=== design 1 ===
Fig. 1: design 1, supply network
The bar under the picture is 20 um long. Pins as bars on the die edge. Tap cells in grey.
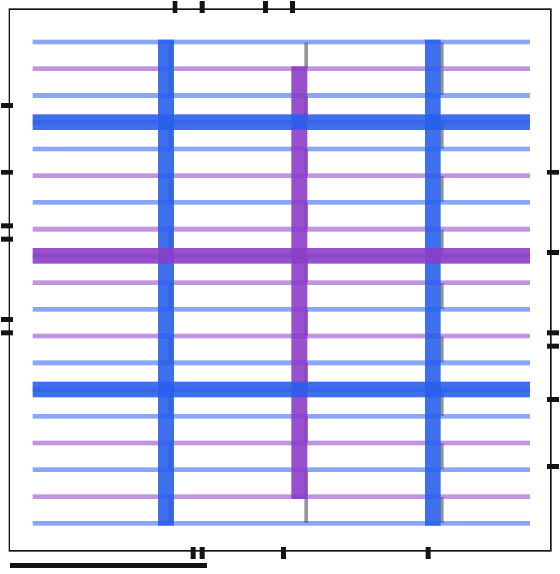
Fig. 2: design 1, placement by cell class
The bar under the picture is 20 um long.
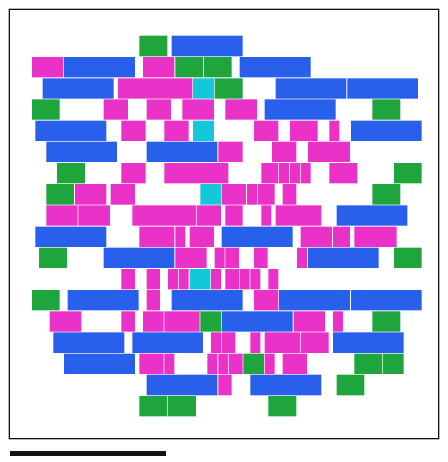
Fig. 3: design 1, routed clock nets over the placement
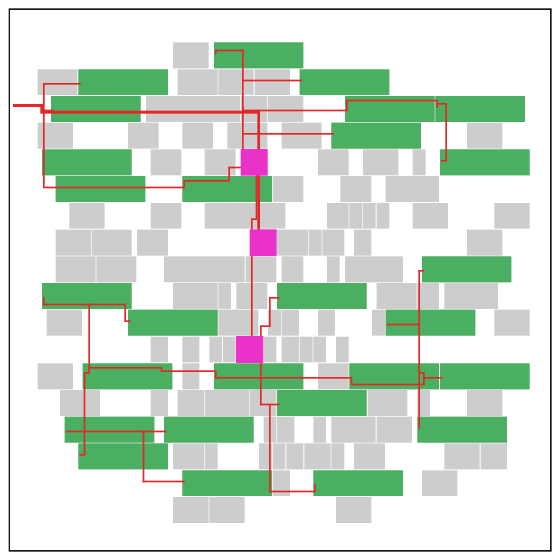
File: src/rtl/seq_inequality_pkg.sv
// rtl/seq_inequality_pkg.sv - shared types, result bit positions and bit-decision helper for seq_inequality
package seq_inequality_pkg;

    typedef enum logic {
        ST_IDLE = 1'b0,
        ST_SCAN = 1'b1
    } state_t;

    localparam int OUT_GT = 2;
    localparam int OUT_EQ = 1;
    localparam int OUT_LT = 0;

    // At the sign bit of a signed compare the operand holding a 1 is the smaller one.
    function automatic logic [2:0] ineq_code(
        input logic differ,
        input logic a_bit,
        input logic is_msb,
        input logic is_signed
    );
        logic [2:0] code;
        code = 3'b000;
        if (!differ)
            code[OUT_EQ] = 1'b1;
        else if (a_bit ^ (is_msb & is_signed))
            code[OUT_GT] = 1'b1;
        else
            code[OUT_LT] = 1'b1;
        return code;
    endfunction

endpackage

File: src/rtl/seq_inequality_bit_cell.sv
// rtl/seq_inequality_bit_cell.sv - combinational single-bit compare with sign-bit handling
module ineq_bit_cell
    import seq_inequality_pkg::*;
(
    input  logic       i_a_bit,
    input  logic       i_b_bit,
    input  logic       i_is_msb,
    input  logic       i_signed,
    output logic       o_differ,
    output logic [2:0] o_code
);

    logic w_differ;

    assign w_differ = i_a_bit ^ i_b_bit;
    assign o_differ = w_differ;
    assign o_code   = ineq_code(w_differ, i_a_bit, i_is_msb, i_signed);

endmodule

File: src/rtl/seq_inequality.sv
// rtl/seq_inequality.sv - bit-serial MSB-first magnitude compare with start/busy/done handshake
module seq_inequality
    import seq_inequality_pkg::*;
#(
    parameter int WIDTH      = 4,
    parameter bit EARLY_EXIT = 1'b1
) (
    input  logic                       i_clk,
    input  logic                       i_rst_n,
    input  logic                       i_start,
    input  logic [WIDTH-1:0]           i_a,
    input  logic [WIDTH-1:0]           i_b,
    input  logic                       i_signed,
    output logic                       o_busy,
    output logic                       o_done,
    output logic [2:0]                 o_out,
    output logic [$clog2(WIDTH+1)-1:0] o_cycles
);

    localparam int IW = $clog2(WIDTH);
    localparam int CW = $clog2(WIDTH + 1);

    state_t           r_state;
    logic [WIDTH-1:0] r_a;
    logic [WIDTH-1:0] r_b;
    logic             r_signed;
    logic [IW-1:0]    r_idx;
    logic [CW-1:0]    r_cnt;
    logic             r_found;
    logic [2:0]       r_dec;
    logic             r_busy;
    logic             r_done;
    logic [2:0]       r_out;
    logic [CW-1:0]    r_cycles;

    logic             w_a_bit;
    logic             w_b_bit;
    logic             w_is_msb;
    logic             w_differ;
    logic [2:0]       w_code;
    logic [2:0]       w_result;
    logic [CW-1:0]    w_cnt_next;
    logic             w_finish;

    assign w_a_bit    = r_a[r_idx];
    assign w_b_bit    = r_b[r_idx];
    assign w_is_msb   = (r_idx == IW'(WIDTH - 1));
    assign w_cnt_next = r_cnt + CW'(1);

    ineq_bit_cell u_cell (
        .i_a_bit  (w_a_bit),
        .i_b_bit  (w_b_bit),
        .i_is_msb (w_is_msb),
        .i_signed (r_signed),
        .o_differ (w_differ),
        .o_code   (w_code)
    );

    // Without early exit the first difference wins; later bits only keep the scan running.
    assign w_result = r_found ? r_dec : w_code;
    assign w_finish = (EARLY_EXIT && w_differ) || (r_idx == '0);

    always_ff @(posedge i_clk or negedge i_rst_n) begin
        if (!i_rst_n) begin
            r_state  <= ST_IDLE;
            r_a      <= '0;
            r_b      <= '0;
            r_signed <= 1'b0;
            r_idx    <= '0;
            r_cnt    <= '0;
            r_found  <= 1'b0;
            r_dec    <= 3'b000;
            r_busy   <= 1'b0;
            r_done   <= 1'b0;
            r_out    <= 3'b000;
            r_cycles <= '0;
        end else begin
            r_done <= 1'b0;
            case (r_state)
                ST_IDLE: begin
                    if (i_start) begin
                        r_a      <= i_a;
                        r_b      <= i_b;
                        r_signed <= i_signed;
                        r_idx    <= IW'(WIDTH - 1);
                        r_cnt    <= '0;
                        r_found  <= 1'b0;
                        r_dec    <= 3'b000;
                        r_busy   <= 1'b1;
                        r_state  <= ST_SCAN;
                    end
                end
                ST_SCAN: begin
                    r_cnt <= w_cnt_next;
                    r_idx <= r_idx - 1'b1;
                    if (w_differ && !r_found) begin
                        r_found <= 1'b1;
                        r_dec   <= w_code;
                    end
                    if (w_finish) begin
                        r_out    <= w_result;
                        r_cycles <= w_cnt_next;
                        r_done   <= 1'b1;
                        r_busy   <= 1'b0;
                        r_state  <= ST_IDLE;
                    end
                end
                default: r_state <= ST_IDLE;
            endcase
        end
    end

    assign o_busy   = r_busy;
    assign o_done   = r_done;
    assign o_out    = r_out;
    assign o_cycles = r_cycles;

endmodule
File: config.mk
export PLATFORM = sky130hd
export DESIGN_NAME = seq_inequality
export DESIGN_NICKNAME = d
export VERILOG_FILES = /design/src/rtl/seq_inequality_pkg.sv /design/src/rtl/seq_inequality_bit_cell.sv /design/src/rtl/seq_inequality.sv
export SDC_FILE = /design/constraint.sdc
export NUM_CORES = 1
export LEC_CHECK = 0
export CORE_MARGIN = 2
export CORE_UTILIZATION = 50
export CTS_CLUSTER_DIAMETER = 120
export DETAILED_ROUTE_END_ITERATION = 10
export PLACE_DENSITY = 0.73
export SKIP_CTS_REPAIR_TIMING = 1
export SLEW_MARGIN = 40
export SYNTH_ARGS = -nofsm -noshare
export SYNTH_HDL_FRONTEND = slang
export SYNTH_SLANG_ARGS = --single-unit
export TNS_END_PERCENT = 100
File: constraint.sdc
create_clock -name i_clk -period 2.1 [get_ports i_clk]
set_clock_uncertainty 0.05 [all_clocks]
set_input_delay 0.21 -clock i_clk [delete_from_list [all_inputs] [get_ports i_clk]]
set_output_delay 0.21 -clock i_clk [all_outputs]
set_load 0.02 [all_outputs]
==> changes_impl.md <==
### Metrics

- Vias in the first global route: 848
- CTS Root Cell: clkbuf_4
- Status: finished, final reports clean
- Number of nets with antenna violations after routing: 0
- CP arrival: 2180 ps
- CTS Sinks: 27
- Clk pin slew, worst setup/hold paths: between 150 and 200 ps
- Distinct cells, synth: 32
- DRT iter0 DRCs: 5
- Gate power share: 53.4%
- Drt first pass iters: 4
- First-pass GRT wire length: approximately 3.9 mm
- Initial antenna violation count: 0
- Met1 Wirelength: 1.024 mm
- Crit path DRT: 2270 ps
- Final #Nets: 145
- Seq share, synth: 52.07%
- Final HPWL DP: 1.813 mm
Notes on Fig. 1 above:
Key: VSS = blue; VDD = purple
30 tap cells. 3 straps on met5.
DIE WIDTH: 54.94 um
VDD IR max: 979.0 uV
core area: 0.002477 sq mm
Die Ht: 54.94 um

Notes on Fig. 2 above:
Key: other buffers and delay cells = green [cells 22, share of their area 14%]; combinational and other logic = magenta [cells 76, share of their area 40%]; flops = blue [cells 27, share of their area 44%]; clock drivers and dummy loads = cyan [cells 4, share of their area 2.0%]

Notes on Fig. 3 above:
Key: flip-flops = green [count 27]; clock wires = red [length 297 um]; clock drivers = magenta [count 3]
Position of the flops: all over the die. There are 4 routed clock nets.
Power Clock: 230 uW
clk latency late pin: 330 ps
Clock Power Share: 8.8%

sequential cells by signal, indices dropped and copies added (netlist names), 2 cells and up:
| signal | count |
|---|---|
| r_cnt | 3 |
| r_dec | 3 |
| o_cycles | 3 |
| r_b | 4 |
| r_idx | 2 |
| r_a | 4 |
| o_out | 3 |
per-stage QoR:
| step | utilization [%] | power (mW) | hold WS, ps |
|---|---|---|---|
| after floorplan | - | 1.990 | -135.6 |
| after global placement | 62.02 | 2.349 | 436.4 |
| after detailed placement | 62.02 | 2.406 | 441.7 |
| after CTS | 63.23 | 2.636 | 179.2 |
| after global routing | 63.23 | 2.816 | 180.8 |
| final | 63.23 | 2.614 | 174.4 |
critical path, delay by kind of cell, from the launching register on:
kind / cells / cell delay, ps
simple gates: 1 / 210
flops: 1 / 480
xor+xnor: 1 / 210
mux: 1 / 610
compound gates: 1 / 330
metal layers:
metal,up-vias,global-route usage (%)
met4,0,7.724
met2,16,30.36
met5,-,0
met1,424,23.77
li1,419,-
met3,4,2.688
cell type report:
cell class              instances  area share [%]
clock inverters                 1          0.4792
flip-flops and latches         27           43.13
well taps                      30           2.396
inverters                       8           2.077
repair buffers                 22           13.58
clock buffers                   3           1.438
multi-input cells              68           36.90

=== design 2 ===
**config.mk**
```make
export PLATFORM = sky130hd
export DESIGN_NAME = pdm_cic_decimator
export DESIGN_NICKNAME = d
export VERILOG_FILES = /design/src/rtl/pdm_cic_decimator.sv
export SDC_FILE = /design/constraint.sdc
export NUM_CORES = 1
export LEC_CHECK = 0
export CAP_MARGIN = 5
export CORE_MARGIN = 8
export CORE_UTILIZATION = 60
export CTS_CLUSTER_SIZE = 20
export DETAILED_ROUTE_END_ITERATION = 8
export PLACE_DENSITY = 0.78
export SYNTH_ARGS = -nofsm -noshare
export SYNTH_HDL_FRONTEND = slang
export SYNTH_SLANG_ARGS = --single-unit
```
**constraint.sdc**
```tcl
create_clock -name clk -period 8.19 [get_ports clk]
set_input_delay 2.457 -clock clk [delete_from_list [all_inputs] [get_ports clk]]
set_output_delay 2.457 -clock clk [all_outputs]
set_load 0.01 [all_outputs]
```
**src/rtl/pdm_cic_decimator.sv**
```systemverilog
`default_nettype none
// ============================================================================
// Module      : pdm_cic_decimator
// Description : Third-order CIC decimator. It converts a 1-bit PDM stream
//               into unsigned PCM samples, producing one sample for every
//               R = 2**LOG2_DECIM accepted PDM bits.
//
// Ports       : clk        in   1       clock, all state changes on rising edge
//               rst        in   1       synchronous reset, active-high
//               en         in   1       PDM sample strobe (pdm_in accepted when 1)
//               pdm_in     in   1       PDM bit, 1 -> +1, 0 -> 0
//               pcm_out    out  ACC_W   unsigned PCM sample, 0..R**3
//               pcm_valid  out  1       one-clk pulse: pcm_out updated
//
// Parameters  : LOG2_DECIM  decimation exponent, legal range 2..6
//               ACC_W       3*LOG2_DECIM+1 (derived, not overridable)
//
// Revision    : 1.0  initial release
// ============================================================================
module pdm_cic_decimator #(
    parameter int LOG2_DECIM = 4
) (
    input  logic                    clk,
    input  logic                    rst,
    input  logic                    en,
    input  logic                    pdm_in,
    output logic [3*LOG2_DECIM:0]   pcm_out,
    output logic                    pcm_valid
);

    localparam int ACC_W = 3 * LOG2_DECIM + 1;
    // Last count value of a frame (R-1); the counter wraps naturally after it.
    localparam logic [LOG2_DECIM-1:0] CNT_LAST = '1;

    // ------------------------------------------------------------------------
    // State
    // ------------------------------------------------------------------------
    logic [ACC_W-1:0]      i1_q, i2_q, i3_q;
    logic [ACC_W-1:0]      i1_d, i2_d, i3_d;
    logic [ACC_W-1:0]      d1_q, d2_q, d3_q;
    logic [ACC_W-1:0]      d1_d, d2_d, d3_d;
    logic [LOG2_DECIM-1:0] cnt_q, cnt_d;
    logic [ACC_W-1:0]      pcm_q, pcm_d;
    logic                  valid_q, valid_d;

    logic                  tick;
    logic [ACC_W-1:0]      pdm_ext;
    logic [ACC_W-1:0]      c1, c2, c3;

    assign tick    = en & (cnt_q == CNT_LAST);
    assign pdm_ext = {{(ACC_W-1){1'b0}}, pdm_in};

    // Comb section works on the pre-edge integrator output. All arithmetic is
    // modulo 2**ACC_W; the final difference is exact because the true result
    // never exceeds R**3 < 2**ACC_W.
    assign c1 = i3_q - d1_q;
    assign c2 = c1 - d2_q;
    assign c3 = c2 - d3_q;

    // ------------------------------------------------------------------------
    // Next-state logic
    // ------------------------------------------------------------------------
    always_comb begin
        i1_d    = i1_q;
        i2_d    = i2_q;
        i3_d    = i3_q;
        d1_d    = d1_q;
        d2_d    = d2_q;
        d3_d    = d3_q;
        cnt_d   = cnt_q;
        pcm_d   = pcm_q;
        valid_d = 1'b0;

        if (en) begin
            // Each stage accumulates the previous stage's pre-edge value, so
            // the cascade carries one register of delay per stage.
            i1_d  = i1_q + pdm_ext;
            i2_d  = i2_q + i1_q;
            i3_d  = i3_q + i2_q;
            cnt_d = cnt_q + 1'b1;
        end

        if (tick) begin
            d1_d    = i3_q;
            d2_d    = c1;
            d3_d    = c2;
            pcm_d   = c3;
            valid_d = 1'b1;
        end
    end

    // ------------------------------------------------------------------------
    // State registers
    // ------------------------------------------------------------------------
    always_ff @(posedge clk) begin
        if (rst) begin
            i1_q    <= '0;
            i2_q    <= '0;
            i3_q    <= '0;
            d1_q    <= '0;
            d2_q    <= '0;
            d3_q    <= '0;
            cnt_q   <= '0;
            pcm_q   <= '0;
            valid_q <= 1'b0;
        end else begin
            i1_q    <= i1_d;
            i2_q    <= i2_d;
            i3_q    <= i3_d;
            d1_q    <= d1_d;
            d2_q    <= d2_d;
            d3_q    <= d3_d;
            cnt_q   <= cnt_d;
            pcm_q   <= pcm_d;
            valid_q <= valid_d;
        end
    end

    assign pcm_out   = pcm_q;
    assign pcm_valid = valid_q;

endmodule
`default_nettype wire

```
Fig. 4: design 2, routed clock nets over the placement
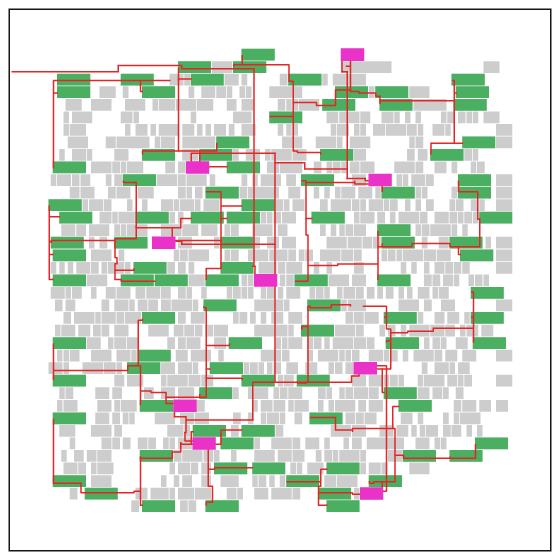
Key: clock drivers = magenta [count 9]; flip-flops = green [count 96]; clock wires = red [length 1230 um]
There are 10 routed clock nets. Position of the flops: all over the die.
Worst Skew: 9.910 ps
Power Clock: 333 uW
clk latency late pin: 380 ps
Clock Power Share: 31.2%

Fig. 5: design 2, supply network
The bar under the picture is 20 um long. Pins as bars on the die edge. Tap cells in grey.
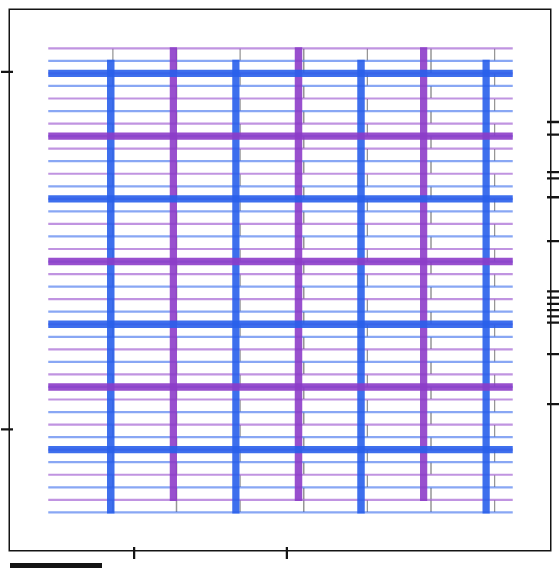
Key: VSS = blue; VDD = purple
38 met1 rails follow the rows. 7 straps on met5. 136 tap cells.

-- path summary, 6_finish.rpt --
path,from,end,slack (ps),cells past startpoint
setup / recovery,en,pcm_out[11]$_SDFFE_PP0P_,3580,7
hold / removal,pcm_out[6]$_SDFFE_PP0P_,pcm_out[6]$_SDFFE_PP0P_,450,2
setup reg to reg,i3_q[0]$_SDFFE_PP0P_,pcm_out[12]$_SDFFE_PP0P_,3660,22
hold reg to reg,pcm_out[6]$_SDFFE_PP0P_,pcm_out[6]$_SDFFE_PP0P_,450,2
-- kinds of logic (layout without fill, tap and decap cells) --
logic type      count (synthesis)  after routing  synth area share (%)
simple gates                  268            268                 19.87
compound gates                175            175                 18.17
flops                          96             96                 31.33
buf+inv                        83             93                 5.099
fa+ha+maj                      68             68                 14.48
xor+xnor                       55             55                 8.077
mux                            18             18                 2.978
-- registers in the layout, summed over array words and instances, names as in the netlist --
name,flops
pcm_valid,1
i3_q,13
d2_q,13
i1_q,13
i2_q,13
d3_q,13
d1_q,13
pcm_out,13
cnt_q,4
-- metal layers --
metal,vias to the layer above,track usage [%],routed length (um)
met5,-,0,0
met4,0,6.826,171
met2,48,36.61,6209
met3,18,3.951,282
met1,2321,19.38,5190
li1,2622,-,-
==> changes_impl.md <==
### Metrics

- Worst setup margin: 3578 ps
- Gate power share: 24.3%
- H-tree Lvls: 3
- Top cells by area: dfxtp_1 (31%), ha_1 (13%), nand2_1 (6.1%), a21oi_1 (5.5%), nor2_1 (5.3%)
- Final min period: 4612 ps
- Status: finished, final reports clean
- Final HPWL DP: 8.707 mm
- CP max-delay cell: nor2_4
- Number of max-cap violations: 0
- Yosys Instances: 763
- CP endpoint kind: flop
- Most common logic cells in the final layout: nand2_1 (99), dfxtp_1 (96), nor2_1 (85)
- Mapped Avg Cell Area: 8.040 sq um
- Ys Warns: 0
- All-Layer GR Usage: approximately a fifth
- Sw power: 332.9 uW
- # setup viols final: 0

=== design 3 ===
$ cat config.mk
export PLATFORM = sky130hd
export DESIGN_NAME = cached_memory_wb_arbiter
export DESIGN_NICKNAME = d
export VERILOG_FILES = /design/src/rtl/cached_memory_wb_arbiter_pkg.sv /design/src/rtl/cached_memory_wb_arbiter_rr_arbiter2.sv /design/src/rtl/cached_memory_wb_arbiter.sv
export SDC_FILE = /design/constraint.sdc
export NUM_CORES = 1
export LEC_CHECK = 0
export CORE_MARGIN = 1.5
export CORE_UTILIZATION = 34
export DETAILED_ROUTE_END_ITERATION = 16
export PLACE_DENSITY = 0.83
export SYNTH_ARGS = -nofsm -noshare
export SYNTH_HDL_FRONTEND = slang
export SYNTH_HIERARCHICAL = 1
export SYNTH_SLANG_ARGS = --single-unit
$ cat constraint.sdc
create_clock -name wb_clk_i -period 1.9 [get_ports wb_clk_i]
set_clock_uncertainty 0.1 [all_clocks]
set_input_delay 0.475 -clock wb_clk_i [delete_from_list [all_inputs] [get_ports wb_clk_i]]
set_output_delay 0.475 -clock wb_clk_i [all_outputs]
set_load 0.01 [all_outputs]
$ cat src/rtl/cached_memory_wb_arbiter_pkg.sv
// Shared types and constants for the two-master Wishbone arbiter in front of
// the cached external-memory block.
package cached_memory_wb_arbiter_pkg;

  typedef enum logic [1:0] {
    ST_IDLE    = 2'd0,
    ST_ISSUE   = 2'd1,
    ST_WAIT    = 2'd2,
    ST_RESPOND = 2'd3
  } arb_state_t;

  // Width of the response-timeout counter; TIMEOUT_CYCLES must fit in it.
  localparam int unsigned TMO_W = 8;

  typedef logic master_idx_t;

  localparam master_idx_t MASTER_0 = 1'b0;
  localparam master_idx_t MASTER_1 = 1'b1;

endpackage

$ cat src/rtl/cached_memory_wb_arbiter_rr_arbiter2.sv
// Two-input round-robin arbiter. On a tie the master that did not complete
// the previous transaction wins; after reset master 0 wins the first tie.
module cached_memory_wb_arbiter_rr_arbiter2
  import cached_memory_wb_arbiter_pkg::*;
(
  input  logic        i_clk,
  input  logic        i_rst_n,
  input  logic        i_req0,
  input  logic        i_req1,
  input  logic        i_update,
  input  master_idx_t i_grant,
  output logic        o_valid,
  output master_idx_t o_winner
);

  master_idx_t r_last_grant;

  // Remember which master completed last; reset value favours master 0.
  always_ff @(posedge i_clk or negedge i_rst_n) begin
    if (!i_rst_n) begin
      r_last_grant <= MASTER_1;
    end else if (i_update) begin
      r_last_grant <= i_grant;
    end
  end

  // Pick the winner from the live requests.
  always_comb begin
    o_valid  = i_req0 | i_req1;
    o_winner = MASTER_0;
    if (i_req0 && i_req1) begin
      o_winner = (r_last_grant == MASTER_0) ? MASTER_1 : MASTER_0;
    end else if (i_req1) begin
      o_winner = MASTER_1;
    end
  end

endmodule

$ cat src/rtl/cached_memory_wb_arbiter.sv
// Two-master Wishbone arbiter: one outstanding transaction, round-robin
// priority, response timeout, abort on owner cycle drop.
module cached_memory_wb_arbiter
  import cached_memory_wb_arbiter_pkg::*;
#(
  parameter int unsigned ADDRESS_SIZE   = 24,
  parameter int unsigned TIMEOUT_CYCLES = 255
) (
  input  logic                    wb_clk_i,
  input  logic                    wb_rst_i,

  input  logic                    m0_wb_cyc_i,
  input  logic                    m0_wb_stb_i,
  input  logic                    m0_wb_we_i,
  input  logic [3:0]              m0_wb_sel_i,
  input  logic [ADDRESS_SIZE-1:0] m0_wb_adr_i,
  input  logic [31:0]             m0_wb_data_i,
  output logic                    m0_wb_ack_o,
  output logic                    m0_wb_error_o,
  output logic                    m0_wb_stall_o,
  output logic [31:0]             m0_wb_data_o,

  input  logic                    m1_wb_cyc_i,
  input  logic                    m1_wb_stb_i,
  input  logic                    m1_wb_we_i,
  input  logic [3:0]              m1_wb_sel_i,
  input  logic [ADDRESS_SIZE-1:0] m1_wb_adr_i,
  input  logic [31:0]             m1_wb_data_i,
  output logic                    m1_wb_ack_o,
  output logic                    m1_wb_error_o,
  output logic                    m1_wb_stall_o,
  output logic [31:0]             m1_wb_data_o,

  output logic                    s_wb_cyc_o,
  output logic                    s_wb_stb_o,
  output logic                    s_wb_we_o,
  output logic [3:0]              s_wb_sel_o,
  output logic [ADDRESS_SIZE-1:0] s_wb_adr_o,
  output logic [31:0]             s_wb_data_o,
  input  logic                    s_wb_ack_i,
  input  logic                    s_wb_stall_i,
  input  logic                    s_wb_error_i,
  input  logic [31:0]             s_wb_data_i
);

  localparam logic [TMO_W-1:0] TMO_LIMIT = TMO_W'(TIMEOUT_CYCLES);

  arb_state_t              r_state;
  master_idx_t             r_owner;
  logic [ADDRESS_SIZE-1:0] r_adr;
  logic [31:0]             r_wdata;
  logic [3:0]              r_sel;
  logic                    r_we;
  logic [TMO_W-1:0]        r_tmo;
  logic [31:0]             r_rsp_data;
  logic                    r_rsp_err;

  logic        w_req0;
  logic        w_req1;
  logic        w_valid;
  master_idx_t w_winner;
  logic        w_update;
  logic        w_owner_cyc;
  logic        w_slave_rsp;
  logic        w_timeout;
  logic        w_respond;
  logic        w_accept;

  assign w_req0      = m0_wb_cyc_i & m0_wb_stb_i;
  assign w_req1      = m1_wb_cyc_i & m1_wb_stb_i;
  assign w_update    = (r_state == ST_RESPOND);
  assign w_owner_cyc = (r_owner == MASTER_1) ? m1_wb_cyc_i : m0_wb_cyc_i;
  assign w_slave_rsp = s_wb_ack_i | s_wb_error_i;
  assign w_timeout   = (r_tmo == TMO_LIMIT);
  assign w_respond   = (r_state == ST_RESPOND);
  assign w_accept    = (r_state == ST_IDLE) & w_valid;

  cached_memory_wb_arbiter_rr_arbiter2 u_rr_arbiter2 (
    .i_clk    (wb_clk_i),
    .i_rst_n  (wb_rst_i),
    .i_req0   (w_req0),
    .i_req1   (w_req1),
    .i_update (w_update),
    .i_grant  (r_owner),
    .o_valid  (w_valid),
    .o_winner (w_winner)
  );

  // Transaction FSM with request/response registers and timeout counter.
  // Owner drop of cyc is checked first so an abort can never produce a
  // response; a slave response in the timeout cycle still wins over the error.
  always_ff @(posedge wb_clk_i or negedge wb_rst_i) begin
    if (!wb_rst_i) begin
      r_state    <= ST_IDLE;
      r_owner    <= MASTER_0;
      r_adr      <= '0;
      r_wdata    <= '0;
      r_sel      <= '0;
      r_we       <= 1'b0;
      r_tmo      <= '0;
      r_rsp_data <= '0;
      r_rsp_err  <= 1'b0;
    end else begin
      case (r_state)
        ST_IDLE: begin
          if (w_valid) begin
            r_owner <= w_winner;
            r_adr   <= (w_winner == MASTER_1) ? m1_wb_adr_i  : m0_wb_adr_i;
            r_wdata <= (w_winner == MASTER_1) ? m1_wb_data_i : m0_wb_data_i;
            r_sel   <= (w_winner == MASTER_1) ? m1_wb_sel_i  : m0_wb_sel_i;
            r_we    <= (w_winner == MASTER_1) ? m1_wb_we_i   : m0_wb_we_i;
            r_tmo   <= '0;
            r_state <= ST_ISSUE;
          end
        end
        ST_ISSUE, ST_WAIT: begin
          if (!w_owner_cyc) begin
            r_state <= ST_IDLE;
          end else if (w_slave_rsp) begin
            r_rsp_data <= s_wb_data_i;
            r_rsp_err  <= s_wb_error_i;
            r_state    <= ST_RESPOND;
          end else if (w_timeout) begin
            r_rsp_data <= '0;
            r_rsp_err  <= 1'b1;
            r_state    <= ST_RESPOND;
          end else begin
            r_tmo <= r_tmo + 1'b1;
            if ((r_state == ST_ISSUE) && !s_wb_stall_i) begin
              r_state <= ST_WAIT;
            end
          end
        end
        ST_RESPOND: begin
          r_state <= ST_IDLE;
        end
        default: begin
          r_state <= ST_IDLE;
        end
      endcase
    end
  end

  assign s_wb_cyc_o  = (r_state == ST_ISSUE) | (r_state == ST_WAIT);
  assign s_wb_stb_o  = (r_state == ST_ISSUE);
  assign s_wb_we_o   = r_we;
  assign s_wb_sel_o  = r_sel;
  assign s_wb_adr_o  = r_adr;
  assign s_wb_data_o = r_wdata;

  assign m0_wb_ack_o   = w_respond & (r_owner == MASTER_0) & ~r_rsp_err;
  assign m0_wb_error_o = w_respond & (r_owner == MASTER_0) &  r_rsp_err;
  assign m1_wb_ack_o   = w_respond & (r_owner == MASTER_1) & ~r_rsp_err;
  assign m1_wb_error_o = w_respond & (r_owner == MASTER_1) &  r_rsp_err;

  assign m0_wb_stall_o = ~(w_accept & (w_winner == MASTER_0));
  assign m1_wb_stall_o = ~(w_accept & (w_winner == MASTER_1));

  assign m0_wb_data_o = r_rsp_data;
  assign m1_wb_data_o = r_rsp_data;

endmodule

Fig. 6: design 3, supply network
The bar under the picture is 20 um long. Pins as bars on the die edge. Tap cells in grey.
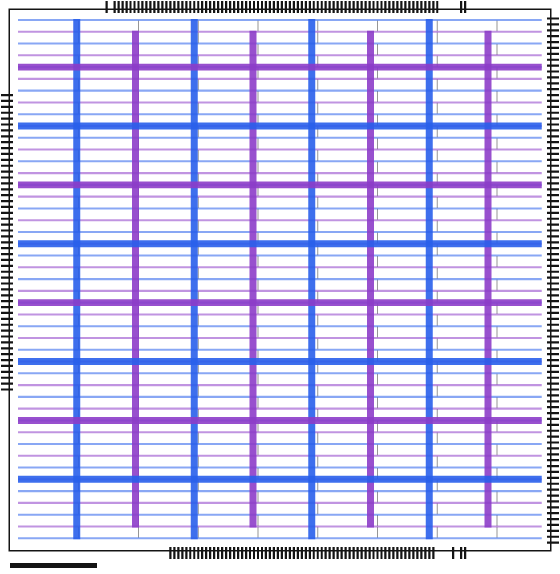
Key: VDD = purple; VSS = blue
45 met1 rails follow the rows. 8 straps on met5. 8 straps on met4. 296 signal pins sit on the boundary. The core has 44 rows.

==> changes_impl.md <==
### Metrics

- Final #Nets: approximately 920
- Worst setup margin: -23.42 ps
- CP arrival: about 1400 ps
- First-pass GRT wire length: 23.31 mm
- Post-synth EDFFs: 0
- Min Hold Slack: -2.901 ps
- CTS Sinks: 106
- H-tree Lvls: 3
- Final Hold Violating Endpoints: 1
- Via count: 4568
- Fa+ha+maj area frac: 0.9938%
- Distinct cells, synth: around 40
- Slew @ Worst Pin: 465.5 ps
- Area added between synthesis and finish: 71.18%
- AND/OR/NAND/NOR Cells, Area Fraction: ~9.1%
- Status: finished with violations
- R2R Setup Slk: 60 ps
- YS chip area: 0.005036 sq mm
- Area of the mapped netlist: 0.005036 sq mm
- Clock Power Share: 14.5%
- Vias in the first global route: 4447
- Design Area, Final: 0.008621 sq mm
- Stages on worst setup path: 4
- CTS Buffer Depth: 2
- Layout cells sized above 1: about an eighth
- Seq share, synth: between 50% and 60%
- # setup viols final: 3
- Commonest Layout Cell: clkdlybuf4s50_1
- Drc violations: 0
- Nature of the critical path startpoint: flop
- Max stage delay on crit path: 410 ps
- Top power group: combinational cells
- CP endpoint kind: output port
- Core area: 0.01448 sq mm
- Final Power: 12.89 mW
- Failing checks: hold timing, setup timing
- FILL cells: about 1200
- Hold Buf Count CTS: 0
## area by class of cell
type / instances / share of cell area, %
repair buffers: 334 / 39.06
flip-flops and latches: 106 / 30.78
multi-input cells: 294 / 23.63
clock buffers: 11 / 2.932
well taps: 184 / 2.671
clock inverters: 5 / 0.5370
inverters: 9 / 0.3919
## synthesized netlist by cell type (2+ instances only)
master     count  area share, %
o21ai_0        6           0.60
mux2i_1       61             12
buf_6          3           0.67
nand4_1        2           0.25
nand2b_1       3           0.37
a21boi_0       2           0.30
or2_2          2           0.25
a2bb2oi_1      3           0.52
nand2_1        9           0.67
dfrtp_1      105             52
clkbuf_1       9           0.67
and3_1         3           0.37
buf_4         35            5.2
and2_1         4           0.50
or3_1          3           0.37
inv_1          9           0.67
o22ai_1        2           0.25
ha_1           4           0.99
mux2_4         2           0.60
buf_2         14            1.4
o211ai_1       5           0.75
o21ai_1        2           0.20
nand3_1        6           0.60
nor2_1        65            4.8
a22o_1        32            5.6
a21oi_1       65            6.5
## metal layers
metal	part of all wire (%)	vias to the layer above	wire, um
met5	0	-	0
met4	1.6	0	243
met3	6.6	20	1006
met2	50	166	7569
met1	42	2180	6343
li1	-	2202	-

=== design 4 ===
File: src/rtl/input_controller_pkg.sv
// Shared definitions for the IN-instruction input controller: bus widths,
// FSM state encoding and the switch-to-word extension helper.
package input_controller_pkg;

  localparam int DATA_W = 32;
  localparam int SW_W   = 16;

  typedef enum logic [1:0] {
    IDLE       = 2'd0,
    WAIT_PRESS = 2'd1,
    ACK        = 2'd2
  } state_t;

  function automatic logic [DATA_W-1:0] extend_switches(input logic [SW_W-1:0] sw,
                                                        input bit              sign_ext);
    if (sign_ext)
      return {{(DATA_W-SW_W){sw[SW_W-1]}}, sw};
    return {{(DATA_W-SW_W){1'b0}}, sw};
  endfunction

endpackage

File: src/rtl/input_controller_if.sv
// Processor/board side signals of the input controller; the master side is the
// processor plus board, the slave side is the controller itself.
interface input_controller_if;
  import input_controller_pkg::*;

  logic              InReq;
  logic [SW_W-1:0]   Switches;
  logic              Enter;
  logic [DATA_W-1:0] DataIO;
  logic              Halt;
  logic              InAck;

  modport master (output InReq, output Switches, output Enter,
                  input  DataIO, input Halt, input InAck);
  modport slave  (input  InReq, input Switches, input Enter,
                  output DataIO, output Halt, output InAck);
endinterface

File: src/rtl/input_controller_debouncer.sv
// Two-flop synchronizer followed by a consecutive-sample debounce filter that
// outputs the filtered pushbutton level.
module debouncer #(
  parameter int DEBOUNCE_CYCLES = 500000
) (
  input  logic clk,
  input  logic rst_n,
  input  logic raw,
  output logic filtered
);

  localparam int CNT_W = (DEBOUNCE_CYCLES < 1) ? 1 : $clog2(DEBOUNCE_CYCLES + 1);
  localparam logic [CNT_W-1:0] CNT_LAST = CNT_W'((DEBOUNCE_CYCLES < 1) ? 0 : DEBOUNCE_CYCLES - 1);
  localparam logic [CNT_W-1:0] CNT_MAX  = CNT_W'((DEBOUNCE_CYCLES < 1) ? 0 : DEBOUNCE_CYCLES);

  logic             sync_p0;
  logic             sync_p1;
  logic [CNT_W-1:0] cnt;

  // Metastability guard: the raw button is asynchronous to clk.
  always_ff @(posedge clk or negedge rst_n) begin
    if (!rst_n) begin
      sync_p0 <= 1'b0;
      sync_p1 <= 1'b0;
    end else begin
      sync_p0 <= raw;
      sync_p1 <= sync_p0;
    end
  end

  // Any sample agreeing with the filtered level restarts the run; the level
  // flips on the last of DEBOUNCE_CYCLES consecutive disagreeing samples.
  always_ff @(posedge clk or negedge rst_n) begin
    if (!rst_n) begin
      cnt      <= '0;
      filtered <= 1'b0;
    end else if (sync_p1 == filtered) begin
      cnt <= '0;
    end else if (cnt >= CNT_LAST) begin
      filtered <= sync_p1;
      cnt      <= '0;
    end else if (cnt != CNT_MAX) begin
      cnt <= cnt + 1'b1;
    end
  end

endmodule

File: src/rtl/input_controller.sv
// Stalls the processor on an IN instruction until the user presses Enter, then
// captures the switches into DataIO and acknowledges with a one-cycle pulse.
module input_controller
  import input_controller_pkg::*;
#(
  parameter int DEBOUNCE_CYCLES = 500000,
  parameter bit SIGN_EXT        = 1'b1
) (
  input  logic               Clock,
  input  logic               Reset,
  input_controller_if.slave  io
);

  state_t            state;
  state_t            state_next;
  logic              enter_filt;
  logic              enter_filt_d;
  logic              press;
  logic              capture;
  logic [DATA_W-1:0] data_q;

  debouncer #(
    .DEBOUNCE_CYCLES (DEBOUNCE_CYCLES)
  ) u_debouncer (
    .clk      (Clock),
    .rst_n    (Reset),
    .raw      (io.Enter),
    .filtered (enter_filt)
  );

  // Rising-edge detect: a held button yields exactly one press, so it can
  // never satisfy a second IN without being released first.
  always_ff @(posedge Clock or negedge Reset) begin
    if (!Reset)
      enter_filt_d <= 1'b0;
    else
      enter_filt_d <= enter_filt;
  end

  assign press = enter_filt & ~enter_filt_d;

  always_ff @(posedge Clock or negedge Reset) begin
    if (!Reset)
      state <= IDLE;
    else
      state <= state_next;
  end

  // An InReq drop in WAIT_PRESS takes priority over a simultaneous press.
  always_comb begin
    state_next = state;
    capture    = 1'b0;
    unique case (state)
      IDLE: begin
        if (io.InReq)
          state_next = WAIT_PRESS;
      end
      WAIT_PRESS: begin
        if (!io.InReq) begin
          state_next = IDLE;
        end else if (press) begin
          state_next = ACK;
          capture    = 1'b1;
        end
      end
      ACK: begin
        state_next = IDLE;
      end
      default: begin
        state_next = IDLE;
      end
    endcase
  end

  always_ff @(posedge Clock or negedge Reset) begin
    if (!Reset)
      data_q <= '0;
    else if (capture)
      data_q <= extend_switches(io.Switches, SIGN_EXT);
  end

  assign io.DataIO = data_q;
  assign io.Halt   = (state == WAIT_PRESS);
  assign io.InAck  = (state == ACK);

endmodule
File: src/flat_wrapper.sv
// flat-port wrapper written by rule: the top's interface ports become plain ports
module input_controller_flat import input_controller_pkg::*;
#(
  parameter int DEBOUNCE_CYCLES = 500000,
  parameter bit SIGN_EXT        = 1'b1
)
  (Clock, Reset, io_InReq, io_Switches, io_Enter, io_DataIO, io_Halt, io_InAck);
  input_controller_if io_i ();
  input  logic Clock;
  input  logic Reset;
  input wire logic [$bits(io_i.InReq)-1:0] io_InReq;
  input wire logic [$bits(io_i.Switches)-1:0] io_Switches;
  input wire logic [$bits(io_i.Enter)-1:0] io_Enter;
  output wire logic [$bits(io_i.DataIO)-1:0] io_DataIO;
  output wire logic [$bits(io_i.Halt)-1:0] io_Halt;
  output wire logic [$bits(io_i.InAck)-1:0] io_InAck;
  assign io_i.InReq = io_InReq;
  assign io_i.Switches = io_Switches;
  assign io_i.Enter = io_Enter;
  assign io_DataIO = io_i.DataIO;
  assign io_Halt = io_i.Halt;
  assign io_InAck = io_i.InAck;
  input_controller #(.DEBOUNCE_CYCLES(DEBOUNCE_CYCLES), .SIGN_EXT(SIGN_EXT)) u_core (.Clock(Clock), .Reset(Reset), .io(io_i));
endmodule
File: config.mk
export PLATFORM = sky130hd
export DESIGN_NAME = input_controller_flat
export DESIGN_NICKNAME = d
export VERILOG_FILES = /design/src/rtl/input_controller_pkg.sv /design/src/rtl/input_controller_if.sv /design/src/rtl/input_controller_debouncer.sv /design/src/rtl/input_controller.sv /design/src/flat_wrapper.sv
export SDC_FILE = /design/constraint.sdc
export NUM_CORES = 1
export LEC_CHECK = 0
export ABC_AREA = 1
export ABC_CLOCK_PERIOD_IN_PS = 1600
export CAP_MARGIN = 20
export CORE_ASPECT_RATIO = 1.1
export CORE_MARGIN = 3
export CORE_UTILIZATION = 45
export CTS_BUF_LIST = sky130_fd_sc_hd__clkbuf_4
export DETAILED_ROUTE_END_ITERATION = 10
export PLACE_DENSITY = 0.77
export SKIP_CTS_REPAIR_TIMING = 1
export SYNTH_ARGS = -nofsm -noshare
export SYNTH_HDL_FRONTEND = slang
export SYNTH_SLANG_ARGS = --single-unit
File: constraint.sdc
create_clock -name Clock -period 1.6 [get_ports Clock]
set_clock_uncertainty 0.05 [all_clocks]
set_input_delay 0.32 -clock Clock [delete_from_list [all_inputs] [get_ports Clock]]
set_output_delay 0.32 -clock Clock [all_outputs]
set_load 0.01 [all_outputs]
==> changes_impl.md <==
### Metrics

- Worst setup margin: -57.02 ps
- Sw power: between 400 and 500 uW
- Status: finished with violations
- Buffer share of cell area: 25.24%
- Initial antenna violation count: 0
- CP cell instances: ha_2 -> nand2_2 -> inv_2 -> nand2_2 -> nor2_1 -> nand3_1 -> nand2_2 -> nor2_4 -> buf_12 -> nand2_8 -> nor2_4
- Hold Startpoint: u_core.u_debouncer.sync_p0$_DFF_PN0_
- # setup viols final: 11
- Inverters: 23
- Met1 Wirelength: between 2 and 2.5 mm
- FP Util: 48.48%
- DIE WIDTH: between 70 and 80 um
- Routed vias/inst: 4.838
- Final #Nets: 363
- Max-slew violation count: 0
- Final wirelength: 5.064 mm
- Failing checks: setup timing
## cells in the mapped netlist
cell type  instances  area, sq um
nand2_4            1        11.26
ha_1               2        25.02
inv_1             21        78.83
xnor2_1            1        8.760
clkinv_1           1        3.750
o21ai_0            4        20.02
nor2_2            11        68.82
clkbuf_1           1        3.750
xor2_1             9        78.83
nand3b_1           2        15.01
inv_2              1        3.750
buf_4             17        127.6
nor3_1             1        5.000
o22ai_1            1        6.260
nand4_1            1        6.260
nor2_4             2        22.52
dfrtp_1           41         1026
nand2_1           96        360.4
nand3_1           19        95.09
buf_6              1        11.26
nand2_2            1        6.260
nor2_1            45        168.9
## logic make-up after synthesis
family	after synthesis	synth area share, %
AND-OR/OR-AND	5	1.220
XOR/XNOR	10	4.068
adder cells (fa/ha/maj)	2	1.162
buffers and inverters	42	10.63
flip-flops	41	47.65
AND/OR/NAND/NOR	179	35.27
## metrics by stage
step / area, sq um / utilization, % / instances / hold slack, ps
finish: 3088 / 69.52 / 396 / 310.2
global placement: 2701 / 60.82 / 380 / 287.4
detailed placement: 2701 / 60.82 / 380 / 285.6
CTS: 2780 / 62.59 / 388 / -32.06
global route: 3088 / 69.52 / 396 / 331.3
floorplan: 2153 / - / 279 / -25.59
Fig. 7: design 4, supply network
The bar under the picture is 20 um long. Pins as bars on the die edge. Tap cells in grey.
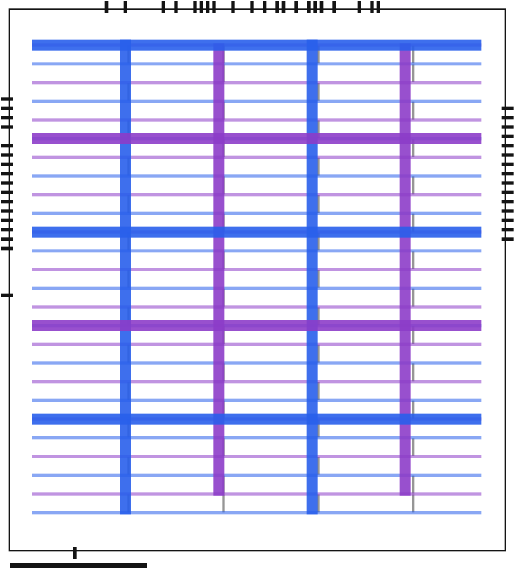
Key: VSS = blue; VDD = purple
4 straps on met4. 26 met1 rails follow the rows. 54 signal pins sit on the boundary. 5 straps on met5. The core has 25 rows.

Fig. 8: design 4, placement by cell class
The bar under the picture is 20 um long.
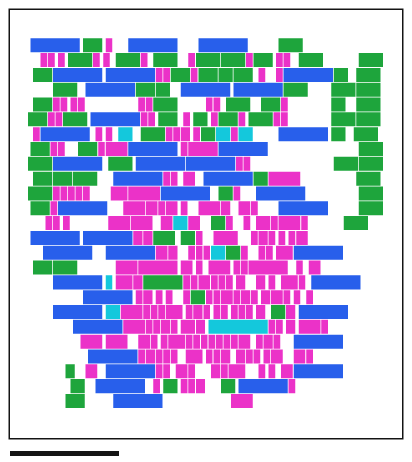
Key: combinational and other logic = magenta [cells 220, share of their area 38%]; other buffers and delay cells = green [cells 73, share of their area 26%]; flops = blue [cells 41, share of their area 34%]; clock drivers and dummy loads = cyan [cells 8, share of their area 2.6%]

Fig. 9: design 4, routed clock nets over the placement
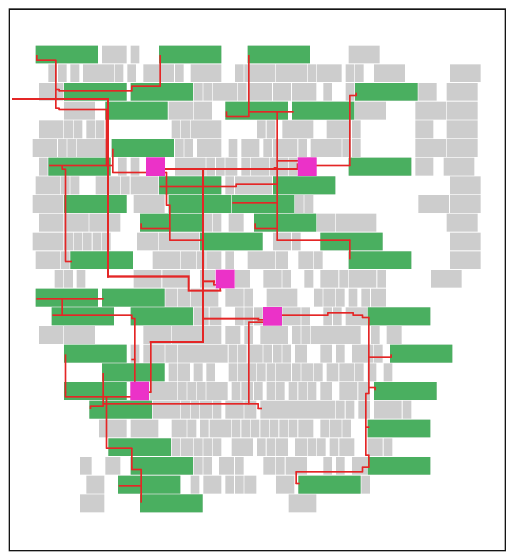
Key: clock drivers = magenta [count 5]; clock wires = red [length 521 um]; flip-flops = green [count 41]
There are 6 routed clock nets. Position of the flops: all over the die.


=== design 5 ===
Fig. 10: design 5, supply network
The bar under the picture is 50 um long. Pins as bars on the die edge. Tap cells in grey.
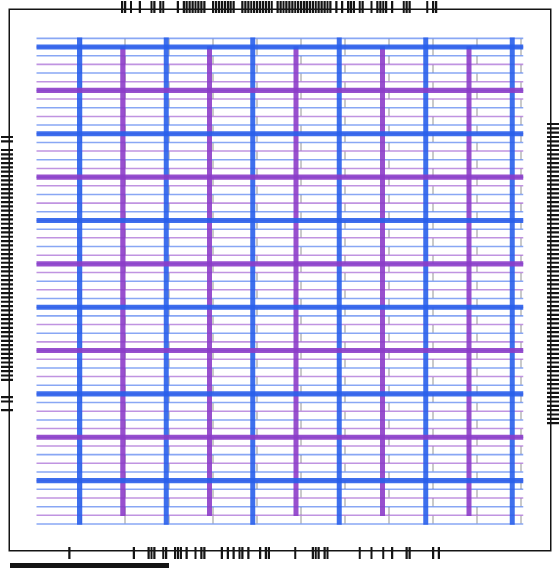
Fig. 11: design 5, placement by cell class
The bar under the picture is 50 um long.
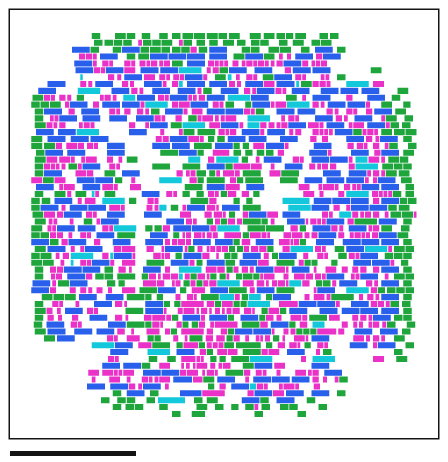
===== src/rtl/coeff_loader_if.sv =====
// Coefficient loader bus: byte stream in, coefficient bank and status out.
interface coeff_loader_if #(
    parameter int unsigned BITS = 32,
    parameter int unsigned NUM  = 7
);
    logic            start;
    logic [7:0]      s_data;
    logic            s_valid;
    logic            s_ready;
    logic [BITS-1:0] q [NUM-1:0];
    logic            busy;
    logic            done;
    logic            err;

    // Master drives the byte stream and start; it observes the bank and status.
    modport master (
        output start, s_data, s_valid,
        input  s_ready, q, busy, done, err
    );

    // Slave is the loader itself.
    modport slave (
        input  start, s_data, s_valid,
        output s_ready, q, busy, done, err
    );
endinterface


===== src/rtl/coeff_loader.sv =====
// Coefficient loader: assembles little-endian bytes into NUM words of BITS bits.
// Optional feature macro: COEFF_LOADER_CHECKSUM_EN adds a trailing mod-256 checksum byte.
module coeff_loader #(
    parameter int unsigned BITS = 32,
    parameter int unsigned NUM  = 7
) (
    input  logic               clk,
    input  logic               reset_n,
    coeff_loader_if.slave      bus
);
    localparam int unsigned BYTES = BITS / 8;
    localparam int unsigned BCW   = (BYTES > 1) ? $clog2(BYTES) : 1;
    localparam int unsigned IW    = (NUM > 1) ? $clog2(NUM) : 1;
    localparam int unsigned OFFW  = BCW + 3;

    typedef enum logic [1:0] {
        ST_IDLE  = 2'd0,
        ST_LOAD  = 2'd1,
`ifdef COEFF_LOADER_CHECKSUM_EN
        ST_CHECK = 2'd2,
`endif
        ST_DONE  = 2'd3
    } state_t;

    state_t          state_q, state_d;
    logic [BCW-1:0]  byte_cnt_q, byte_cnt_d;
    logic [IW-1:0]   idx_q, idx_d;
    logic [BITS-1:0] shadow_q, shadow_d;
    logic [BITS-1:0] q_q [NUM-1:0];
    logic [BITS-1:0] q_d [NUM-1:0];
    logic            done_q, done_d;
    logic            s_ready_q, s_ready_d;
    logic            busy_q, busy_d;
`ifdef COEFF_LOADER_CHECKSUM_EN
    logic [7:0]      sum_q, sum_d;
    logic            err_q, err_d;
`endif

    logic [BITS-1:0] word_c;
    logic [OFFW-1:0] off_c;
    logic            xfer_c;
    logic            last_byte_c;
    logic            last_word_c;

    // Next-state, datapath and registered-output computation.
    always_comb begin
        state_d    = state_q;
        byte_cnt_d = byte_cnt_q;
        idx_d      = idx_q;
        shadow_d   = shadow_q;
        q_d        = q_q;
        done_d     = done_q;
`ifdef COEFF_LOADER_CHECKSUM_EN
        sum_d      = sum_q;
        err_d      = err_q;
`endif
        xfer_c      = bus.s_valid && s_ready_q;
        off_c       = {byte_cnt_q, 3'b000};
        word_c      = shadow_q;
        word_c[off_c +: 8] = bus.s_data;
        last_byte_c = (byte_cnt_q == BCW'(BYTES - 1));
        last_word_c = (idx_q == IW'(NUM - 1));

        case (state_q)
            ST_IDLE, ST_DONE: begin
                if (bus.start) begin
                    state_d    = ST_LOAD;
                    byte_cnt_d = '0;
                    idx_d      = '0;
                    shadow_d   = '0;
                    done_d     = 1'b0;
`ifdef COEFF_LOADER_CHECKSUM_EN
                    sum_d      = '0;
                    err_d      = 1'b0;
`endif
                end
            end
            ST_LOAD: begin
                if (xfer_c) begin
                    shadow_d = word_c;
`ifdef COEFF_LOADER_CHECKSUM_EN
                    sum_d    = sum_q + bus.s_data;
`endif
                    if (last_byte_c) begin
                        // Whole word commits at once so q never shows a partial word.
                        q_d[idx_q] = word_c;
                        byte_cnt_d = '0;
                        if (last_word_c) begin
                            idx_d = '0;
`ifdef COEFF_LOADER_CHECKSUM_EN
                            state_d = ST_CHECK;
`else
                            state_d = ST_DONE;
                            done_d  = 1'b1;
`endif
                        end else begin
                            idx_d = idx_q + IW'(1);
                        end
                    end else begin
                        byte_cnt_d = byte_cnt_q + BCW'(1);
                    end
                end
            end
`ifdef COEFF_LOADER_CHECKSUM_EN
            ST_CHECK: begin
                if (xfer_c) begin
                    err_d   = (bus.s_data != sum_q);
                    done_d  = 1'b1;
                    state_d = ST_DONE;
                end
            end
`endif
            default: state_d = ST_IDLE;
        endcase

`ifdef COEFF_LOADER_CHECKSUM_EN
        s_ready_d = (state_d == ST_LOAD) || (state_d == ST_CHECK);
`else
        s_ready_d = (state_d == ST_LOAD);
`endif
        busy_d = s_ready_d;
    end

    // State and output registers with synchronous active-high reset.
    always_ff @(posedge clk) begin
        if (reset_n) begin
            state_q    <= ST_IDLE;
            byte_cnt_q <= '0;
            idx_q      <= '0;
            shadow_q   <= '0;
            for (int i = 0; i < int'(NUM); i++) q_q[i] <= '0;
            done_q     <= 1'b0;
            s_ready_q  <= 1'b0;
            busy_q     <= 1'b0;
`ifdef COEFF_LOADER_CHECKSUM_EN
            sum_q      <= '0;
            err_q      <= 1'b0;
`endif
        end else begin
            state_q    <= state_d;
            byte_cnt_q <= byte_cnt_d;
            idx_q      <= idx_d;
            shadow_q   <= shadow_d;
            q_q        <= q_d;
            done_q     <= done_d;
            s_ready_q  <= s_ready_d;
            busy_q     <= busy_d;
`ifdef COEFF_LOADER_CHECKSUM_EN
            sum_q      <= sum_d;
            err_q      <= err_d;
`endif
        end
    end

    assign bus.s_ready = s_ready_q;
    assign bus.busy    = busy_q;
    assign bus.done    = done_q;
    assign bus.q       = q_q;
`ifdef COEFF_LOADER_CHECKSUM_EN
    assign bus.err     = err_q;
`else
    assign bus.err     = 1'b0;
`endif
endmodule


===== src/flat_wrapper.sv =====
// flat-port wrapper written by rule: the top's interface ports become plain ports
module coeff_loader_flat 
#(
    parameter int unsigned BITS = 32,
    parameter int unsigned NUM  = 7
)
  (clk, reset_n, bus_start, bus_s_data, bus_s_valid, bus_s_ready, bus_q, bus_busy, bus_done, bus_err);
  coeff_loader_if #(.BITS(BITS), .NUM(NUM)) bus_i ();
  input  logic clk;
  input  logic reset_n;
  input wire logic [$bits(bus_i.start)-1:0] bus_start;
  input wire logic [$bits(bus_i.s_data)-1:0] bus_s_data;
  input wire logic [$bits(bus_i.s_valid)-1:0] bus_s_valid;
  output wire logic [$bits(bus_i.s_ready)-1:0] bus_s_ready;
  output wire logic [$bits(bus_i.q)-1:0] bus_q;
  output wire logic [$bits(bus_i.busy)-1:0] bus_busy;
  output wire logic [$bits(bus_i.done)-1:0] bus_done;
  output wire logic [$bits(bus_i.err)-1:0] bus_err;
  assign bus_i.start = bus_start;
  assign bus_i.s_data = bus_s_data;
  assign bus_i.s_valid = bus_s_valid;
  assign bus_s_ready = bus_i.s_ready;
  assign bus_q = {>>{bus_i.q}};
  assign bus_busy = bus_i.busy;
  assign bus_done = bus_i.done;
  assign bus_err = bus_i.err;
  coeff_loader #(.BITS(BITS), .NUM(NUM)) u_core (.clk(clk), .reset_n(reset_n), .bus(bus_i));
endmodule

===== config.mk =====
export PLATFORM = sky130hd
export DESIGN_NAME = coeff_loader_flat
export DESIGN_NICKNAME = d
export VERILOG_FILES = /design/src/rtl/coeff_loader_if.sv /design/src/rtl/coeff_loader.sv /design/src/flat_wrapper.sv
export SDC_FILE = /design/constraint.sdc
export NUM_CORES = 1
export LEC_CHECK = 0
export ABC_CLOCK_PERIOD_IN_PS = 1850
export CORE_MARGIN = 8
export CORE_UTILIZATION = 45
export DETAILED_ROUTE_END_ITERATION = 6
export GPL_TIMING_DRIVEN = 1
export PLACE_DENSITY = 0.76
export SYNTH_ARGS = -nofsm -noshare
export SYNTH_HDL_FRONTEND = slang
export SYNTH_SLANG_ARGS = --single-unit

===== constraint.sdc =====
create_clock -name clk -period 1.85 [get_ports clk]
set_input_delay 0.37 -clock clk [delete_from_list [all_inputs] [get_ports clk]]
set_output_delay 0.37 -clock clk [all_outputs]
set_load 0.01 [all_outputs]

==> changes_impl.md <==
### Metrics

- Max stage delay on crit path: 580 ps
- Place WS: -207.5 ps
- Fa+ha+maj area frac: 0.9455%
- First-pass GRT wire length: 56.08 mm
- CTS tree: yes
- AND/OR/NAND/NOR Cells, Area Fraction: 4.798%
- Final min period: 1832 ps
- P_int: around 9.4 mW
- Sequential share of power: 46.9%
- Ys Warns: 0
- Seq/total area: between 30% and 40%
- Clk pin slew, worst setup/hold paths: 60 ps
- Post-synth top area share: about half
- Seq share, synth: around 50%
- XOR/XNOR Area Share: 0%
- Routed vias/inst: 5.979
- Non-clk bufs: 361
- Area added between synthesis and finish: 45.09%
- Register area: 0.005310 sq mm
- Diode count: 0
- VDD IR max: 567.3 uV
- Post-route insts no fill: approximately 1600
- CP startpoint: u_core.bus.q[91]$_SDFFE_PP0P_
- Commonest Layout Cell: dfxtp_1
- Core area: 0.02326 sq mm
- Rows: approximately 56
- CP endpoint kind: output port
- Status: finished, final reports clean
- Clock tree buffer count of the final layout: between 40 and 50
- Sw power: around 2.8 mW
- FP Util: 45.51%
- Registers, synthesis: 265
About Fig. 10:
Key: VDD = purple; VSS = blue
The core has 56 rows. 11 straps on met5. 240 signal pins sit on the boundary.

About Fig. 11:
Key: clock drivers and dummy loads = cyan [cells 49, share of their area 6.3%]; flops = blue [cells 265, share of their area 35%]; other buffers and delay cells = green [cells 361, share of their area 27%]; combinational and other logic = magenta [cells 653, share of their area 32%]

power groups by stage:
stage          registers [mW]  logic [mW]  clock network [mW]
4_1_cts                  5.73       0.785                5.70
6_report                 5.74       0.830                5.68
3_5_place_dp             5.86       0.782                   0
5_1_grt                  5.74       0.863                5.98
3_3_place_gp             5.86       0.776                   0
2_1_floorplan            5.86       0.368                   0
Yosys cell counts, types with 2 or more instances:
cell type  instances
dfxtp_1          265
a21oi_1          227
a211oi_1         189
clkbuf_1          44
buf_2             40
inv_1             38
nor2b_1           37
a211oi_2          36
o32ai_1           33
buf_6             25
buf_4             16
a31oi_2           14
a31oi_1           10
a2bb2oi_2          8
ha_1               8
and2_1             6
and3b_1            4
nand2_1            4
nor2_1             4
nand2b_1           3
nand4_1            3
nor3b_2            3
a21boi_0           2
and4_1             2
clkbuf_2           2
nand3b_1           2
nor3_1             2
o21a_1             2
o31ai_1            2
per-layer routing:
| layer | track usage, % | vias to the layer above | routed length [um] |
|---|---|---|---|
| met5 | 0 | - | 0 |
| met4 | 8.965 | 0 | 1173 |
| met3 | 5.885 | 76 | 3514 |
| met2 | 40.22 | 493 | 18010 |
| met1 | 30.68 | 4815 | 15480 |
| li1 | - | 4463 | - |

=== design 6 ===
Fig. 12: design 6, supply network
The bar under the picture is 20 um long. Pins as bars on the die edge. Tap cells in grey.
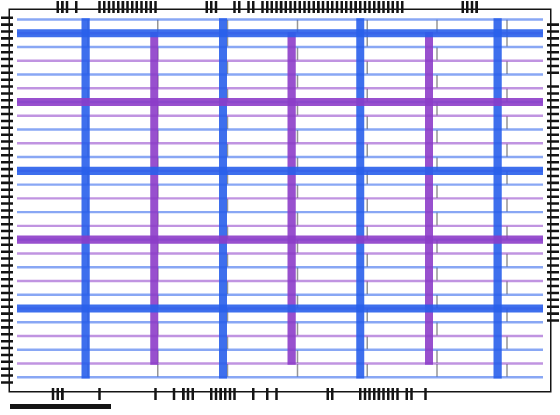
`src/rtl/memory_arbiter_pkg.sv`:
```
// Shared encodings for the instruction/data memory arbiter.
package memory_arbiter_pkg;

  typedef enum logic [1:0] {
    IDLE    = 2'b00,
    GRANT_D = 2'b01,
    GRANT_I = 2'b10
  } state_t;

  localparam logic PORT_D = 1'b0;
  localparam logic PORT_I = 1'b1;

  // Map a winning port onto the grant state that serves it.
  function automatic state_t grant_state(input logic port);
    return (port == PORT_I) ? GRANT_I : GRANT_D;
  endfunction

endpackage

```
`src/rtl/rr_arbiter2.sv`:
```
// Two-input round-robin select: a lone requester wins, a tie goes to the
// port that was not served last. `last` only moves when a grant is taken.
module rr_arbiter2
  import memory_arbiter_pkg::*;
(
  input  logic       clock,
  input  logic       reset,
  input  logic [1:0] req,     // indexed by PORT_D / PORT_I
  input  logic       take,    // winner is being granted this edge
  output logic       valid,
  output logic       port
);

  logic last;

  // Winner selection from the current requests and the last-served port.
  always_comb begin
    valid = |req;
    port  = PORT_D;
    if (req[PORT_D] && req[PORT_I]) port = ~last;
    else if (req[PORT_I])           port = PORT_I;
  end

  // Remember who was served; resets to I so D wins the first tie.
  always_ff @(posedge clock or posedge reset) begin
    if (reset)              last <= PORT_I;
    else if (take && valid) last <= port;
  end

endmodule

```
`src/rtl/memory_arbiter.sv`:
```
// Shares one block memory between the I-cache (read-only) and the D-cache
// (read/write-back). One grant at a time, round-robin on ties, with a
// mandatory idle cycle between transfers so the memory sees its command drop.
module memory_arbiter
  import memory_arbiter_pkg::*;
#(
  parameter int ADDR_W = 6,
  parameter int DATA_W = 32
) (
  input  logic              clock,
  input  logic              reset,
  input  logic              d_read,
  input  logic              d_write,
  input  logic [ADDR_W-1:0] d_address,
  input  logic [DATA_W-1:0] d_writedata,
  output logic [DATA_W-1:0] d_readdata,
  output logic              d_busywait,
  input  logic              i_read,
  input  logic [ADDR_W-1:0] i_address,
  output logic [DATA_W-1:0] i_readdata,
  output logic              i_busywait,
  output logic              mem_read,
  output logic              mem_write,
  output logic [ADDR_W-1:0] mem_address,
  output logic [DATA_W-1:0] mem_writedata,
  input  logic [DATA_W-1:0] mem_readdata,
  input  logic              mem_busywait
);

  state_t            state, state_next;
  logic              started;
  logic [ADDR_W-1:0] addr_q;
  logic [DATA_W-1:0] wdata_q;
  logic              rd_q, wr_q;
  logic              d_req, i_req;
  logic              grant_valid, grant_port, take, done;

  assign d_req = d_read | d_write;
  assign i_req = i_read;

  rr_arbiter2 u_rr (
    .clock (clock),
    .reset (reset),
    .req   ({i_req, d_req}),
    .take  (take),
    .valid (grant_valid),
    .port  (grant_port)
  );

  // A grant finishes once a full cycle has passed (covers memories that
  // raise busywait a cycle late) and the memory is no longer busy.
  assign done = (state != IDLE) && started && !mem_busywait;

  // Next-state: arbitrate only from IDLE, return to IDLE on completion.
  always_comb begin
    state_next = state;
    take       = 1'b0;
    case (state)
      IDLE: begin
        if (grant_valid) begin
          take       = 1'b1;
          state_next = grant_state(grant_port);
        end
      end
      GRANT_D, GRANT_I: if (done) state_next = IDLE;
      default: state_next = IDLE;
    endcase
  end

  // State register.
  always_ff @(posedge clock or posedge reset) begin
    if (reset) state <= IDLE;
    else       state <= state_next;
  end

  // `started` is low on the grant edge and high from the second grant cycle.
  always_ff @(posedge clock or posedge reset) begin
    if (reset) started <= 1'b0;
    else       started <= (state != IDLE) && !done;
  end

  // Latch the winner's command/address/data on the grant edge; drop the
  // command on completion so the memory re-arms during the idle cycle.
  always_ff @(posedge clock or posedge reset) begin
    if (reset) begin
      addr_q  <= '0;
      wdata_q <= '0;
      rd_q    <= 1'b0;
      wr_q    <= 1'b0;
    end else if (take) begin
      if (grant_port == PORT_I) begin
        addr_q <= i_address;
        rd_q   <= 1'b1;
        wr_q   <= 1'b0;
      end else begin
        addr_q  <= d_address;
        wdata_q <= d_writedata;
        rd_q    <= d_read;              // read+write together counts as read
        wr_q    <= d_write & ~d_read;
      end
    end else if (done) begin
      rd_q <= 1'b0;
      wr_q <= 1'b0;
    end
  end

  assign mem_read      = rd_q;
  assign mem_write     = wr_q;
  assign mem_address   = addr_q;
  assign mem_writedata = wdata_q;

  // Stall every requester except the owner during its completion cycle.
  assign d_busywait = d_req && !((state == GRANT_D) && started && !mem_busywait);
  assign i_busywait = i_req && !((state == GRANT_I) && started && !mem_busywait);

  assign d_readdata = mem_readdata;
  assign i_readdata = mem_readdata;

endmodule

```
`config.mk`:
```
export PLATFORM = sky130hd
export DESIGN_NAME = memory_arbiter
export DESIGN_NICKNAME = d
export VERILOG_FILES = /design/src/rtl/memory_arbiter_pkg.sv /design/src/rtl/rr_arbiter2.sv /design/src/rtl/memory_arbiter.sv
export SDC_FILE = /design/constraint.sdc
export NUM_CORES = 1
export LEC_CHECK = 0
export CAP_MARGIN = 20
export CORE_ASPECT_RATIO = 0.7
export CORE_UTILIZATION = 30
export DETAILED_ROUTE_END_ITERATION = 6
export MAX_ROUTING_LAYER = met4
export PLACE_DENSITY_LB_ADDON = 0.12
export SETUP_SLACK_MARGIN = 0.4
export SYNTH_ARGS = -nofsm -noshare
export SYNTH_HDL_FRONTEND = slang
export SYNTH_SLANG_ARGS = --single-unit
```
`constraint.sdc`:
```
create_clock -name clock -period 1.8 [get_ports clock]
set_clock_uncertainty 0.2 [all_clocks]
set_input_delay 0.36 -clock clock [delete_from_list [all_inputs] [get_ports clock]]
set_output_delay 0.36 -clock clock [all_outputs]
set_load 0.1 [all_outputs]
```
==> changes_impl.md <==
### Metrics

- Crit path DRT: 1240 ps
- Final wirelength: 5.324 mm
- Failing checks: setup timing
- Final #Nets: between 300 and 400
- Top Ports: 188
- Inverters: 4
- Fa+ha+maj area frac: 1.630%
- Relative slew slack: between 70% and 80%
- Final period utilization: 104.4%
- FILL cells: 680
- Asr flop ratio synth: 100.0%
- Status: finished with violations
- CTS Sinks: 44
- CTS Root Cell: clkbuf_8
- Post-synth EDFFs: 0
- Worst setup margin: -79.91 ps
- Seq_cells: 44
- Grt ovf: 0
- Main synth FF type: dfrtp_1
- Seq/total area: 31.08%
- Clk pin slew, worst setup/hold paths: 90 ps
- Final min period: 1880 ps
- Min Hold Slack: about 270 ps
- # setup viols final: 38
- Clk latency late pin: 290 ps
- Drt first pass iters: 4
- Via count: 1474
- Synth top cell by count: buf_4
- Area added between synthesis and finish: 60.24%
- Initial antenna violation count: 0
- Tool Warnings: 31
- Number of max-cap violations: 0
- All-Layer GR Usage: 13.65%
- Area of the mapped netlist: ~0.0023 sq mm
- Util after Layout: 50.20%
- RSZ-0062 raised after global routing: yes
- Top cells by area: dfrtp_1 (47%), buf_4 (21%), mux2_2 (8.8%), mux2_1 (6.8%), a221o_1 (2.6%)
- Placed Cells: 325
## Picture notes: Fig. 12
Key: VSS = blue; VDD = purple
5 straps on met5. 98 tap cells. 27 met1 rails follow the rows.
Die Ht: 75.31 um
core area: 0.007352 sq mm

==> flip-flops by register name, indices dropped and copies added, names as in the netlist <==
register	count
state	2
started	1
mem_write	1
mem_writedata	32
mem_read	1
mem_address	6
u_rr.last	1
==> final timing paths <==
| path | cells after the start | startpoint | end |
|---|---|---|---|
| worst max-delay path | 4 | state[1]$_DFFE_PP0P_ | i_busywait |
| worst min-delay path | 3 | reset | mem_writedata[14]$_DFFE_PP0P_ |
| worst max register to register | 6 | state[0]$_DFFE_PP0P_ | mem_writedata[6]$_DFFE_PP0P_ |
| worst min register to register | 1 | mem_writedata[30]$_DFFE_PP0P_ | mem_writedata[30]$_DFFE_PP0P_ |
| max in group asynchronous | 3 | reset | u_rr.last$_DFFE_PP1P_ |
| min in group clock | 1 | mem_writedata[30]$_DFFE_PP0P_ | mem_writedata[30]$_DFFE_PP0P_ |
==> metal layers <==
metal	track usage [%]	vias to the layer above	wire, um
met4	5.936	0	91
met5	-	-	0
li1	-	669	-
met3	4.876	21	565
met1	17.02	697	2395
met2	20.14	87	2272
==> tightest hold or removal path: cells and delay by family <==
family                 cells  cell delay [ps]
buffers and inverters      3              800

=== design 7 ===
Fig. 13: design 7, supply network
The bar under the picture is 100 um long. Pins as bars on the die edge. Tap cells in grey.
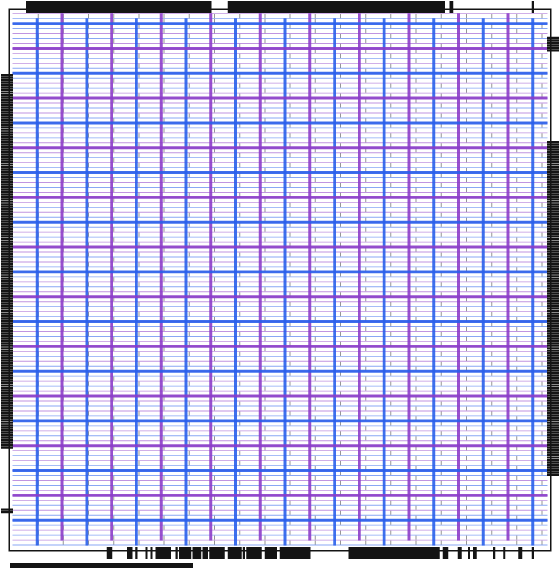
Fig. 14: design 7, placement by cell class
The bar under the picture is 100 um long.
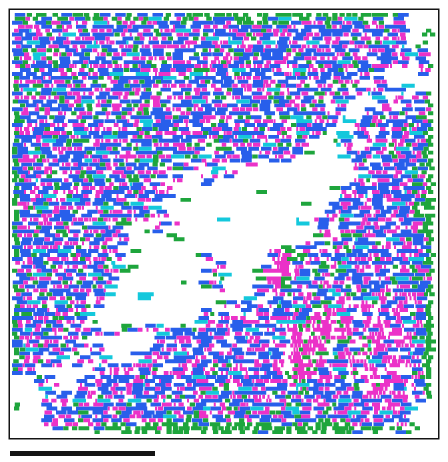
Fig. 15: design 7, routed clock nets over the placement
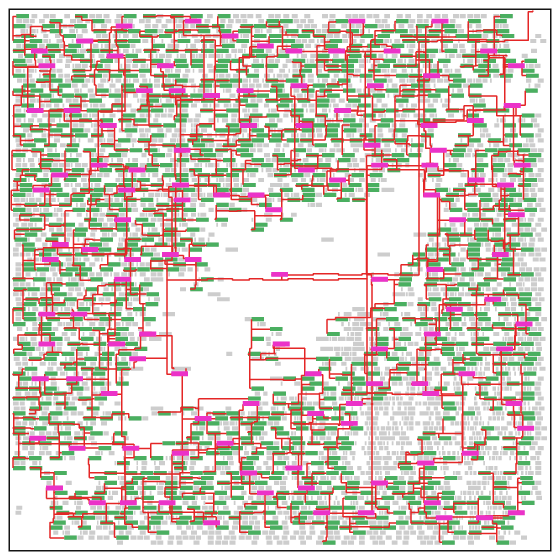
===== src/rtl/axis_width_packer_pkg.sv =====
// Shared definitions for the narrow-to-wide AXI4-Stream packer.
//   COMP_DATA_BITS : default narrow (compression-core) tdata width
//   AXI_DATA_BITS  : default wide (host/FIFO) tdata width
//   KEEP_MAX_BITS  : widest tkeep keep_popcount() can count
//   ratio_of()     : wide/narrow lane ratio for localparam derivation
//   keep_popcount(): number of set tkeep bits (valid bytes in a beat)
package axis_width_packer_pkg;

  localparam int COMP_DATA_BITS = 64;
  localparam int AXI_DATA_BITS  = 512;
  localparam int KEEP_MAX_BITS  = 256;

  function automatic int unsigned ratio_of(input int unsigned out_bits,
                                           input int unsigned in_bits);
    return (in_bits == 0) ? 0 : out_bits / in_bits;
  endfunction

  function automatic int unsigned keep_popcount(input logic [KEEP_MAX_BITS-1:0] keep);
    int unsigned n;
    n = 0;
    for (int i = 0; i < KEEP_MAX_BITS; i++) begin
      if (keep[i]) n++;
    end
    return n;
  endfunction

endpackage


===== src/rtl/axis_keep_popcount.sv =====
// Combinational byte counter for one narrow beat's tkeep.
//   keep  in  KEEP_BITS   tkeep of the beat
//   count out COUNT_BITS  number of valid bytes (set keep bits)
module axis_keep_popcount
  import axis_width_packer_pkg::*;
#(
  parameter int KEEP_BITS  = COMP_DATA_BITS / 8,
  parameter int COUNT_BITS = $clog2(KEEP_BITS + 1)
) (
  input  logic [KEEP_BITS-1:0]  keep,
  output logic [COUNT_BITS-1:0] count
);

  if (KEEP_BITS > KEEP_MAX_BITS) begin : g_keep_too_wide
    $error("axis_keep_popcount: KEEP_BITS exceeds KEEP_MAX_BITS");
  end

  assign count = COUNT_BITS'(keep_popcount(KEEP_MAX_BITS'(keep)));

endmodule


===== src/rtl/axis_width_packer.sv =====
// Packs a narrow AXI4-Stream into wide beats, lane 0 at the LSB.
// A wide beat closes when all lanes are filled or on tlast; unused lanes
// carry tkeep=0/tdata=0. Counts the bytes of each packet (saturating).
//   clk, rst_n                single clock, synchronous active-low reset
//   axis_in_*   (slave)       narrow input: tdata, tkeep, tlast, tvalid, tready
//   axis_out_*  (master)      wide output:  tdata, tkeep, tlast, tvalid, tready
//   o_pkt_bytes out CNT_BITS  byte count of the packet just completed
//   o_pkt_valid out 1         one-cycle strobe qualifying o_pkt_bytes
module axis_width_packer
  import axis_width_packer_pkg::*;
#(
  parameter int IN_BITS  = COMP_DATA_BITS,
  parameter int OUT_BITS = AXI_DATA_BITS,
  parameter int CNT_BITS = 32
) (
  input  logic                  clk,
  input  logic                  rst_n,
  input  logic [IN_BITS-1:0]    axis_in_tdata,
  input  logic [IN_BITS/8-1:0]  axis_in_tkeep,
  input  logic                  axis_in_tlast,
  input  logic                  axis_in_tvalid,
  output logic                  axis_in_tready,
  output logic [OUT_BITS-1:0]   axis_out_tdata,
  output logic [OUT_BITS/8-1:0] axis_out_tkeep,
  output logic                  axis_out_tlast,
  output logic                  axis_out_tvalid,
  input  logic                  axis_out_tready,
  output logic [CNT_BITS-1:0]   o_pkt_bytes,
  output logic                  o_pkt_valid
);

  localparam int RATIO    = int'(ratio_of(OUT_BITS, IN_BITS));
  localparam int IN_KEEP  = IN_BITS / 8;
  localparam int OUT_KEEP = OUT_BITS / 8;
  localparam int LANE_W   = (RATIO > 1) ? $clog2(RATIO) : 1;
  localparam int POP_W    = $clog2(IN_KEEP + 1);

  if (IN_BITS % 8 != 0) begin : g_bad_in_bits
    $error("axis_width_packer: IN_BITS must be a multiple of 8");
  end
  if (OUT_BITS % IN_BITS != 0) begin : g_bad_ratio
    $error("axis_width_packer: OUT_BITS must be a multiple of IN_BITS");
  end

  logic [LANE_W-1:0]   lane_q;
  logic [OUT_BITS-1:0] build_data_q;
  logic [OUT_KEEP-1:0] build_keep_q;
  logic [CNT_BITS-1:0] acc_q;

  logic                in_fire;
  logic                out_fire;
  logic                pkt_end_fire;
  logic                lane_write;
  logic                beat_done;
  logic [OUT_BITS-1:0] merged_data;
  logic [OUT_KEEP-1:0] merged_keep;
  logic [POP_W-1:0]    in_pop;
  logic [CNT_BITS-1:0] acc_base;
  logic [CNT_BITS:0]   acc_sum;
  logic [CNT_BITS-1:0] acc_next;

  axis_keep_popcount #(
    .KEEP_BITS  (IN_KEEP),
    .COUNT_BITS (POP_W)
  ) u_keep_popcount (
    .keep  (axis_in_tkeep),
    .count (in_pop)
  );

  // The only stall source is a held, unaccepted wide beat; a handoff in the
  // same cycle frees the output register for the next completing beat.
  assign axis_in_tready = !axis_out_tvalid || axis_out_tready;
  assign in_fire        = axis_in_tvalid && axis_in_tready;
  assign out_fire       = axis_out_tvalid && axis_out_tready;
  assign pkt_end_fire   = out_fire && axis_out_tlast;

  // A tkeep==0 beat never occupies a lane; with tlast it only closes the beat.
  assign lane_write = in_fire && (axis_in_tkeep != '0);
  assign beat_done  = in_fire &&
                      (axis_in_tlast || (lane_write && lane_q == LANE_W'(RATIO - 1)));

  // Current partial beat with the incoming lane merged in. Lanes above the
  // write position are still zero because the build registers are cleared
  // every time a wide beat is handed to the output register.
  always_comb begin
    // NOTE: every always_comb output gets a default first so no path leaves it
    // unassigned, which would otherwise infer a latch.
    merged_data = build_data_q;
    merged_keep = build_keep_q;
    if (lane_write) begin
      for (int l = 0; l < RATIO; l++) begin
        if (lane_q == LANE_W'(l)) begin
          merged_data[l*IN_BITS +: IN_BITS] = axis_in_tdata;
          merged_keep[l*IN_KEEP +: IN_KEEP] = axis_in_tkeep;
        end
      end
    end
  end

  // A packet closing on the output this cycle hands its total over, so a
  // beat of the next packet accepted in the same cycle starts from zero.
  always_comb begin
    acc_base = pkt_end_fire ? '0 : acc_q;
    acc_sum  = {1'b0, acc_base} + (CNT_BITS + 1)'(in_pop);
    acc_next = acc_sum[CNT_BITS] ? '1 : acc_sum[CNT_BITS-1:0];
  end

  always_ff @(posedge clk) begin
    // NOTE: sequential state uses non-blocking assignments so every register
    // samples pre-edge values regardless of statement order.
    if (!rst_n) begin
      // NOTE: the build registers are datapath, but they are reset anyway:
      // the zero-padding of unused lanes relies on them starting from zero.
      lane_q          <= '0;
      build_data_q    <= '0;
      build_keep_q    <= '0;
      axis_out_tdata  <= '0;
      axis_out_tkeep  <= '0;
      axis_out_tlast  <= 1'b0;
      axis_out_tvalid <= 1'b0;
      acc_q           <= '0;
      o_pkt_bytes     <= '0;
      o_pkt_valid     <= 1'b0;
    end else begin
      if (out_fire) axis_out_tvalid <= 1'b0;

      if (beat_done) begin
        axis_out_tvalid <= 1'b1;
        axis_out_tdata  <= merged_data;
        axis_out_tkeep  <= merged_keep;
        axis_out_tlast  <= axis_in_tlast;
        build_data_q    <= '0;
        build_keep_q    <= '0;
        lane_q          <= '0;
      end else if (lane_write) begin
        build_data_q    <= merged_data;
        build_keep_q    <= merged_keep;
        lane_q          <= lane_q + LANE_W'(1);
      end

      o_pkt_valid <= pkt_end_fire;
      if (pkt_end_fire) o_pkt_bytes <= acc_q;

      if (in_fire)           acc_q <= acc_next;
      else if (pkt_end_fire) acc_q <= '0;
    end
  end

endmodule


===== config.mk =====
export PLATFORM = sky130hd
export DESIGN_NAME = axis_width_packer
export DESIGN_NICKNAME = d
export VERILOG_FILES = /design/src/rtl/axis_width_packer_pkg.sv /design/src/rtl/axis_keep_popcount.sv /design/src/rtl/axis_width_packer.sv
export SDC_FILE = /design/constraint.sdc
export NUM_CORES = 2
export LEC_CHECK = 0
export CAP_MARGIN = 20
export CORE_UTILIZATION = 48
export CTS_CLUSTER_SIZE = 12
export DETAILED_ROUTE_END_ITERATION = 10
export PLACE_DENSITY = 0.76
export SLEW_MARGIN = 40
export SYNTH_ARGS = -nofsm -noshare
export SYNTH_HDL_FRONTEND = slang
export SYNTH_SLANG_ARGS = --single-unit

===== constraint.sdc =====
create_clock -name clk -period 5.35 [get_ports clk]
set_clock_uncertainty 0.05 [all_clocks]
set_input_delay 0.535 -clock clk [delete_from_list [all_inputs] [get_ports clk]]
set_output_delay 0.535 -clock clk [all_outputs]
set_load 0.01 [all_outputs]

==> changes_impl.md <==
### Metrics

- Status: finished, final reports clean
- Top Ports: ~700
- Grt ovf: 0
- CTS Root Cell: clkbuf_16
- Power Density: between 300 and 400 mW/mm^2
- Largest regs: axis_out_tdata (512), build_data_q (512)
- Post-synth top area share: between 50% and 60%
- Gate power share: approximately 7.0%
- Final Hold Violating Endpoints: 0
- Reg2reg start: axis_out_tvalid$_SDFFE_PN0P_
- Syn_nets: 3822
- CP startpoint: axis_in_tkeep[0]
- CTS tree: yes
- Fmax: 195.5 MHz
- Initial antenna violation count: 3
- H-tree Lvls: 3
- Inverters: 16
- Seq. pwr: about 9.3 mW
- Met1 Wirelength: 51.70 mm
## Picture notes: Fig. 13
Key: VSS = blue; VDD = purple
21 straps on met4. 1144 tap cells. 108 met1 rails follow the rows. 21 straps on met5.
Die Ht: 295.8 um
DIE WIDTH: 295.8 um
core area: 0.08528 sq mm

## Picture notes: Fig. 14
Key: combinational and other logic = magenta [cells 2153, share of their area 30%]; clock drivers and dummy loads = cyan [cells 182, share of their area 6.8%]; flops = blue [cells 1222, share of their area 47%]; other buffers and delay cells = green [cells 784, share of their area 15%]

## Picture notes: Fig. 15
Key: clock drivers = magenta [count 119]; flip-flops = green [count 1222]; clock wires = red [length 13200 um]
Position of the flops: all over the die. There are 120 routed clock nets.
Clock Power Share: 42.1%
clk latency late pin: 700 ps

==> cell usage after synthesis, drive strengths merged, types with 2 or more instances <==
master,number
nand4b,2
and3,6
nor3,12
nor4b,4
clkbuf,243
nor2,625
xor2,7
nor2b,4
nand3,17
o21ai,11
o2bb2ai,576
nand4,8
buf,109
nor4,13
or3,4
a21oi,56
xnor2,31
xnor3,2
nand2b,2
o211ai,2
a21o,5
a211oi,4
o21a,17
and4,2
nand2,110
inv,15
o31ai,2
and2,8
o221a,4
a31oi,4
or2,2
ha,18
mux2i,561
dfxtp,1222
==> cell usage in the layout, fill, tap and decap left out, drive strengths merged, types with 5 or more instances in the layout <==
cell type      synthesis  routed
a21o                   5       5
a21oi                 56      56
and2                   8       8
and3                   6       6
buf                  109      97
clkbuf               243     162
clkdlybuf4s50          0     686
clkinv                 1      17
dfxtp               1222    1222
ha                    18      18
inv                   15      17
mux2i                561     561
nand2                110     110
nand3                 17      17
nand4                  8       8
nor2                 625     626
nor3                  12      12
nor4                  13      13
o21a                  17      17
o21ai                 11      11
o2bb2ai              576     576
xnor2                 31      31
xor2                   7       7

=== design 8 ===
$ cat src/rtl/uart_mult_byte_tx.sv
// Multi-byte UART frame transmitter: 0x55 header, 12 latched payload bytes, 0xAA tail,
// sent 8N1 LSB-first with optional idle-high gap bits between bytes.
module uart_mult_byte_tx #(
    parameter int CLK_FREQ = 50_000_000,
    parameter int UART_BPS = 115200,
    parameter int GAP_BITS = 0
) (
    input  logic        sys_clk,
    input  logic        sys_rst_n,
    input  logic        send_req,
    input  logic [95:0] tx_payload,
    output logic        uart_txd,
    output logic        tx_busy,
    output logic        send_done,
    output logic [3:0]  byte_idx
);

    localparam int          BPS_CNT   = CLK_FREQ / UART_BPS;
    localparam logic [15:0] BIT_LAST  = 16'(BPS_CNT - 1);
    localparam logic [15:0] GAP_LAST  = (GAP_BITS > 0) ? 16'(GAP_BITS * BPS_CNT - 1) : 16'd0;
    localparam logic [3:0]  LAST_BYTE = 4'd13;

    typedef enum logic [2:0] {
        IDLE  = 3'd0,
        START = 3'd1,
        DATA  = 3'd2,
        STOP  = 3'd3,
        GAP   = 3'd4
    } state_t;

    state_t      state_r;
    logic [95:0] payload_r;
    logic [2:0]  bit_cnt_r;
    logic [15:0] clk_cnt_r;
    logic [7:0]  cur_byte_s;
    logic        bit_end_s;
    logic        gap_end_s;

    // Indices 14..15 cannot occur; they idle the line rather than expose payload.
    function automatic logic [7:0] frame_byte(input logic [3:0] idx, input logic [95:0] pl);
        logic [7:0] res;
        case (idx)
            4'd0:    res = 8'h55;
            4'd13:   res = 8'hAA;
            4'd14:   res = 8'hFF;
            4'd15:   res = 8'hFF;
            default: res = pl[{idx - 4'd1, 3'b000} +: 8];
        endcase
        return res;
    endfunction

    // Current frame byte and bit-period / gap-period terminal counts.
    always_comb begin
        cur_byte_s = frame_byte(byte_idx, payload_r);
        bit_end_s  = (clk_cnt_r == BIT_LAST);
        gap_end_s  = (clk_cnt_r == GAP_LAST);
    end

    // Frame sequencer with registered line and status outputs.
    always_ff @(posedge sys_clk) begin
        if (!sys_rst_n) begin
            state_r   <= IDLE;
            payload_r <= 96'd0;
            bit_cnt_r <= 3'd0;
            clk_cnt_r <= 16'd0;
            uart_txd  <= 1'b1;
            tx_busy   <= 1'b0;
            send_done <= 1'b0;
            byte_idx  <= 4'd0;
        end else begin
            send_done <= 1'b0;
            case (state_r)
                IDLE: begin
                    clk_cnt_r <= 16'd0;
                    if (send_req) begin
                        payload_r <= tx_payload;
                        byte_idx  <= 4'd0;
                        tx_busy   <= 1'b1;
                        uart_txd  <= 1'b0;
                        state_r   <= START;
                    end else begin
                        uart_txd  <= 1'b1;
                    end
                end
                START: begin
                    if (bit_end_s) begin
                        clk_cnt_r <= 16'd0;
                        bit_cnt_r <= 3'd0;
                        uart_txd  <= cur_byte_s[0];
                        state_r   <= DATA;
                    end else begin
                        clk_cnt_r <= clk_cnt_r + 16'd1;
                    end
                end
                DATA: begin
                    if (bit_end_s) begin
                        clk_cnt_r <= 16'd0;
                        if (bit_cnt_r == 3'd7) begin
                            uart_txd <= 1'b1;
                            state_r  <= STOP;
                        end else begin
                            bit_cnt_r <= bit_cnt_r + 3'd1;
                            uart_txd  <= cur_byte_s[bit_cnt_r + 3'd1];
                        end
                    end else begin
                        clk_cnt_r <= clk_cnt_r + 16'd1;
                    end
                end
                STOP: begin
                    if (bit_end_s) begin
                        clk_cnt_r <= 16'd0;
                        if (byte_idx == LAST_BYTE) begin
                            send_done <= 1'b1;
                            tx_busy   <= 1'b0;
                            byte_idx  <= 4'd0;
                            state_r   <= IDLE;
                        end else if (GAP_BITS > 0) begin
                            state_r   <= GAP;
                        end else begin
                            byte_idx  <= byte_idx + 4'd1;
                            uart_txd  <= 1'b0;
                            state_r   <= START;
                        end
                    end else begin
                        clk_cnt_r <= clk_cnt_r + 16'd1;
                    end
                end
                GAP: begin
                    if (gap_end_s) begin
                        clk_cnt_r <= 16'd0;
                        byte_idx  <= byte_idx + 4'd1;
                        uart_txd  <= 1'b0;
                        state_r   <= START;
                    end else begin
                        clk_cnt_r <= clk_cnt_r + 16'd1;
                    end
                end
                default: begin
                    state_r   <= IDLE;
                    clk_cnt_r <= 16'd0;
                    uart_txd  <= 1'b1;
                    tx_busy   <= 1'b0;
                    byte_idx  <= 4'd0;
                end
            endcase
        end
    end

endmodule

$ cat config.mk
export PLATFORM = sky130hd
export DESIGN_NAME = uart_mult_byte_tx
export DESIGN_NICKNAME = d
export VERILOG_FILES = /design/src/rtl/uart_mult_byte_tx.sv
export SDC_FILE = /design/constraint.sdc
export NUM_CORES = 1
export LEC_CHECK = 0
export CORE_ASPECT_RATIO = 1.75
export CORE_MARGIN = 2
export CORE_UTILIZATION = 45
export DETAILED_ROUTE_END_ITERATION = 10
export GPL_TIMING_DRIVEN = 0
export PLACE_DENSITY = 0.81
export SYNTH_ARGS = -nofsm -noshare
export SYNTH_HDL_FRONTEND = slang
export SYNTH_SLANG_ARGS = --single-unit
$ cat constraint.sdc
create_clock -name sys_clk -period 3.8 [get_ports sys_clk]
set_input_delay 0.76 -clock sys_clk [delete_from_list [all_inputs] [get_ports sys_clk]]
set_output_delay 0.76 -clock sys_clk [all_outputs]
set_load 0.02 [all_outputs]
==> changes_impl.md <==
### Metrics

- Inserted Clock Buffers: 17
- First-pass GRT wire length: 25.56 mm
- Area of the mapped netlist: 0.005632 sq mm
- Port Buffers: 105
- Power Density: 577.3 mW/mm^2
- Post-synth EDFFs: 0
- Status: finished, final reports clean
- Worst Skew: roughly 5.5 ps
- Syn_nets: 792
- Inverters: 14
- Area added between synthesis and finish: 33.53%
- GP Congestion: 0.9895
- Area after DPL: 0.006893 sq mm
- Die Ht: 152.0 um
- Nature of the critical path startpoint: flop
- Critical path type: flop to flop
- WL per Instance: 16.54 um
- Seq/total area: 33.01%
- Design Area, Final: between 0.007 and 0.008 sq mm
- Crit path DRT: about 4000 ps
- Seq_cells: about 120
- Reg2reg path depth: 11
- FILL cells: approximately 1000
- Pin count of the biggest net entering global routing: 17
- Fmax: 282.0 MHz
- Non-clk bufs: 147
- CP endpoint kind: flop
- CTS tree: yes
- Post-route insts no fill: 981
- Clk tree area frac: 7.837%
- Drt first pass iters: 5
- Relative slew slack: between 50% and 60%
- YS chip area: 0.005632 sq mm
- Setup repair bufs after CTS: 0
- R2R Setup Slk: 250 ps
- Max FO, Critical Path: 10
- Max-slew violation count: 0
- # setup viols final: 0
- Placed Cells: 952
==> critical path: stages (launching register included) <==
cell	delay (ps)
dfxtp_1	480
buf_6	230
clkbuf_4	260
inv_1	100
ha_1	360
xnor2_4	320
mux4_2	570
mux2_2	280
a221oi_1	360
a221oi_1	140
a21oi_1	230
a32oi_1	80
==> state kept, by name, summed over array words and instances (netlist names) <==
name and flops:
bit_cnt_r 3, byte_idx 4, clk_cnt_r 16, payload_r 96, send_done 1, state_r 2
tx_busy 1, uart_txd 1
==> power breakdown <==
part	switching [mW]	internal [mW]
combinational	0.644	0.442
sequential	0.124	1.50
clock	0.561	1.07
==> logic make-up (layout without fill, tap and decap cells) <==
group,count (synthesis),in the layout,share of synthesized area (%)
AND-OR/OR-AND,157,157,15.46
XOR/XNOR,12,12,2.133
adder cells (fa/ha/maj),14,14,3.110
buffers and inverters,56,190,3.866
flip-flops,124,124,44.08
multiplexers,29,29,10.53
AND/OR/NAND/NOR,287,287,20.82
==> routing by layer <==
layer | vias to the layer above | global-route usage, %
li1 | 2564 | -
met1 | 2472 | 24.56
met2 | 191 | 45.40
met3 | 70 | 4.889
met4 | 0 | 15.95
met5 | - | 0
Fig. 16: design 8, supply network
The bar under the picture is 20 um long. Pins as bars on the die edge. Tap cells in grey.
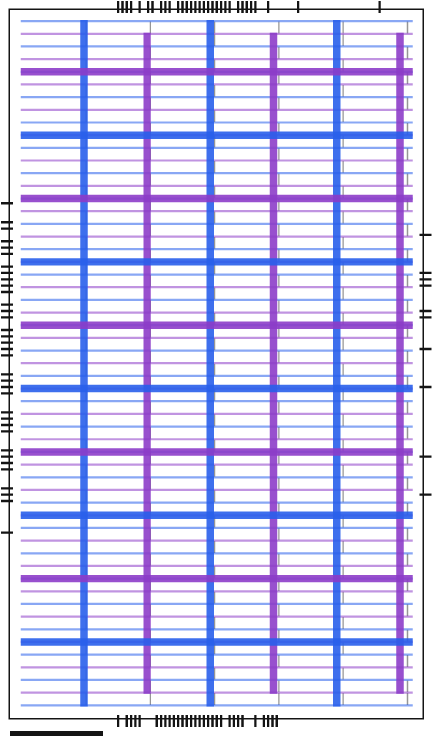
Key: VSS = blue; VDD = purple
6 straps on met4. 168 tap cells. 55 met1 rails follow the rows. 106 signal pins sit on the boundary. 10 straps on met5.


=== design 9 ===
Fig. 17: design 9, supply network
The bar under the picture is 50 um long. Pins as bars on the die edge. Tap cells in grey.
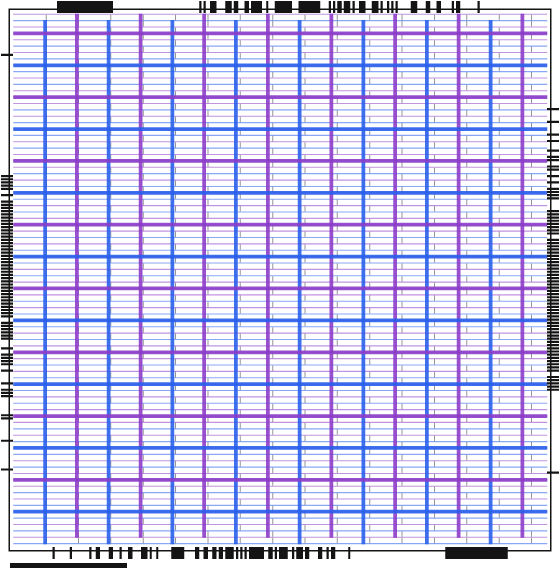
Fig. 18: design 9, placement by cell class
The bar under the picture is 50 um long.
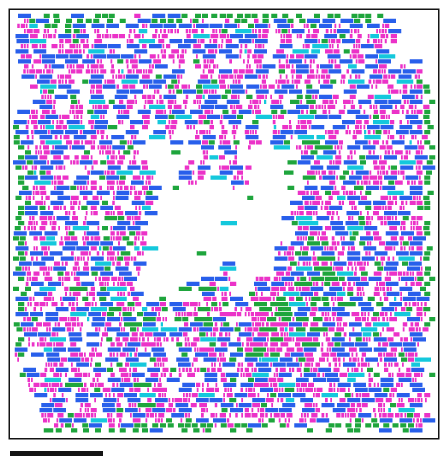
## src/rtl/mem_store_serializer.sv

```systemverilog
// mem_store_serializer: memory stage that writes a 4-lane vector result
// into a single-port data memory one word per beat and feeds MEM/WB.
module mem_store_serializer #(
    parameter int unsigned ADDR_W    = 6,
    parameter int unsigned BASE_ADDR = 0
) (
    input  logic              clk,
    input  logic              rst,
    input  logic              regWriteM,
    input  logic              memWriteM,
    input  logic [3:0]        RdM,
    input  logic [3:0]        compResOut,
    input  logic [31:0]       RD0,
    input  logic [31:0]       RD1,
    input  logic [31:0]       RD2,
    input  logic [31:0]       RD3,
    output logic              stall,
    output logic              mem_we,
    output logic [ADDR_W-1:0] mem_addr,
    output logic [31:0]       mem_wdata,
    output logic              regWriteW,
    output logic [3:0]        RdW,
    output logic [3:0]        compResW,
    output logic [31:0]       WD0,
    output logic [31:0]       WD1,
    output logic [31:0]       WD2,
    output logic [31:0]       WD3
);

    typedef enum logic [1:0] {
        IDLE,
        STORE,
        FLUSH
    } state_t;

    typedef struct packed {
        logic         rw;
        logic         mw;
        logic [3:0]   rd;
        logic [3:0]   cmp;
        logic [127:0] data;
    } ins_t;

    state_t              state_q, state_d;
    logic [1:0]          beat_q, beat_d;
    logic                cap_rw_q, cap_rw_d;
    logic [3:0]          cap_rd_q, cap_rd_d;
    logic [3:0]          cap_cmp_q, cap_cmp_d;
    logic [127:0]        cap_data_q, cap_data_d;
    ins_t                skid0_q, skid0_d;
    ins_t                skid1_q, skid1_d;
    logic [1:0]          cnt_q, cnt_d;
    logic                stall_q;
    logic                mem_we_q, mem_we_d;
    logic [ADDR_W-1:0]   mem_addr_q, mem_addr_d;
    logic [31:0]         mem_wdata_q, mem_wdata_d;
    logic                wb_rw_q, wb_rw_d;
    logic [3:0]          wb_rd_q, wb_rd_d;
    logic [3:0]          wb_cmp_q, wb_cmp_d;
    logic [127:0]        wb_data_q, wb_data_d;

    ins_t in_w;
    ins_t cur;
    logic new_w;
    logic cur_v;
    logic pop;
    logic push;

    function automatic logic [31:0] lane(input logic [127:0] d,
                                         input logic [1:0]   b);
        return d[{b, 5'd0} +: 32];
    endfunction

    function automatic logic [ADDR_W-1:0] addr_of(input logic [3:0] rd,
                                                  input logic [1:0] b);
        return ADDR_W'(BASE_ADDR) + ADDR_W'({rd, 2'b00}) + ADDR_W'(b);
    endfunction

    assign in_w  = '{rw: regWriteM, mw: memWriteM, rd: RdM,
                     cmp: compResOut, data: {RD3, RD2, RD1, RD0}};
    // Upstream only presents a fresh instruction after a non-stalled cycle.
    assign new_w = !stall_q;
    assign cur   = (cnt_q != 2'd0) ? skid0_q : in_w;
    assign cur_v = (cnt_q != 2'd0) || new_w;

    // Next-state, memory beat and MEM/WB load selection.
    always_comb begin
        state_d     = state_q;
        beat_d      = beat_q;
        cap_rw_d    = cap_rw_q;
        cap_rd_d    = cap_rd_q;
        cap_cmp_d   = cap_cmp_q;
        cap_data_d  = cap_data_q;
        mem_we_d    = 1'b0;
        mem_addr_d  = mem_addr_q;
        mem_wdata_d = mem_wdata_q;
        wb_rw_d     = 1'b0;
        wb_rd_d     = wb_rd_q;
        wb_cmp_d    = wb_cmp_q;
        wb_data_d   = wb_data_q;
        stall       = 1'b0;
        pop         = 1'b0;
        push        = 1'b0;
        unique case (state_q)
            IDLE: begin
                pop  = cnt_q != 2'd0;
                push = pop && new_w;
                if (cur_v && cur.mw) begin
                    stall       = 1'b1;
                    state_d     = STORE;
                    beat_d      = 2'd0;
                    cap_rw_d    = cur.rw;
                    cap_rd_d    = cur.rd;
                    cap_cmp_d   = cur.cmp;
                    cap_data_d  = cur.data;
                    mem_we_d    = 1'b1;
                    mem_addr_d  = addr_of(cur.rd, 2'd0);
                    mem_wdata_d = lane(cur.data, 2'd0);
                end else if (cur_v) begin
                    wb_rw_d   = cur.rw;
                    wb_rd_d   = cur.rd;
                    wb_cmp_d  = cur.cmp;
                    wb_data_d = cur.data;
                end
            end
            STORE: begin
                if (beat_q != 2'd3) begin
                    stall       = 1'b1;
                    beat_d      = beat_q + 2'd1;
                    mem_we_d    = 1'b1;
                    mem_addr_d  = addr_of(cap_rd_q, beat_q + 2'd1);
                    mem_wdata_d = lane(cap_data_q, beat_q + 2'd1);
                end else begin
                    // Hold upstream one more cycle only if the skid is full
                    // and the flush cycle would otherwise overflow it.
                    stall   = cap_rw_q && (cnt_q == 2'd2);
                    state_d = cap_rw_q ? FLUSH : IDLE;
                end
            end
            FLUSH: begin
                wb_rw_d   = 1'b1;
                wb_rd_d   = cap_rd_q;
                wb_cmp_d  = cap_cmp_q;
                wb_data_d = cap_data_q;
                push      = new_w;
                state_d   = IDLE;
            end
            default: state_d = IDLE;
        endcase
    end

    // Skid FIFO: pop the head when it is consumed, append fresh input.
    always_comb begin
        skid0_d = skid0_q;
        skid1_d = skid1_q;
        cnt_d   = cnt_q;
        if (pop) begin
            skid0_d = skid1_q;
            cnt_d   = cnt_d - 2'd1;
        end
        if (push) begin
            if (cnt_d == 2'd0) begin
                skid0_d = in_w;
            end else begin
                skid1_d = in_w;
            end
            cnt_d = cnt_d + 2'd1;
        end
    end

    // State, capture, skid, memory port and MEM/WB registers.
    always_ff @(posedge clk) begin
        if (rst) begin
            state_q     <= IDLE;
            beat_q      <= 2'd0;
            cap_rw_q    <= 1'b0;
            cap_rd_q    <= 4'd0;
            cap_cmp_q   <= 4'd0;
            cap_data_q  <= '0;
            skid0_q     <= '0;
            skid1_q     <= '0;
            cnt_q       <= 2'd0;
            stall_q     <= 1'b0;
            mem_we_q    <= 1'b0;
            mem_addr_q  <= '0;
            mem_wdata_q <= '0;
            wb_rw_q     <= 1'b0;
            wb_rd_q     <= 4'd0;
            wb_cmp_q    <= 4'd0;
            wb_data_q   <= '0;
        end else begin
            state_q     <= state_d;
            beat_q      <= beat_d;
            cap_rw_q    <= cap_rw_d;
            cap_rd_q    <= cap_rd_d;
            cap_cmp_q   <= cap_cmp_d;
            cap_data_q  <= cap_data_d;
            skid0_q     <= skid0_d;
            skid1_q     <= skid1_d;
            cnt_q       <= cnt_d;
            stall_q     <= stall;
            mem_we_q    <= mem_we_d;
            mem_addr_q  <= mem_addr_d;
            mem_wdata_q <= mem_wdata_d;
            wb_rw_q     <= wb_rw_d;
            wb_rd_q     <= wb_rd_d;
            wb_cmp_q    <= wb_cmp_d;
            wb_data_q   <= wb_data_d;
        end
    end

    assign mem_we    = mem_we_q;
    assign mem_addr  = mem_addr_q;
    assign mem_wdata = mem_wdata_q;
    assign regWriteW = wb_rw_q;
    assign RdW       = wb_rd_q;
    assign compResW  = wb_cmp_q;
    assign WD0       = wb_data_q[31:0];
    assign WD1       = wb_data_q[63:32];
    assign WD2       = wb_data_q[95:64];
    assign WD3       = wb_data_q[127:96];

endmodule

```

## config.mk

```make
export PLATFORM = sky130hd
export DESIGN_NAME = mem_store_serializer
export DESIGN_NICKNAME = d
export VERILOG_FILES = /design/src/rtl/mem_store_serializer.sv
export SDC_FILE = /design/constraint.sdc
export NUM_CORES = 1
export LEC_CHECK = 0
export CORE_UTILIZATION = 50
export CTS_CLUSTER_DIAMETER = 60
export DETAILED_ROUTE_END_ITERATION = 16
export GPL_TIMING_DRIVEN = 0
export PLACE_DENSITY = 0.71
export REMOVE_ABC_BUFFERS = 1
export SYNTH_ARGS = -nofsm -noshare
export SYNTH_HDL_FRONTEND = slang
export SYNTH_SLANG_ARGS = --single-unit
```

## constraint.sdc

```tcl
create_clock -name clk -period 8 [get_ports clk]
set_clock_uncertainty 0.05 [all_clocks]
set_input_delay 1.6 -clock clk [delete_from_list [all_inputs] [get_ports clk]]
set_output_delay 1.6 -clock clk [all_outputs]
set_load 0.01 [all_outputs]
```

==> changes_impl.md <==
### Metrics

- Final period utilization: approximately 70%
- Status: finished, final reports clean
- Tool Warnings: 39
- Ys Warns: 0
- XOR/XNOR Area Share: less than 1%
- Met2 wire length: 36.44 mm
- Routed vias/inst: roughly 5.8
- CP endpoint: stall
- Tap Cells: 680
- Most common logic cells in the final layout: nand2_1 (615), dfxtp_1 (593), mux2i_1 (331)
- Via count: 22600
- Final HPWL DP: 48.45 mm
- Clk latency late pin: around 610 ps
- CP endpoint kind: output port
- Commonest Layout Cell: nand2_1
- Reg2reg path depth: 15
- Number of max-cap violations: 0
- Chip area: about 0.053 sq mm
- FILL cells: around 4200
- Power Density: 435.0 mW/mm^2
- DRT iter0 DRCs: between 1500 and 2000
- CTS Sinks: 594
- Met1 Wirelength: 31.79 mm
- Gate power share: 45.2%
- Met3 wire len: 4.781 mm
- Met2 Track Usage GR: 46.80%
- Area added between synthesis and finish: 24.79%
- CTS tree: yes
- First-pass GRT wire length: 119.0 mm
- Hold path endpoint: wb_data_q[54]$_SDFFE_PP0P_
- Hold Startpoint: wb_data_q[54]$_SDFFE_PP0P_
- Initial antenna violation count: 13
Notes on Fig. 17 above:
Key: VSS = blue; VDD = purple
16 straps on met5. 680 tap cells. 317 signal pins sit on the boundary. 84 met1 rails follow the rows. 16 straps on met4.
core area: 0.05141 sq mm
DIE WIDTH: 230.3 um
VDD IR max: 268.1 uV
Die Ht: 230.3 um

Notes on Fig. 18 above:
Key: combinational and other logic = magenta [cells 2072, share of their area 41%]; other buffers and delay cells = green [cells 395, share of their area 14%]; clock drivers and dummy loads = cyan [cells 115, share of their area 7.0%]; flops = blue [cells 594, share of their area 38%]

==> synthesized netlist by cell type, drive strengths merged <==
| cell type | number | area share, % |
|---|---|---|
| nand3 | 29 | 0.56 |
| a2111oi | 1 | 0.058 |
| clkbuf | 128 | 1.8 |
| buf | 147 | 3.1 |
| a21oi | 317 | 6.1 |
| mux4 | 4 | 0.35 |
| a2bb2oi | 1 | 0.034 |
| mux2i | 331 | 13 |
| a211oi | 276 | 10 |
| inv | 6 | 0.086 |
| nor2b | 2 | 0.048 |
| nor3b | 3 | 0.12 |
| or3 | 1 | 0.024 |
| nand2 | 615 | 8.9 |
| and2 | 1 | 0.024 |
| ha | 5 | 0.24 |
| xor2 | 1 | 0.034 |
| nand2b | 2 | 0.048 |
| xnor2 | 1 | 0.034 |
| and3b | 3 | 0.10 |
| o31ai | 2 | 0.11 |
| a22oi | 28 | 0.81 |
| o211ai | 140 | 4.0 |
| a2111o | 2 | 0.086 |
| o21ai | 5 | 0.096 |
| nor3 | 1 | 0.019 |
| nor2 | 288 | 4.1 |
| o211a | 2 | 0.077 |
| a211o | 1 | 0.034 |
| dfxtp | 594 | 46 |
| o31a | 2 | 0.067 |
| a21o | 1 | 0.029 |
| and4 | 1 | 0.034 |

=== design 10 ===
Fig. 19: design 10, supply network
The bar under the picture is 20 um long. Pins as bars on the die edge. Tap cells in grey.
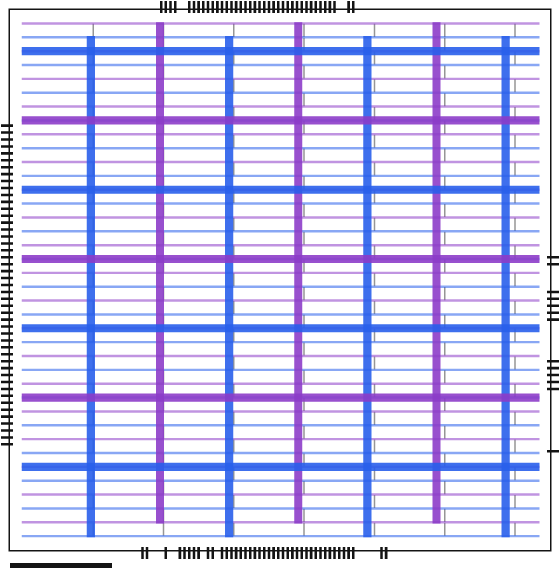
===== src/rtl/xdfil_req_arb_pkg.sv =====
// Shared types and constants for the xdfil DMA request arbiter (package xdfil_pkg).
package xdfil_pkg;

    localparam int XDFIL_REQ_W        = 43;
    localparam int XDFIL_REQ_LAST_BIT = 42;

    typedef logic [XDFIL_REQ_W-1:0] xdfil_dma_req_t;

    typedef enum logic [1:0] {
        IDLE    = 2'd0,
        LOCK_S0 = 2'd1,
        LOCK_S1 = 2'd2
    } xdfil_arb_state_e;

endpackage


===== src/rtl/xdfil_req_arb_if.sv =====
// Request stream bundle: beat data, valid, and backpressure (stall).
// The master drives the beat; the slave drives stall back.
interface xdfil_req_arb_if #(
    parameter int REQ_W = 43
) ();
    logic [REQ_W-1:0] req_data;
    logic             req_valid;
    logic             req_stall;

    modport master (output req_data, output req_valid, input  req_stall);
    modport slave  (input  req_data, input  req_valid, output req_stall);
endinterface


===== src/rtl/xdfil_req_arb_oreg.sv =====
// Registered output stage: loads a new beat on accept, holds it under stall,
// and drops valid once the downstream takes the beat with nothing new behind it.
module xdfil_req_arb_oreg #(
    parameter int REQ_W = 43
) (
    input  logic             i_clk,
    input  logic             i_rst_n,
    input  logic             i_load,
    input  logic [REQ_W-1:0] i_data,
    input  logic             i_take,
    output logic             o_valid,
    output logic [REQ_W-1:0] o_data
);

    logic             r_valid;
    logic [REQ_W-1:0] r_data;

    // Valid/data register; a load in the same cycle as a take replaces the beat.
    always_ff @(posedge i_clk or negedge i_rst_n) begin
        if (!i_rst_n) begin
            r_valid <= 1'b0;
            r_data  <= '0;
        end else if (i_load) begin
            r_valid <= 1'b1;
            r_data  <= i_data;
        end else if (i_take) begin
            r_valid <= 1'b0;
        end
    end

    assign o_valid = r_valid;
    assign o_data  = r_data;

endmodule


===== src/rtl/xdfil_req_arb.sv =====
// Two-input round-robin request arbiter with burst locking, a registered
// output stage and a burst-length watchdog raising a sticky error.
// Optional feature: define XDFIL_REQ_ARB_WEIGHT_EN for weighted round-robin
// (S0_WEIGHT / S1_WEIGHT consecutive bursts for the priority holder).
module xdfil_req_arb
    import xdfil_pkg::*;
#(
    parameter int REQ_W     = 43,
    parameter int MAX_BURST = 16,
    parameter int S0_WEIGHT = 2,
    parameter int S1_WEIGHT = 1
) (
    input  logic             xdfil_clk,
    input  logic             xdfil_rst_n,
    xdfil_req_arb_if.slave   s0_req,
    xdfil_req_arb_if.slave   s1_req,
    xdfil_req_arb_if.master  xdfil2dma_req,
    input  logic             arb_err_clr,
    output logic             arb_err_intr
);

    // Counters are 8 bits (beats) and 4 bits (weights); reject configurations they cannot hold.
    if (MAX_BURST < 1 || MAX_BURST > 255 ||
        S0_WEIGHT < 1 || S0_WEIGHT > 15 ||
        S1_WEIGHT < 1 || S1_WEIGHT > 15) begin : g_param_chk
        $error("xdfil_req_arb: parameter out of range");
    end

    xdfil_arb_state_e r_state, w_state_nxt;
    logic             r_rr_ptr, w_rr_nxt;
    logic [7:0]       r_beat_cnt, w_beat_nxt;
    logic             r_err;

    logic             w_out_valid;
    logic [REQ_W-1:0] w_out_data;
    logic             w_out_ready;
    logic             w_elig0, w_elig1;
    logic             w_acc0, w_acc1, w_accept;
    logic             w_win;
    logic [REQ_W-1:0] w_acc_data;
    logic             w_last;
    logic [7:0]       w_cnt_inc;
    logic             w_overrun;
    logic             w_burst_end;

    assign w_out_ready = !w_out_valid || !xdfil2dma_req.req_stall;

    // Pick the eligible side: locked side during a burst, otherwise rr_ptr on contention.
    always_comb begin
        w_elig0 = 1'b0;
        w_elig1 = 1'b0;
        case (r_state)
            IDLE: begin
                if (s0_req.req_valid && s1_req.req_valid) begin
                    if (r_rr_ptr) w_elig1 = 1'b1;
                    else          w_elig0 = 1'b1;
                end else if (s0_req.req_valid) begin
                    w_elig0 = 1'b1;
                end else if (s1_req.req_valid) begin
                    w_elig1 = 1'b1;
                end
            end
            LOCK_S0: w_elig0 = 1'b1;
            LOCK_S1: w_elig1 = 1'b1;
            default: begin
                w_elig0 = 1'b0;
                w_elig1 = 1'b0;
            end
        endcase
    end

    // Sources are held off during reset so nothing is issued into a dead pipeline.
    assign s0_req.req_stall = !xdfil_rst_n || !(w_elig0 && w_out_ready);
    assign s1_req.req_stall = !xdfil_rst_n || !(w_elig1 && w_out_ready);

    assign w_acc0     = w_elig0 && s0_req.req_valid && w_out_ready;
    assign w_acc1     = w_elig1 && s1_req.req_valid && w_out_ready;
    assign w_accept   = w_acc0 || w_acc1;
    assign w_win      = w_acc1;
    assign w_acc_data = w_acc1 ? s1_req.req_data : s0_req.req_data;
    assign w_last     = w_acc_data[REQ_W-1];

    // The first beat of a burst is accepted in IDLE and counts as beat 1.
    assign w_cnt_inc   = (r_state == IDLE) ? 8'd1 : r_beat_cnt + 8'd1;
    assign w_overrun   = w_accept && !w_last && (w_cnt_inc >= 8'(MAX_BURST));
    assign w_burst_end = w_accept && (w_last || w_overrun);

    // Next state and beat count: lock on an open burst, release on last beat or watchdog.
    always_comb begin
        w_state_nxt = r_state;
        w_beat_nxt  = r_beat_cnt;
        if (w_burst_end) begin
            w_state_nxt = IDLE;
            w_beat_nxt  = 8'd0;
        end else if (w_accept) begin
            w_state_nxt = w_win ? LOCK_S1 : LOCK_S0;
            w_beat_nxt  = w_cnt_inc;
        end
    end

`ifdef XDFIL_REQ_ARB_WEIGHT_EN
    logic [3:0] r_wt_cnt, w_wt_nxt;
    logic [3:0] w_wt_lim;

    assign w_wt_lim = r_rr_ptr ? 4'(S1_WEIGHT) : 4'(S0_WEIGHT);

    // Priority holder keeps priority for its weight in bursts; a non-priority winner changes nothing.
    always_comb begin
        w_rr_nxt = r_rr_ptr;
        w_wt_nxt = r_wt_cnt;
        if (w_burst_end && (w_win == r_rr_ptr)) begin
            if (r_wt_cnt + 4'd1 >= w_wt_lim) begin
                w_rr_nxt = !r_rr_ptr;
                w_wt_nxt = 4'd0;
            end else begin
                w_wt_nxt = r_wt_cnt + 4'd1;
            end
        end
    end

    // Weight counter register.
    always_ff @(posedge xdfil_clk or negedge xdfil_rst_n) begin
        if (!xdfil_rst_n) r_wt_cnt <= 4'd0;
        else              r_wt_cnt <= w_wt_nxt;
    end
`else
    // Strict alternation: priority moves to the other side after every burst.
    always_comb begin
        w_rr_nxt = r_rr_ptr;
        if (w_burst_end) w_rr_nxt = !w_win;
    end
`endif

    // Arbiter state, priority pointer, beat counter and sticky error (set beats clear).
    always_ff @(posedge xdfil_clk or negedge xdfil_rst_n) begin
        if (!xdfil_rst_n) begin
            r_state    <= IDLE;
            r_rr_ptr   <= 1'b0;
            r_beat_cnt <= 8'd0;
            r_err      <= 1'b0;
        end else begin
            r_state    <= w_state_nxt;
            r_rr_ptr   <= w_rr_nxt;
            r_beat_cnt <= w_beat_nxt;
            r_err      <= (r_err && !arb_err_clr) || w_overrun;
        end
    end

    assign arb_err_intr = r_err;

    xdfil_req_arb_oreg #(
        .REQ_W (REQ_W)
    ) u_oreg (
        .i_clk   (xdfil_clk),
        .i_rst_n (xdfil_rst_n),
        .i_load  (w_accept),
        .i_data  (w_acc_data),
        .i_take  (w_out_valid && !xdfil2dma_req.req_stall),
        .o_valid (w_out_valid),
        .o_data  (w_out_data)
    );

    assign xdfil2dma_req.req_valid = w_out_valid;
    assign xdfil2dma_req.req_data  = w_out_data;

endmodule


===== src/flat_wrapper.sv =====
// flat-port wrapper written by rule: the top's interface ports become plain ports
module xdfil_req_arb_flat import xdfil_pkg::*;
#(
    parameter int REQ_W     = 43,
    parameter int MAX_BURST = 16,
    parameter int S0_WEIGHT = 2,
    parameter int S1_WEIGHT = 1
)
  (xdfil_clk, xdfil_rst_n, arb_err_clr, arb_err_intr, s0_req_req_data, s0_req_req_valid, s0_req_req_stall, s1_req_req_data, s1_req_req_valid, s1_req_req_stall, xdfil2dma_req_req_data, xdfil2dma_req_req_valid, xdfil2dma_req_req_stall);
  xdfil_req_arb_if #(.REQ_W(REQ_W)) s0_req_i ();
  xdfil_req_arb_if #(.REQ_W(REQ_W)) s1_req_i ();
  xdfil_req_arb_if #(.REQ_W(REQ_W)) xdfil2dma_req_i ();
  input  logic xdfil_clk;
  input  logic xdfil_rst_n;
  input  logic arb_err_clr;
  output logic arb_err_intr;
  input wire logic [$bits(s0_req_i.req_data)-1:0] s0_req_req_data;
  input wire logic [$bits(s0_req_i.req_valid)-1:0] s0_req_req_valid;
  output wire logic [$bits(s0_req_i.req_stall)-1:0] s0_req_req_stall;
  input wire logic [$bits(s1_req_i.req_data)-1:0] s1_req_req_data;
  input wire logic [$bits(s1_req_i.req_valid)-1:0] s1_req_req_valid;
  output wire logic [$bits(s1_req_i.req_stall)-1:0] s1_req_req_stall;
  output wire logic [$bits(xdfil2dma_req_i.req_data)-1:0] xdfil2dma_req_req_data;
  output wire logic [$bits(xdfil2dma_req_i.req_valid)-1:0] xdfil2dma_req_req_valid;
  input wire logic [$bits(xdfil2dma_req_i.req_stall)-1:0] xdfil2dma_req_req_stall;
  assign s0_req_i.req_data = s0_req_req_data;
  assign s0_req_i.req_valid = s0_req_req_valid;
  assign s0_req_req_stall = s0_req_i.req_stall;
  assign s1_req_i.req_data = s1_req_req_data;
  assign s1_req_i.req_valid = s1_req_req_valid;
  assign s1_req_req_stall = s1_req_i.req_stall;
  assign xdfil2dma_req_req_data = xdfil2dma_req_i.req_data;
  assign xdfil2dma_req_req_valid = xdfil2dma_req_i.req_valid;
  assign xdfil2dma_req_i.req_stall = xdfil2dma_req_req_stall;
  xdfil_req_arb #(.REQ_W(REQ_W), .MAX_BURST(MAX_BURST), .S0_WEIGHT(S0_WEIGHT), .S1_WEIGHT(S1_WEIGHT)) u_core (.xdfil_clk(xdfil_clk), .xdfil_rst_n(xdfil_rst_n), .s0_req(s0_req_i), .s1_req(s1_req_i), .xdfil2dma_req(xdfil2dma_req_i), .arb_err_clr(arb_err_clr), .arb_err_intr(arb_err_intr));
endmodule

===== config.mk =====
export PLATFORM = sky130hd
export DESIGN_NAME = xdfil_req_arb_flat
export DESIGN_NICKNAME = d
export VERILOG_FILES = /design/src/rtl/xdfil_req_arb_pkg.sv /design/src/rtl/xdfil_req_arb_if.sv /design/src/rtl/xdfil_req_arb_oreg.sv /design/src/rtl/xdfil_req_arb.sv /design/src/flat_wrapper.sv
export SDC_FILE = /design/constraint.sdc
export NUM_CORES = 1
export LEC_CHECK = 0
export ABC_CLOCK_PERIOD_IN_PS = 1800
export CAP_MARGIN = 20
export CELL_PAD_IN_SITES_DETAIL_PLACEMENT = 1
export CELL_PAD_IN_SITES_GLOBAL_PLACEMENT = 1
export CORE_MARGIN = 2
export CORE_UTILIZATION = 26
export DETAILED_ROUTE_END_ITERATION = 10
export PLACE_DENSITY = 0.8
export SYNTH_ARGS = -nofsm -noshare
export SYNTH_HDL_FRONTEND = slang
export SYNTH_SLANG_ARGS = --single-unit

===== constraint.sdc =====
create_clock -name xdfil_clk -period 1.8 [get_ports xdfil_clk]
set_clock_uncertainty 0.1 [all_clocks]
set_input_delay 0.18 -clock xdfil_clk [delete_from_list [all_inputs] [get_ports xdfil_clk]]
set_output_delay 0.18 -clock xdfil_clk [all_outputs]
set_load 0.02 [all_outputs]

==> changes_impl.md <==
### Metrics

- Status: finished with violations
- Failing checks: setup timing
- YS chip area: approximately 0.0027 sq mm
- Registers, synthesis: 56
- Fa+ha+maj area frac: 0.4625%
- Grt ovf: 0
- Seq share, synth: 51.80%
- Hold path depth: 2
- Worst setup margin: -103.3 ps
- CP max-delay cell: dfrtp_1
- Post-synth EDFFs: 0
- Synth top cell by count: dfrtp_1
- # setup viols final: 6
- Port Buffers: ~140
- Chip area: 0.01124 sq mm
- Max stage delay on crit path: roughly 410 ps
- Met2 Track Usage GR: between 20 and 30%
- Number of nets with antenna violations after routing: 0
## Picture notes: Fig. 19
Key: VDD = purple; VSS = blue
7 straps on met5. The core has 37 rows. 7 straps on met4. 136 tap cells.

-- stage by stage --
step	util, %	worst slack (ps)	setup TNS, ps	hold slack (ps)	std cells
6_report	43.92	-103.3	-280.9	354.7	553
5_1_grt	43.92	-201.9	-1210	353.2	553
4_1_cts	43.85	-97.77	-282.5	342.8	553
3_5_place_dp	42.99	-291.6	-9377	300.7	545
3_3_place_gp	42.99	-242.6	-6925	304.8	545
2_1_floorplan	-	-41.16	-46.68	-215.6	266
-- final cells by class --
class                      instances  area [sq um]
multi-input combinational        193          1264
sequential                        56          1403
tap                              136         170.2
fill                            1143          5738
clock buffer                       6         72.57
timing repair buffer             160          1575
inverter                           1         3.754
clock inverter                     1         5.005
-- kinds of logic after synthesis --
family,after synthesis
simple gates,79
xor+xnor,1
fa+ha+maj,1
buf+inv,17
flops,56
mux,44
compound gates,68
-- state kept, by name (all words and copies together) (netlist names) --
signal and cells:
u_core.r_rr_ptr 1, u_core.u_oreg.o_data 43, u_core.arb_err_intr 1, u_core.r_beat_cnt 8, u_core.u_oreg.o_valid 1, u_core.r_state 2
-- worst max-delay path, delay by kind of cell (launching register included) --
family	cells	cell delay [ps]
compound gates	4	920
simple gates	1	170
fa+ha+maj	1	190
flops	1	410

=== design 11 ===
Fig. 20: design 11, supply network
The bar under the picture is 100 um long. Pins as bars on the die edge. Tap cells in grey.
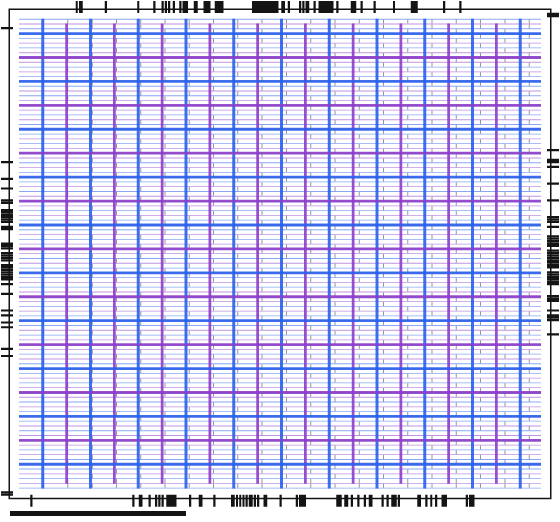
Fig. 21: design 11, routing congestion
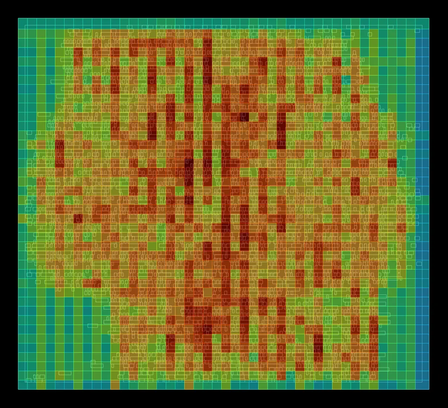
--- config.mk ---
export PLATFORM = sky130hd
export DESIGN_NAME = issueque_int
export DESIGN_NICKNAME = d
export VERILOG_FILES = /design/src/rtl/issueque_int.sv
export SDC_FILE = /design/constraint.sdc
export NUM_CORES = 1
export LEC_CHECK = 0
export ABC_AREA = 1
export CAP_MARGIN = 20
export CELL_PAD_IN_SITES_DETAIL_PLACEMENT = 1
export CELL_PAD_IN_SITES_GLOBAL_PLACEMENT = 1
export CORE_ASPECT_RATIO = 0.9
export CORE_MARGIN = 5
export CORE_UTILIZATION = 35
export CTS_CLUSTER_DIAMETER = 50
export DETAILED_ROUTE_END_ITERATION = 10
export PLACE_DENSITY = 0.72
export SLEW_MARGIN = 25
export SYNTH_ARGS = -nofsm -noshare
export SYNTH_HDL_FRONTEND = slang
export SYNTH_SLANG_ARGS = --single-unit
export TNS_END_PERCENT = 20
--- constraint.sdc ---
create_clock -name clk -period 5.7 [get_ports clk]
set_input_delay 1.425 -clock clk [delete_from_list [all_inputs] [get_ports clk]]
set_output_delay 1.425 -clock clk [all_outputs]
set_load 0.01 [all_outputs]
--- src/rtl/issueque_int.sv ---
// Integer issue queue: age-ordered, compacted entries with CDB wakeup and oldest-ready select.
// Presents combinationally from registers; the entry is removed at the edge where done && ready.
module issueque_int #(
    parameter int DEPTH = 4,
    parameter int TAGW  = 6
) (
    input  logic            clk,
    input  logic            reset,
    input  logic            dispatch_en,
    input  logic [5:0]      dispatch_opcode,
    input  logic [31:0]     dispatch_rsdata,
    input  logic            dispatch_rsvalid,
    input  logic [TAGW-1:0] dispatch_rstag,
    input  logic [31:0]     dispatch_rtdata,
    input  logic            dispatch_rtvalid,
    input  logic [TAGW-1:0] dispatch_rttag,
    input  logic [TAGW-1:0] dispatch_rdtag,
    input  logic            flush,
    input  logic            cdb_valid,
    input  logic [TAGW-1:0] cdb_tag,
    input  logic [31:0]     cdb_data,
    input  logic            issueint_equeueint_done,
    output logic            issueque_full,
    output logic            issueint_ready,
    output logic [5:0]      issueint_opcode,
    output logic [31:0]     issueint_rsdata,
    output logic [31:0]     issueint_rtdata,
    output logic [TAGW-1:0] issueint_rdtag
);
    localparam int CW = $clog2(DEPTH + 1);
    localparam int IW = $clog2(DEPTH);

    typedef struct packed {
        logic            valid;
        logic [5:0]      opcode;
        logic [31:0]     rsdata;
        logic            rsvalid;
        logic [TAGW-1:0] rstag;
        logic [31:0]     rtdata;
        logic            rtvalid;
        logic [TAGW-1:0] rttag;
        logic [TAGW-1:0] rdtag;
    } entry_t;

    entry_t        q     [DEPTH];
    entry_t        q_nxt [DEPTH];
    entry_t        new_e;
    logic [CW-1:0] count;
    logic [CW-1:0] count_nxt;
    logic [CW-1:0] widx;
    logic [IW-1:0] sel;
    logic          any_rdy;
    logic          deq;
    logic          disp;
    logic          full_r;
    logic          full_nxt;

    // Scanning from the top down leaves the lowest-index ready entry in sel.
    always_comb begin
        any_rdy = 1'b0;
        sel     = '0;
        for (int i = DEPTH - 1; i >= 0; i--) begin
            if (q[i].valid && q[i].rsvalid && q[i].rtvalid) begin
                any_rdy = 1'b1;
                sel     = IW'(i);
            end
        end
    end

    always_comb begin
        issueint_ready  = any_rdy;
        issueint_opcode = '0;
        issueint_rsdata = '0;
        issueint_rtdata = '0;
        issueint_rdtag  = '0;
        if (any_rdy) begin
            issueint_opcode = q[sel].opcode;
            issueint_rsdata = q[sel].rsdata;
            issueint_rtdata = q[sel].rtdata;
            issueint_rdtag  = q[sel].rdtag;
        end
    end

    assign deq           = issueint_equeueint_done & any_rdy;
    assign disp          = dispatch_en & ~full_r;
    assign widx          = count - CW'(deq);
    assign issueque_full = full_r;

    // New entry, with operands forwarded from a same-cycle CDB broadcast.
    always_comb begin
        new_e         = '0;
        new_e.valid   = 1'b1;
        new_e.opcode  = dispatch_opcode;
        new_e.rdtag   = dispatch_rdtag;
        new_e.rsdata  = dispatch_rsdata;
        new_e.rsvalid = dispatch_rsvalid;
        new_e.rstag   = dispatch_rstag;
        new_e.rtdata  = dispatch_rtdata;
        new_e.rtvalid = dispatch_rtvalid;
        new_e.rttag   = dispatch_rttag;
        if (!dispatch_rsvalid && cdb_valid && (cdb_tag == dispatch_rstag)) begin
            new_e.rsdata  = cdb_data;
            new_e.rsvalid = 1'b1;
        end
        if (!dispatch_rtvalid && cdb_valid && (cdb_tag == dispatch_rttag)) begin
            new_e.rtdata  = cdb_data;
            new_e.rtvalid = 1'b1;
        end
    end

    // Order matters: compact first, then wake the shifted entries, then append.
    always_comb begin
        for (int i = 0; i < DEPTH - 1; i++) begin
            q_nxt[i] = (deq && (i >= int'(sel))) ? q[i + 1] : q[i];
        end
        q_nxt[DEPTH - 1] = deq ? entry_t'('0) : q[DEPTH - 1];

        for (int i = 0; i < DEPTH; i++) begin
            if (q_nxt[i].valid && cdb_valid) begin
                if (!q_nxt[i].rsvalid && (q_nxt[i].rstag == cdb_tag)) begin
                    q_nxt[i].rsdata  = cdb_data;
                    q_nxt[i].rsvalid = 1'b1;
                end
                if (!q_nxt[i].rtvalid && (q_nxt[i].rttag == cdb_tag)) begin
                    q_nxt[i].rtdata  = cdb_data;
                    q_nxt[i].rtvalid = 1'b1;
                end
            end
            if (disp && (i == int'(widx))) begin
                q_nxt[i] = new_e;
            end
        end

        count_nxt = count + CW'(disp) - CW'(deq);

        if (flush) begin
            for (int i = 0; i < DEPTH; i++) begin
                q_nxt[i] = '0;
            end
            count_nxt = '0;
        end
        full_nxt = (count_nxt == CW'(DEPTH));
    end

    always_ff @(posedge clk or negedge reset) begin
        if (!reset) begin
            for (int i = 0; i < DEPTH; i++) begin
                q[i] <= '0;
            end
            count  <= '0;
            full_r <= 1'b0;
        end else begin
            q      <= q_nxt;
            count  <= count_nxt;
            full_r <= full_nxt;
        end
    end
endmodule

==> changes_impl.md <==
### Metrics

- First-pass GRT wire length: about 200 mm
- AND/OR/NAND/NOR Cells, Area Fraction: between 20% and 30%
- Gate power share: 31.3%
- Most used cell, CP: nor2_1
- Fa+ha+maj area frac: 0.2523%
- RSZ-0062 raised after global routing: no
- Status: finished, final reports clean
- Global route hottest layer: met2
- Max-slew violation count: 0
- Chip area: 0.08509 sq mm
- Sw Ratio: 37.51%
- Number of nets with antenna violations after routing: 0
- Clock Power Share: 38.8%
- Relative slew slack: 33.23%
- Hold Buf Count CTS: 0
- Tap Cells: 1050
- Main synth FF type: dfrtp_1
About Fig. 20:
Key: VDD = purple; VSS = blue
The core has 98 rows. 212 signal pins sit on the boundary. 1050 tap cells.
Die Ht: 277.2 um
DIE WIDTH: 306.9 um
core area: 0.07909 sq mm
VDD IR max: 179.3 uV

About Fig. 21:
met1 Resource Use GR: 41.14%
WL per Instance: 23.21 um
All-Layer GR Usage: 29.65%

==> cell usage in the layout (no fill, tap or decap), drive strengths merged <==
master         count
nor3              55
ha                 4
nand3            364
nor2             158
o21ai            675
a211oi            18
clkinvlp           2
dfrtp            368
xnor2              2
buf              127
nor4               6
inv              912
clkdlybuf4s50    210
a32oi              1
a22oi              2
bufinv             9
or2               31
o21a               1
fa                 1
a32o               1
diode              8
o211ai            50
xor2              14
nand4            204
o221ai            23
a21oi            110
clkinv            14
o22ai             50
nand2           1046
a31oi             12
nor3b              1
clkbuf            98
==> cell families after synthesis <==
family,after synthesis
xor+xnor,16
buf+inv,1277
simple gates,1865
fa+ha+maj,5
flops,368
compound gates,943
==> worst paths after layout <==
check / end / slack [ps] / cells past startpoint
max: issueint_rsdata[1] / 170 / 13
min: q[276]$_DFFE_PN0P_ / 510 / 2
max reg2reg: q[144]$_DFF_PN0_ / 1060 / 18
min reg2reg: q[276]$_DFFE_PN0P_ / 510 / 2
max in group asynchronous: q[166]$_DFF_PN0_ / 3620 / 2
min in group asynchronous: issueque_full$_DFF_PN0_ / 780 / 1
==> flip-flops by register name, indices dropped and copies added (netlist names) <==
name,cells
count,3
issueque_full,1
q,364


==> layout pictures side by side <==
Routed clock nets over the placement.
image #1
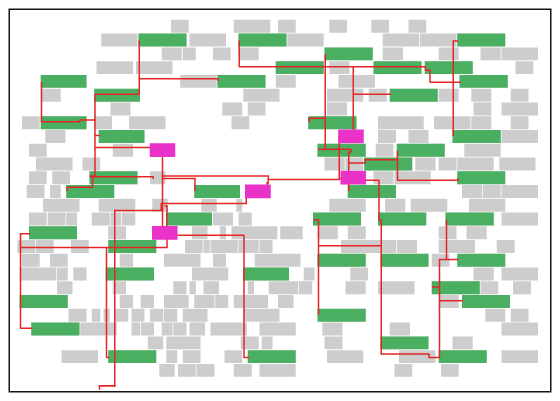
image #2
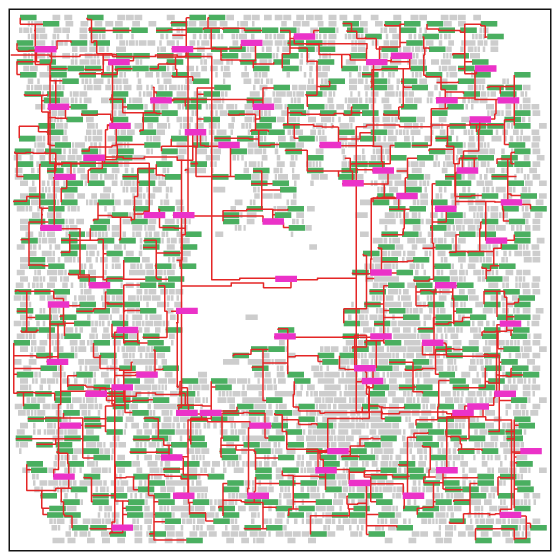
image #3
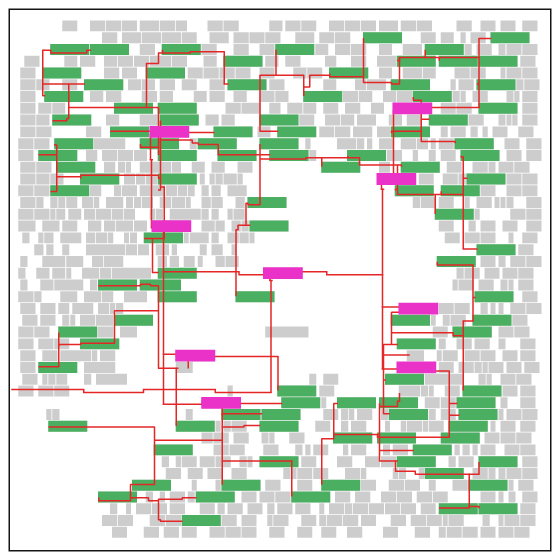
image #4
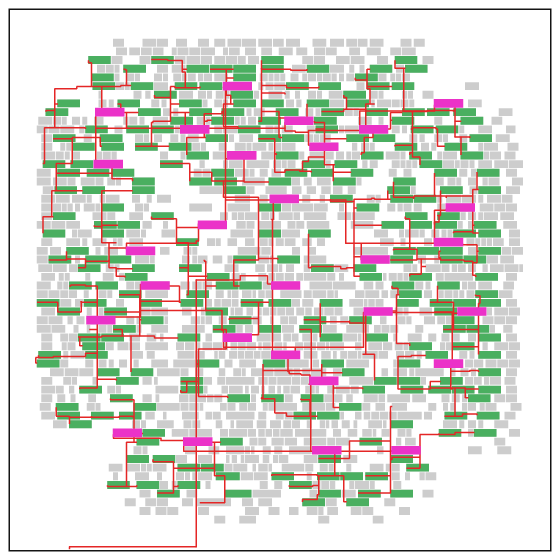
image #5
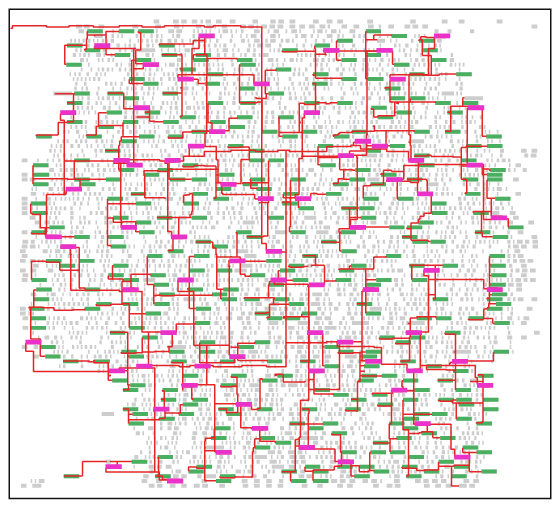
image #6
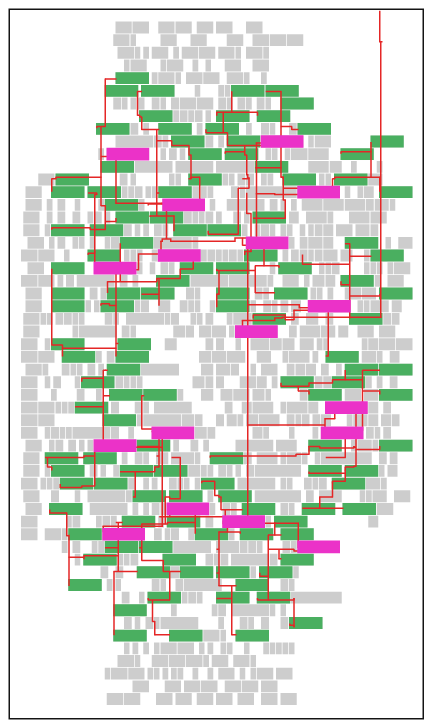
design 5 -> image #4
design 11 -> image #5
design 8 -> image #6
design 9 -> image #2
design 6 -> image #1
design 3 -> image #3
The one with the most sequential cells is image #2.
The one with the fewest sequential cells is image #1.

Key to image #1:
Key: clock drivers = magenta [count 5]; flip-flops = green [count 44]; clock wires = red [length 653 um]
There are 6 routed clock nets. Position of the flops: all over the die.


==> layout pictures side by side <==
Placement by cell class.
(a)
The bar under the picture is 20 um long.
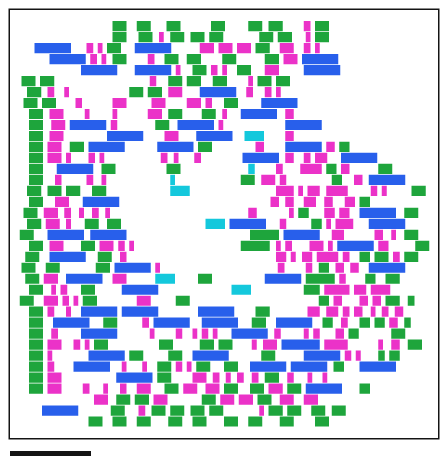
(b)
The bar under the picture is 20 um long.
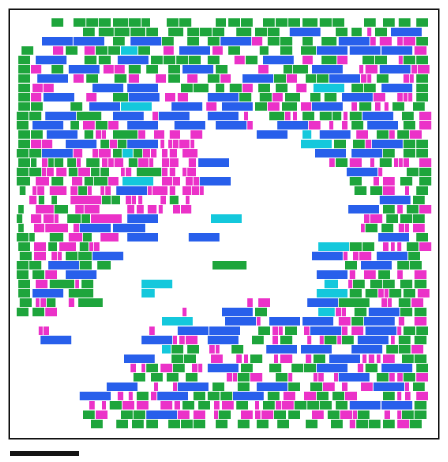
(c)
The bar under the picture is 100 um long.
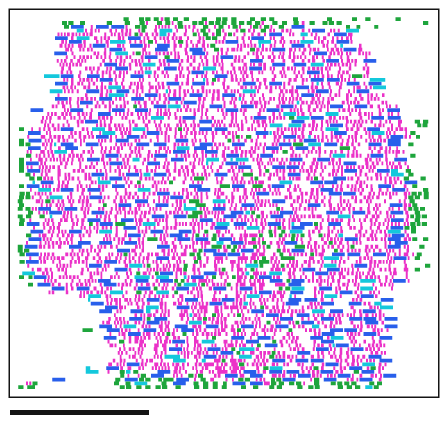
(d)
The bar under the picture is 20 um long.
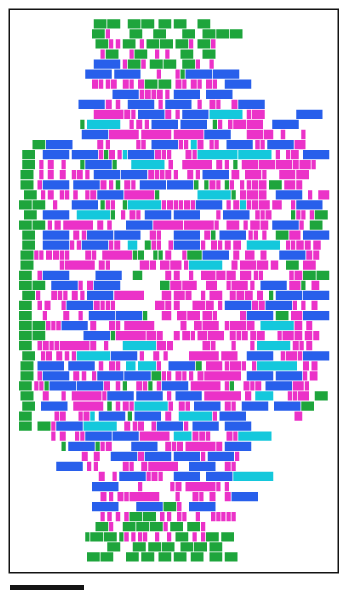
(e)
The bar under the picture is 20 um long.
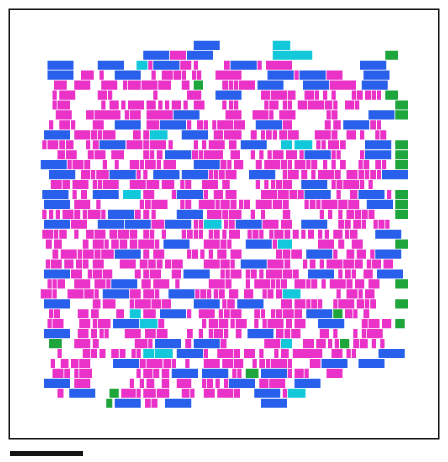
(f)
The bar under the picture is 20 um long.
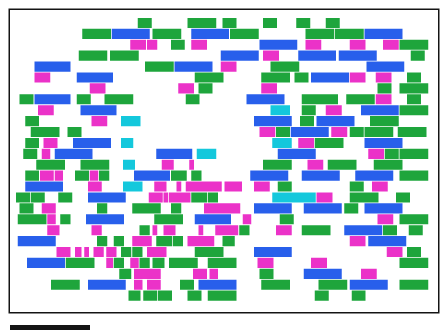
- largest die: (c)
| from | picture |
|---|---|
| design 6 | (f) |
| design 10 | (a) |
| design 8 | (d) |
| design 11 | (c) |
| design 3 | (b) |
| design 2 | (e) |

Power is estimated from default activity; no workload was simulated.
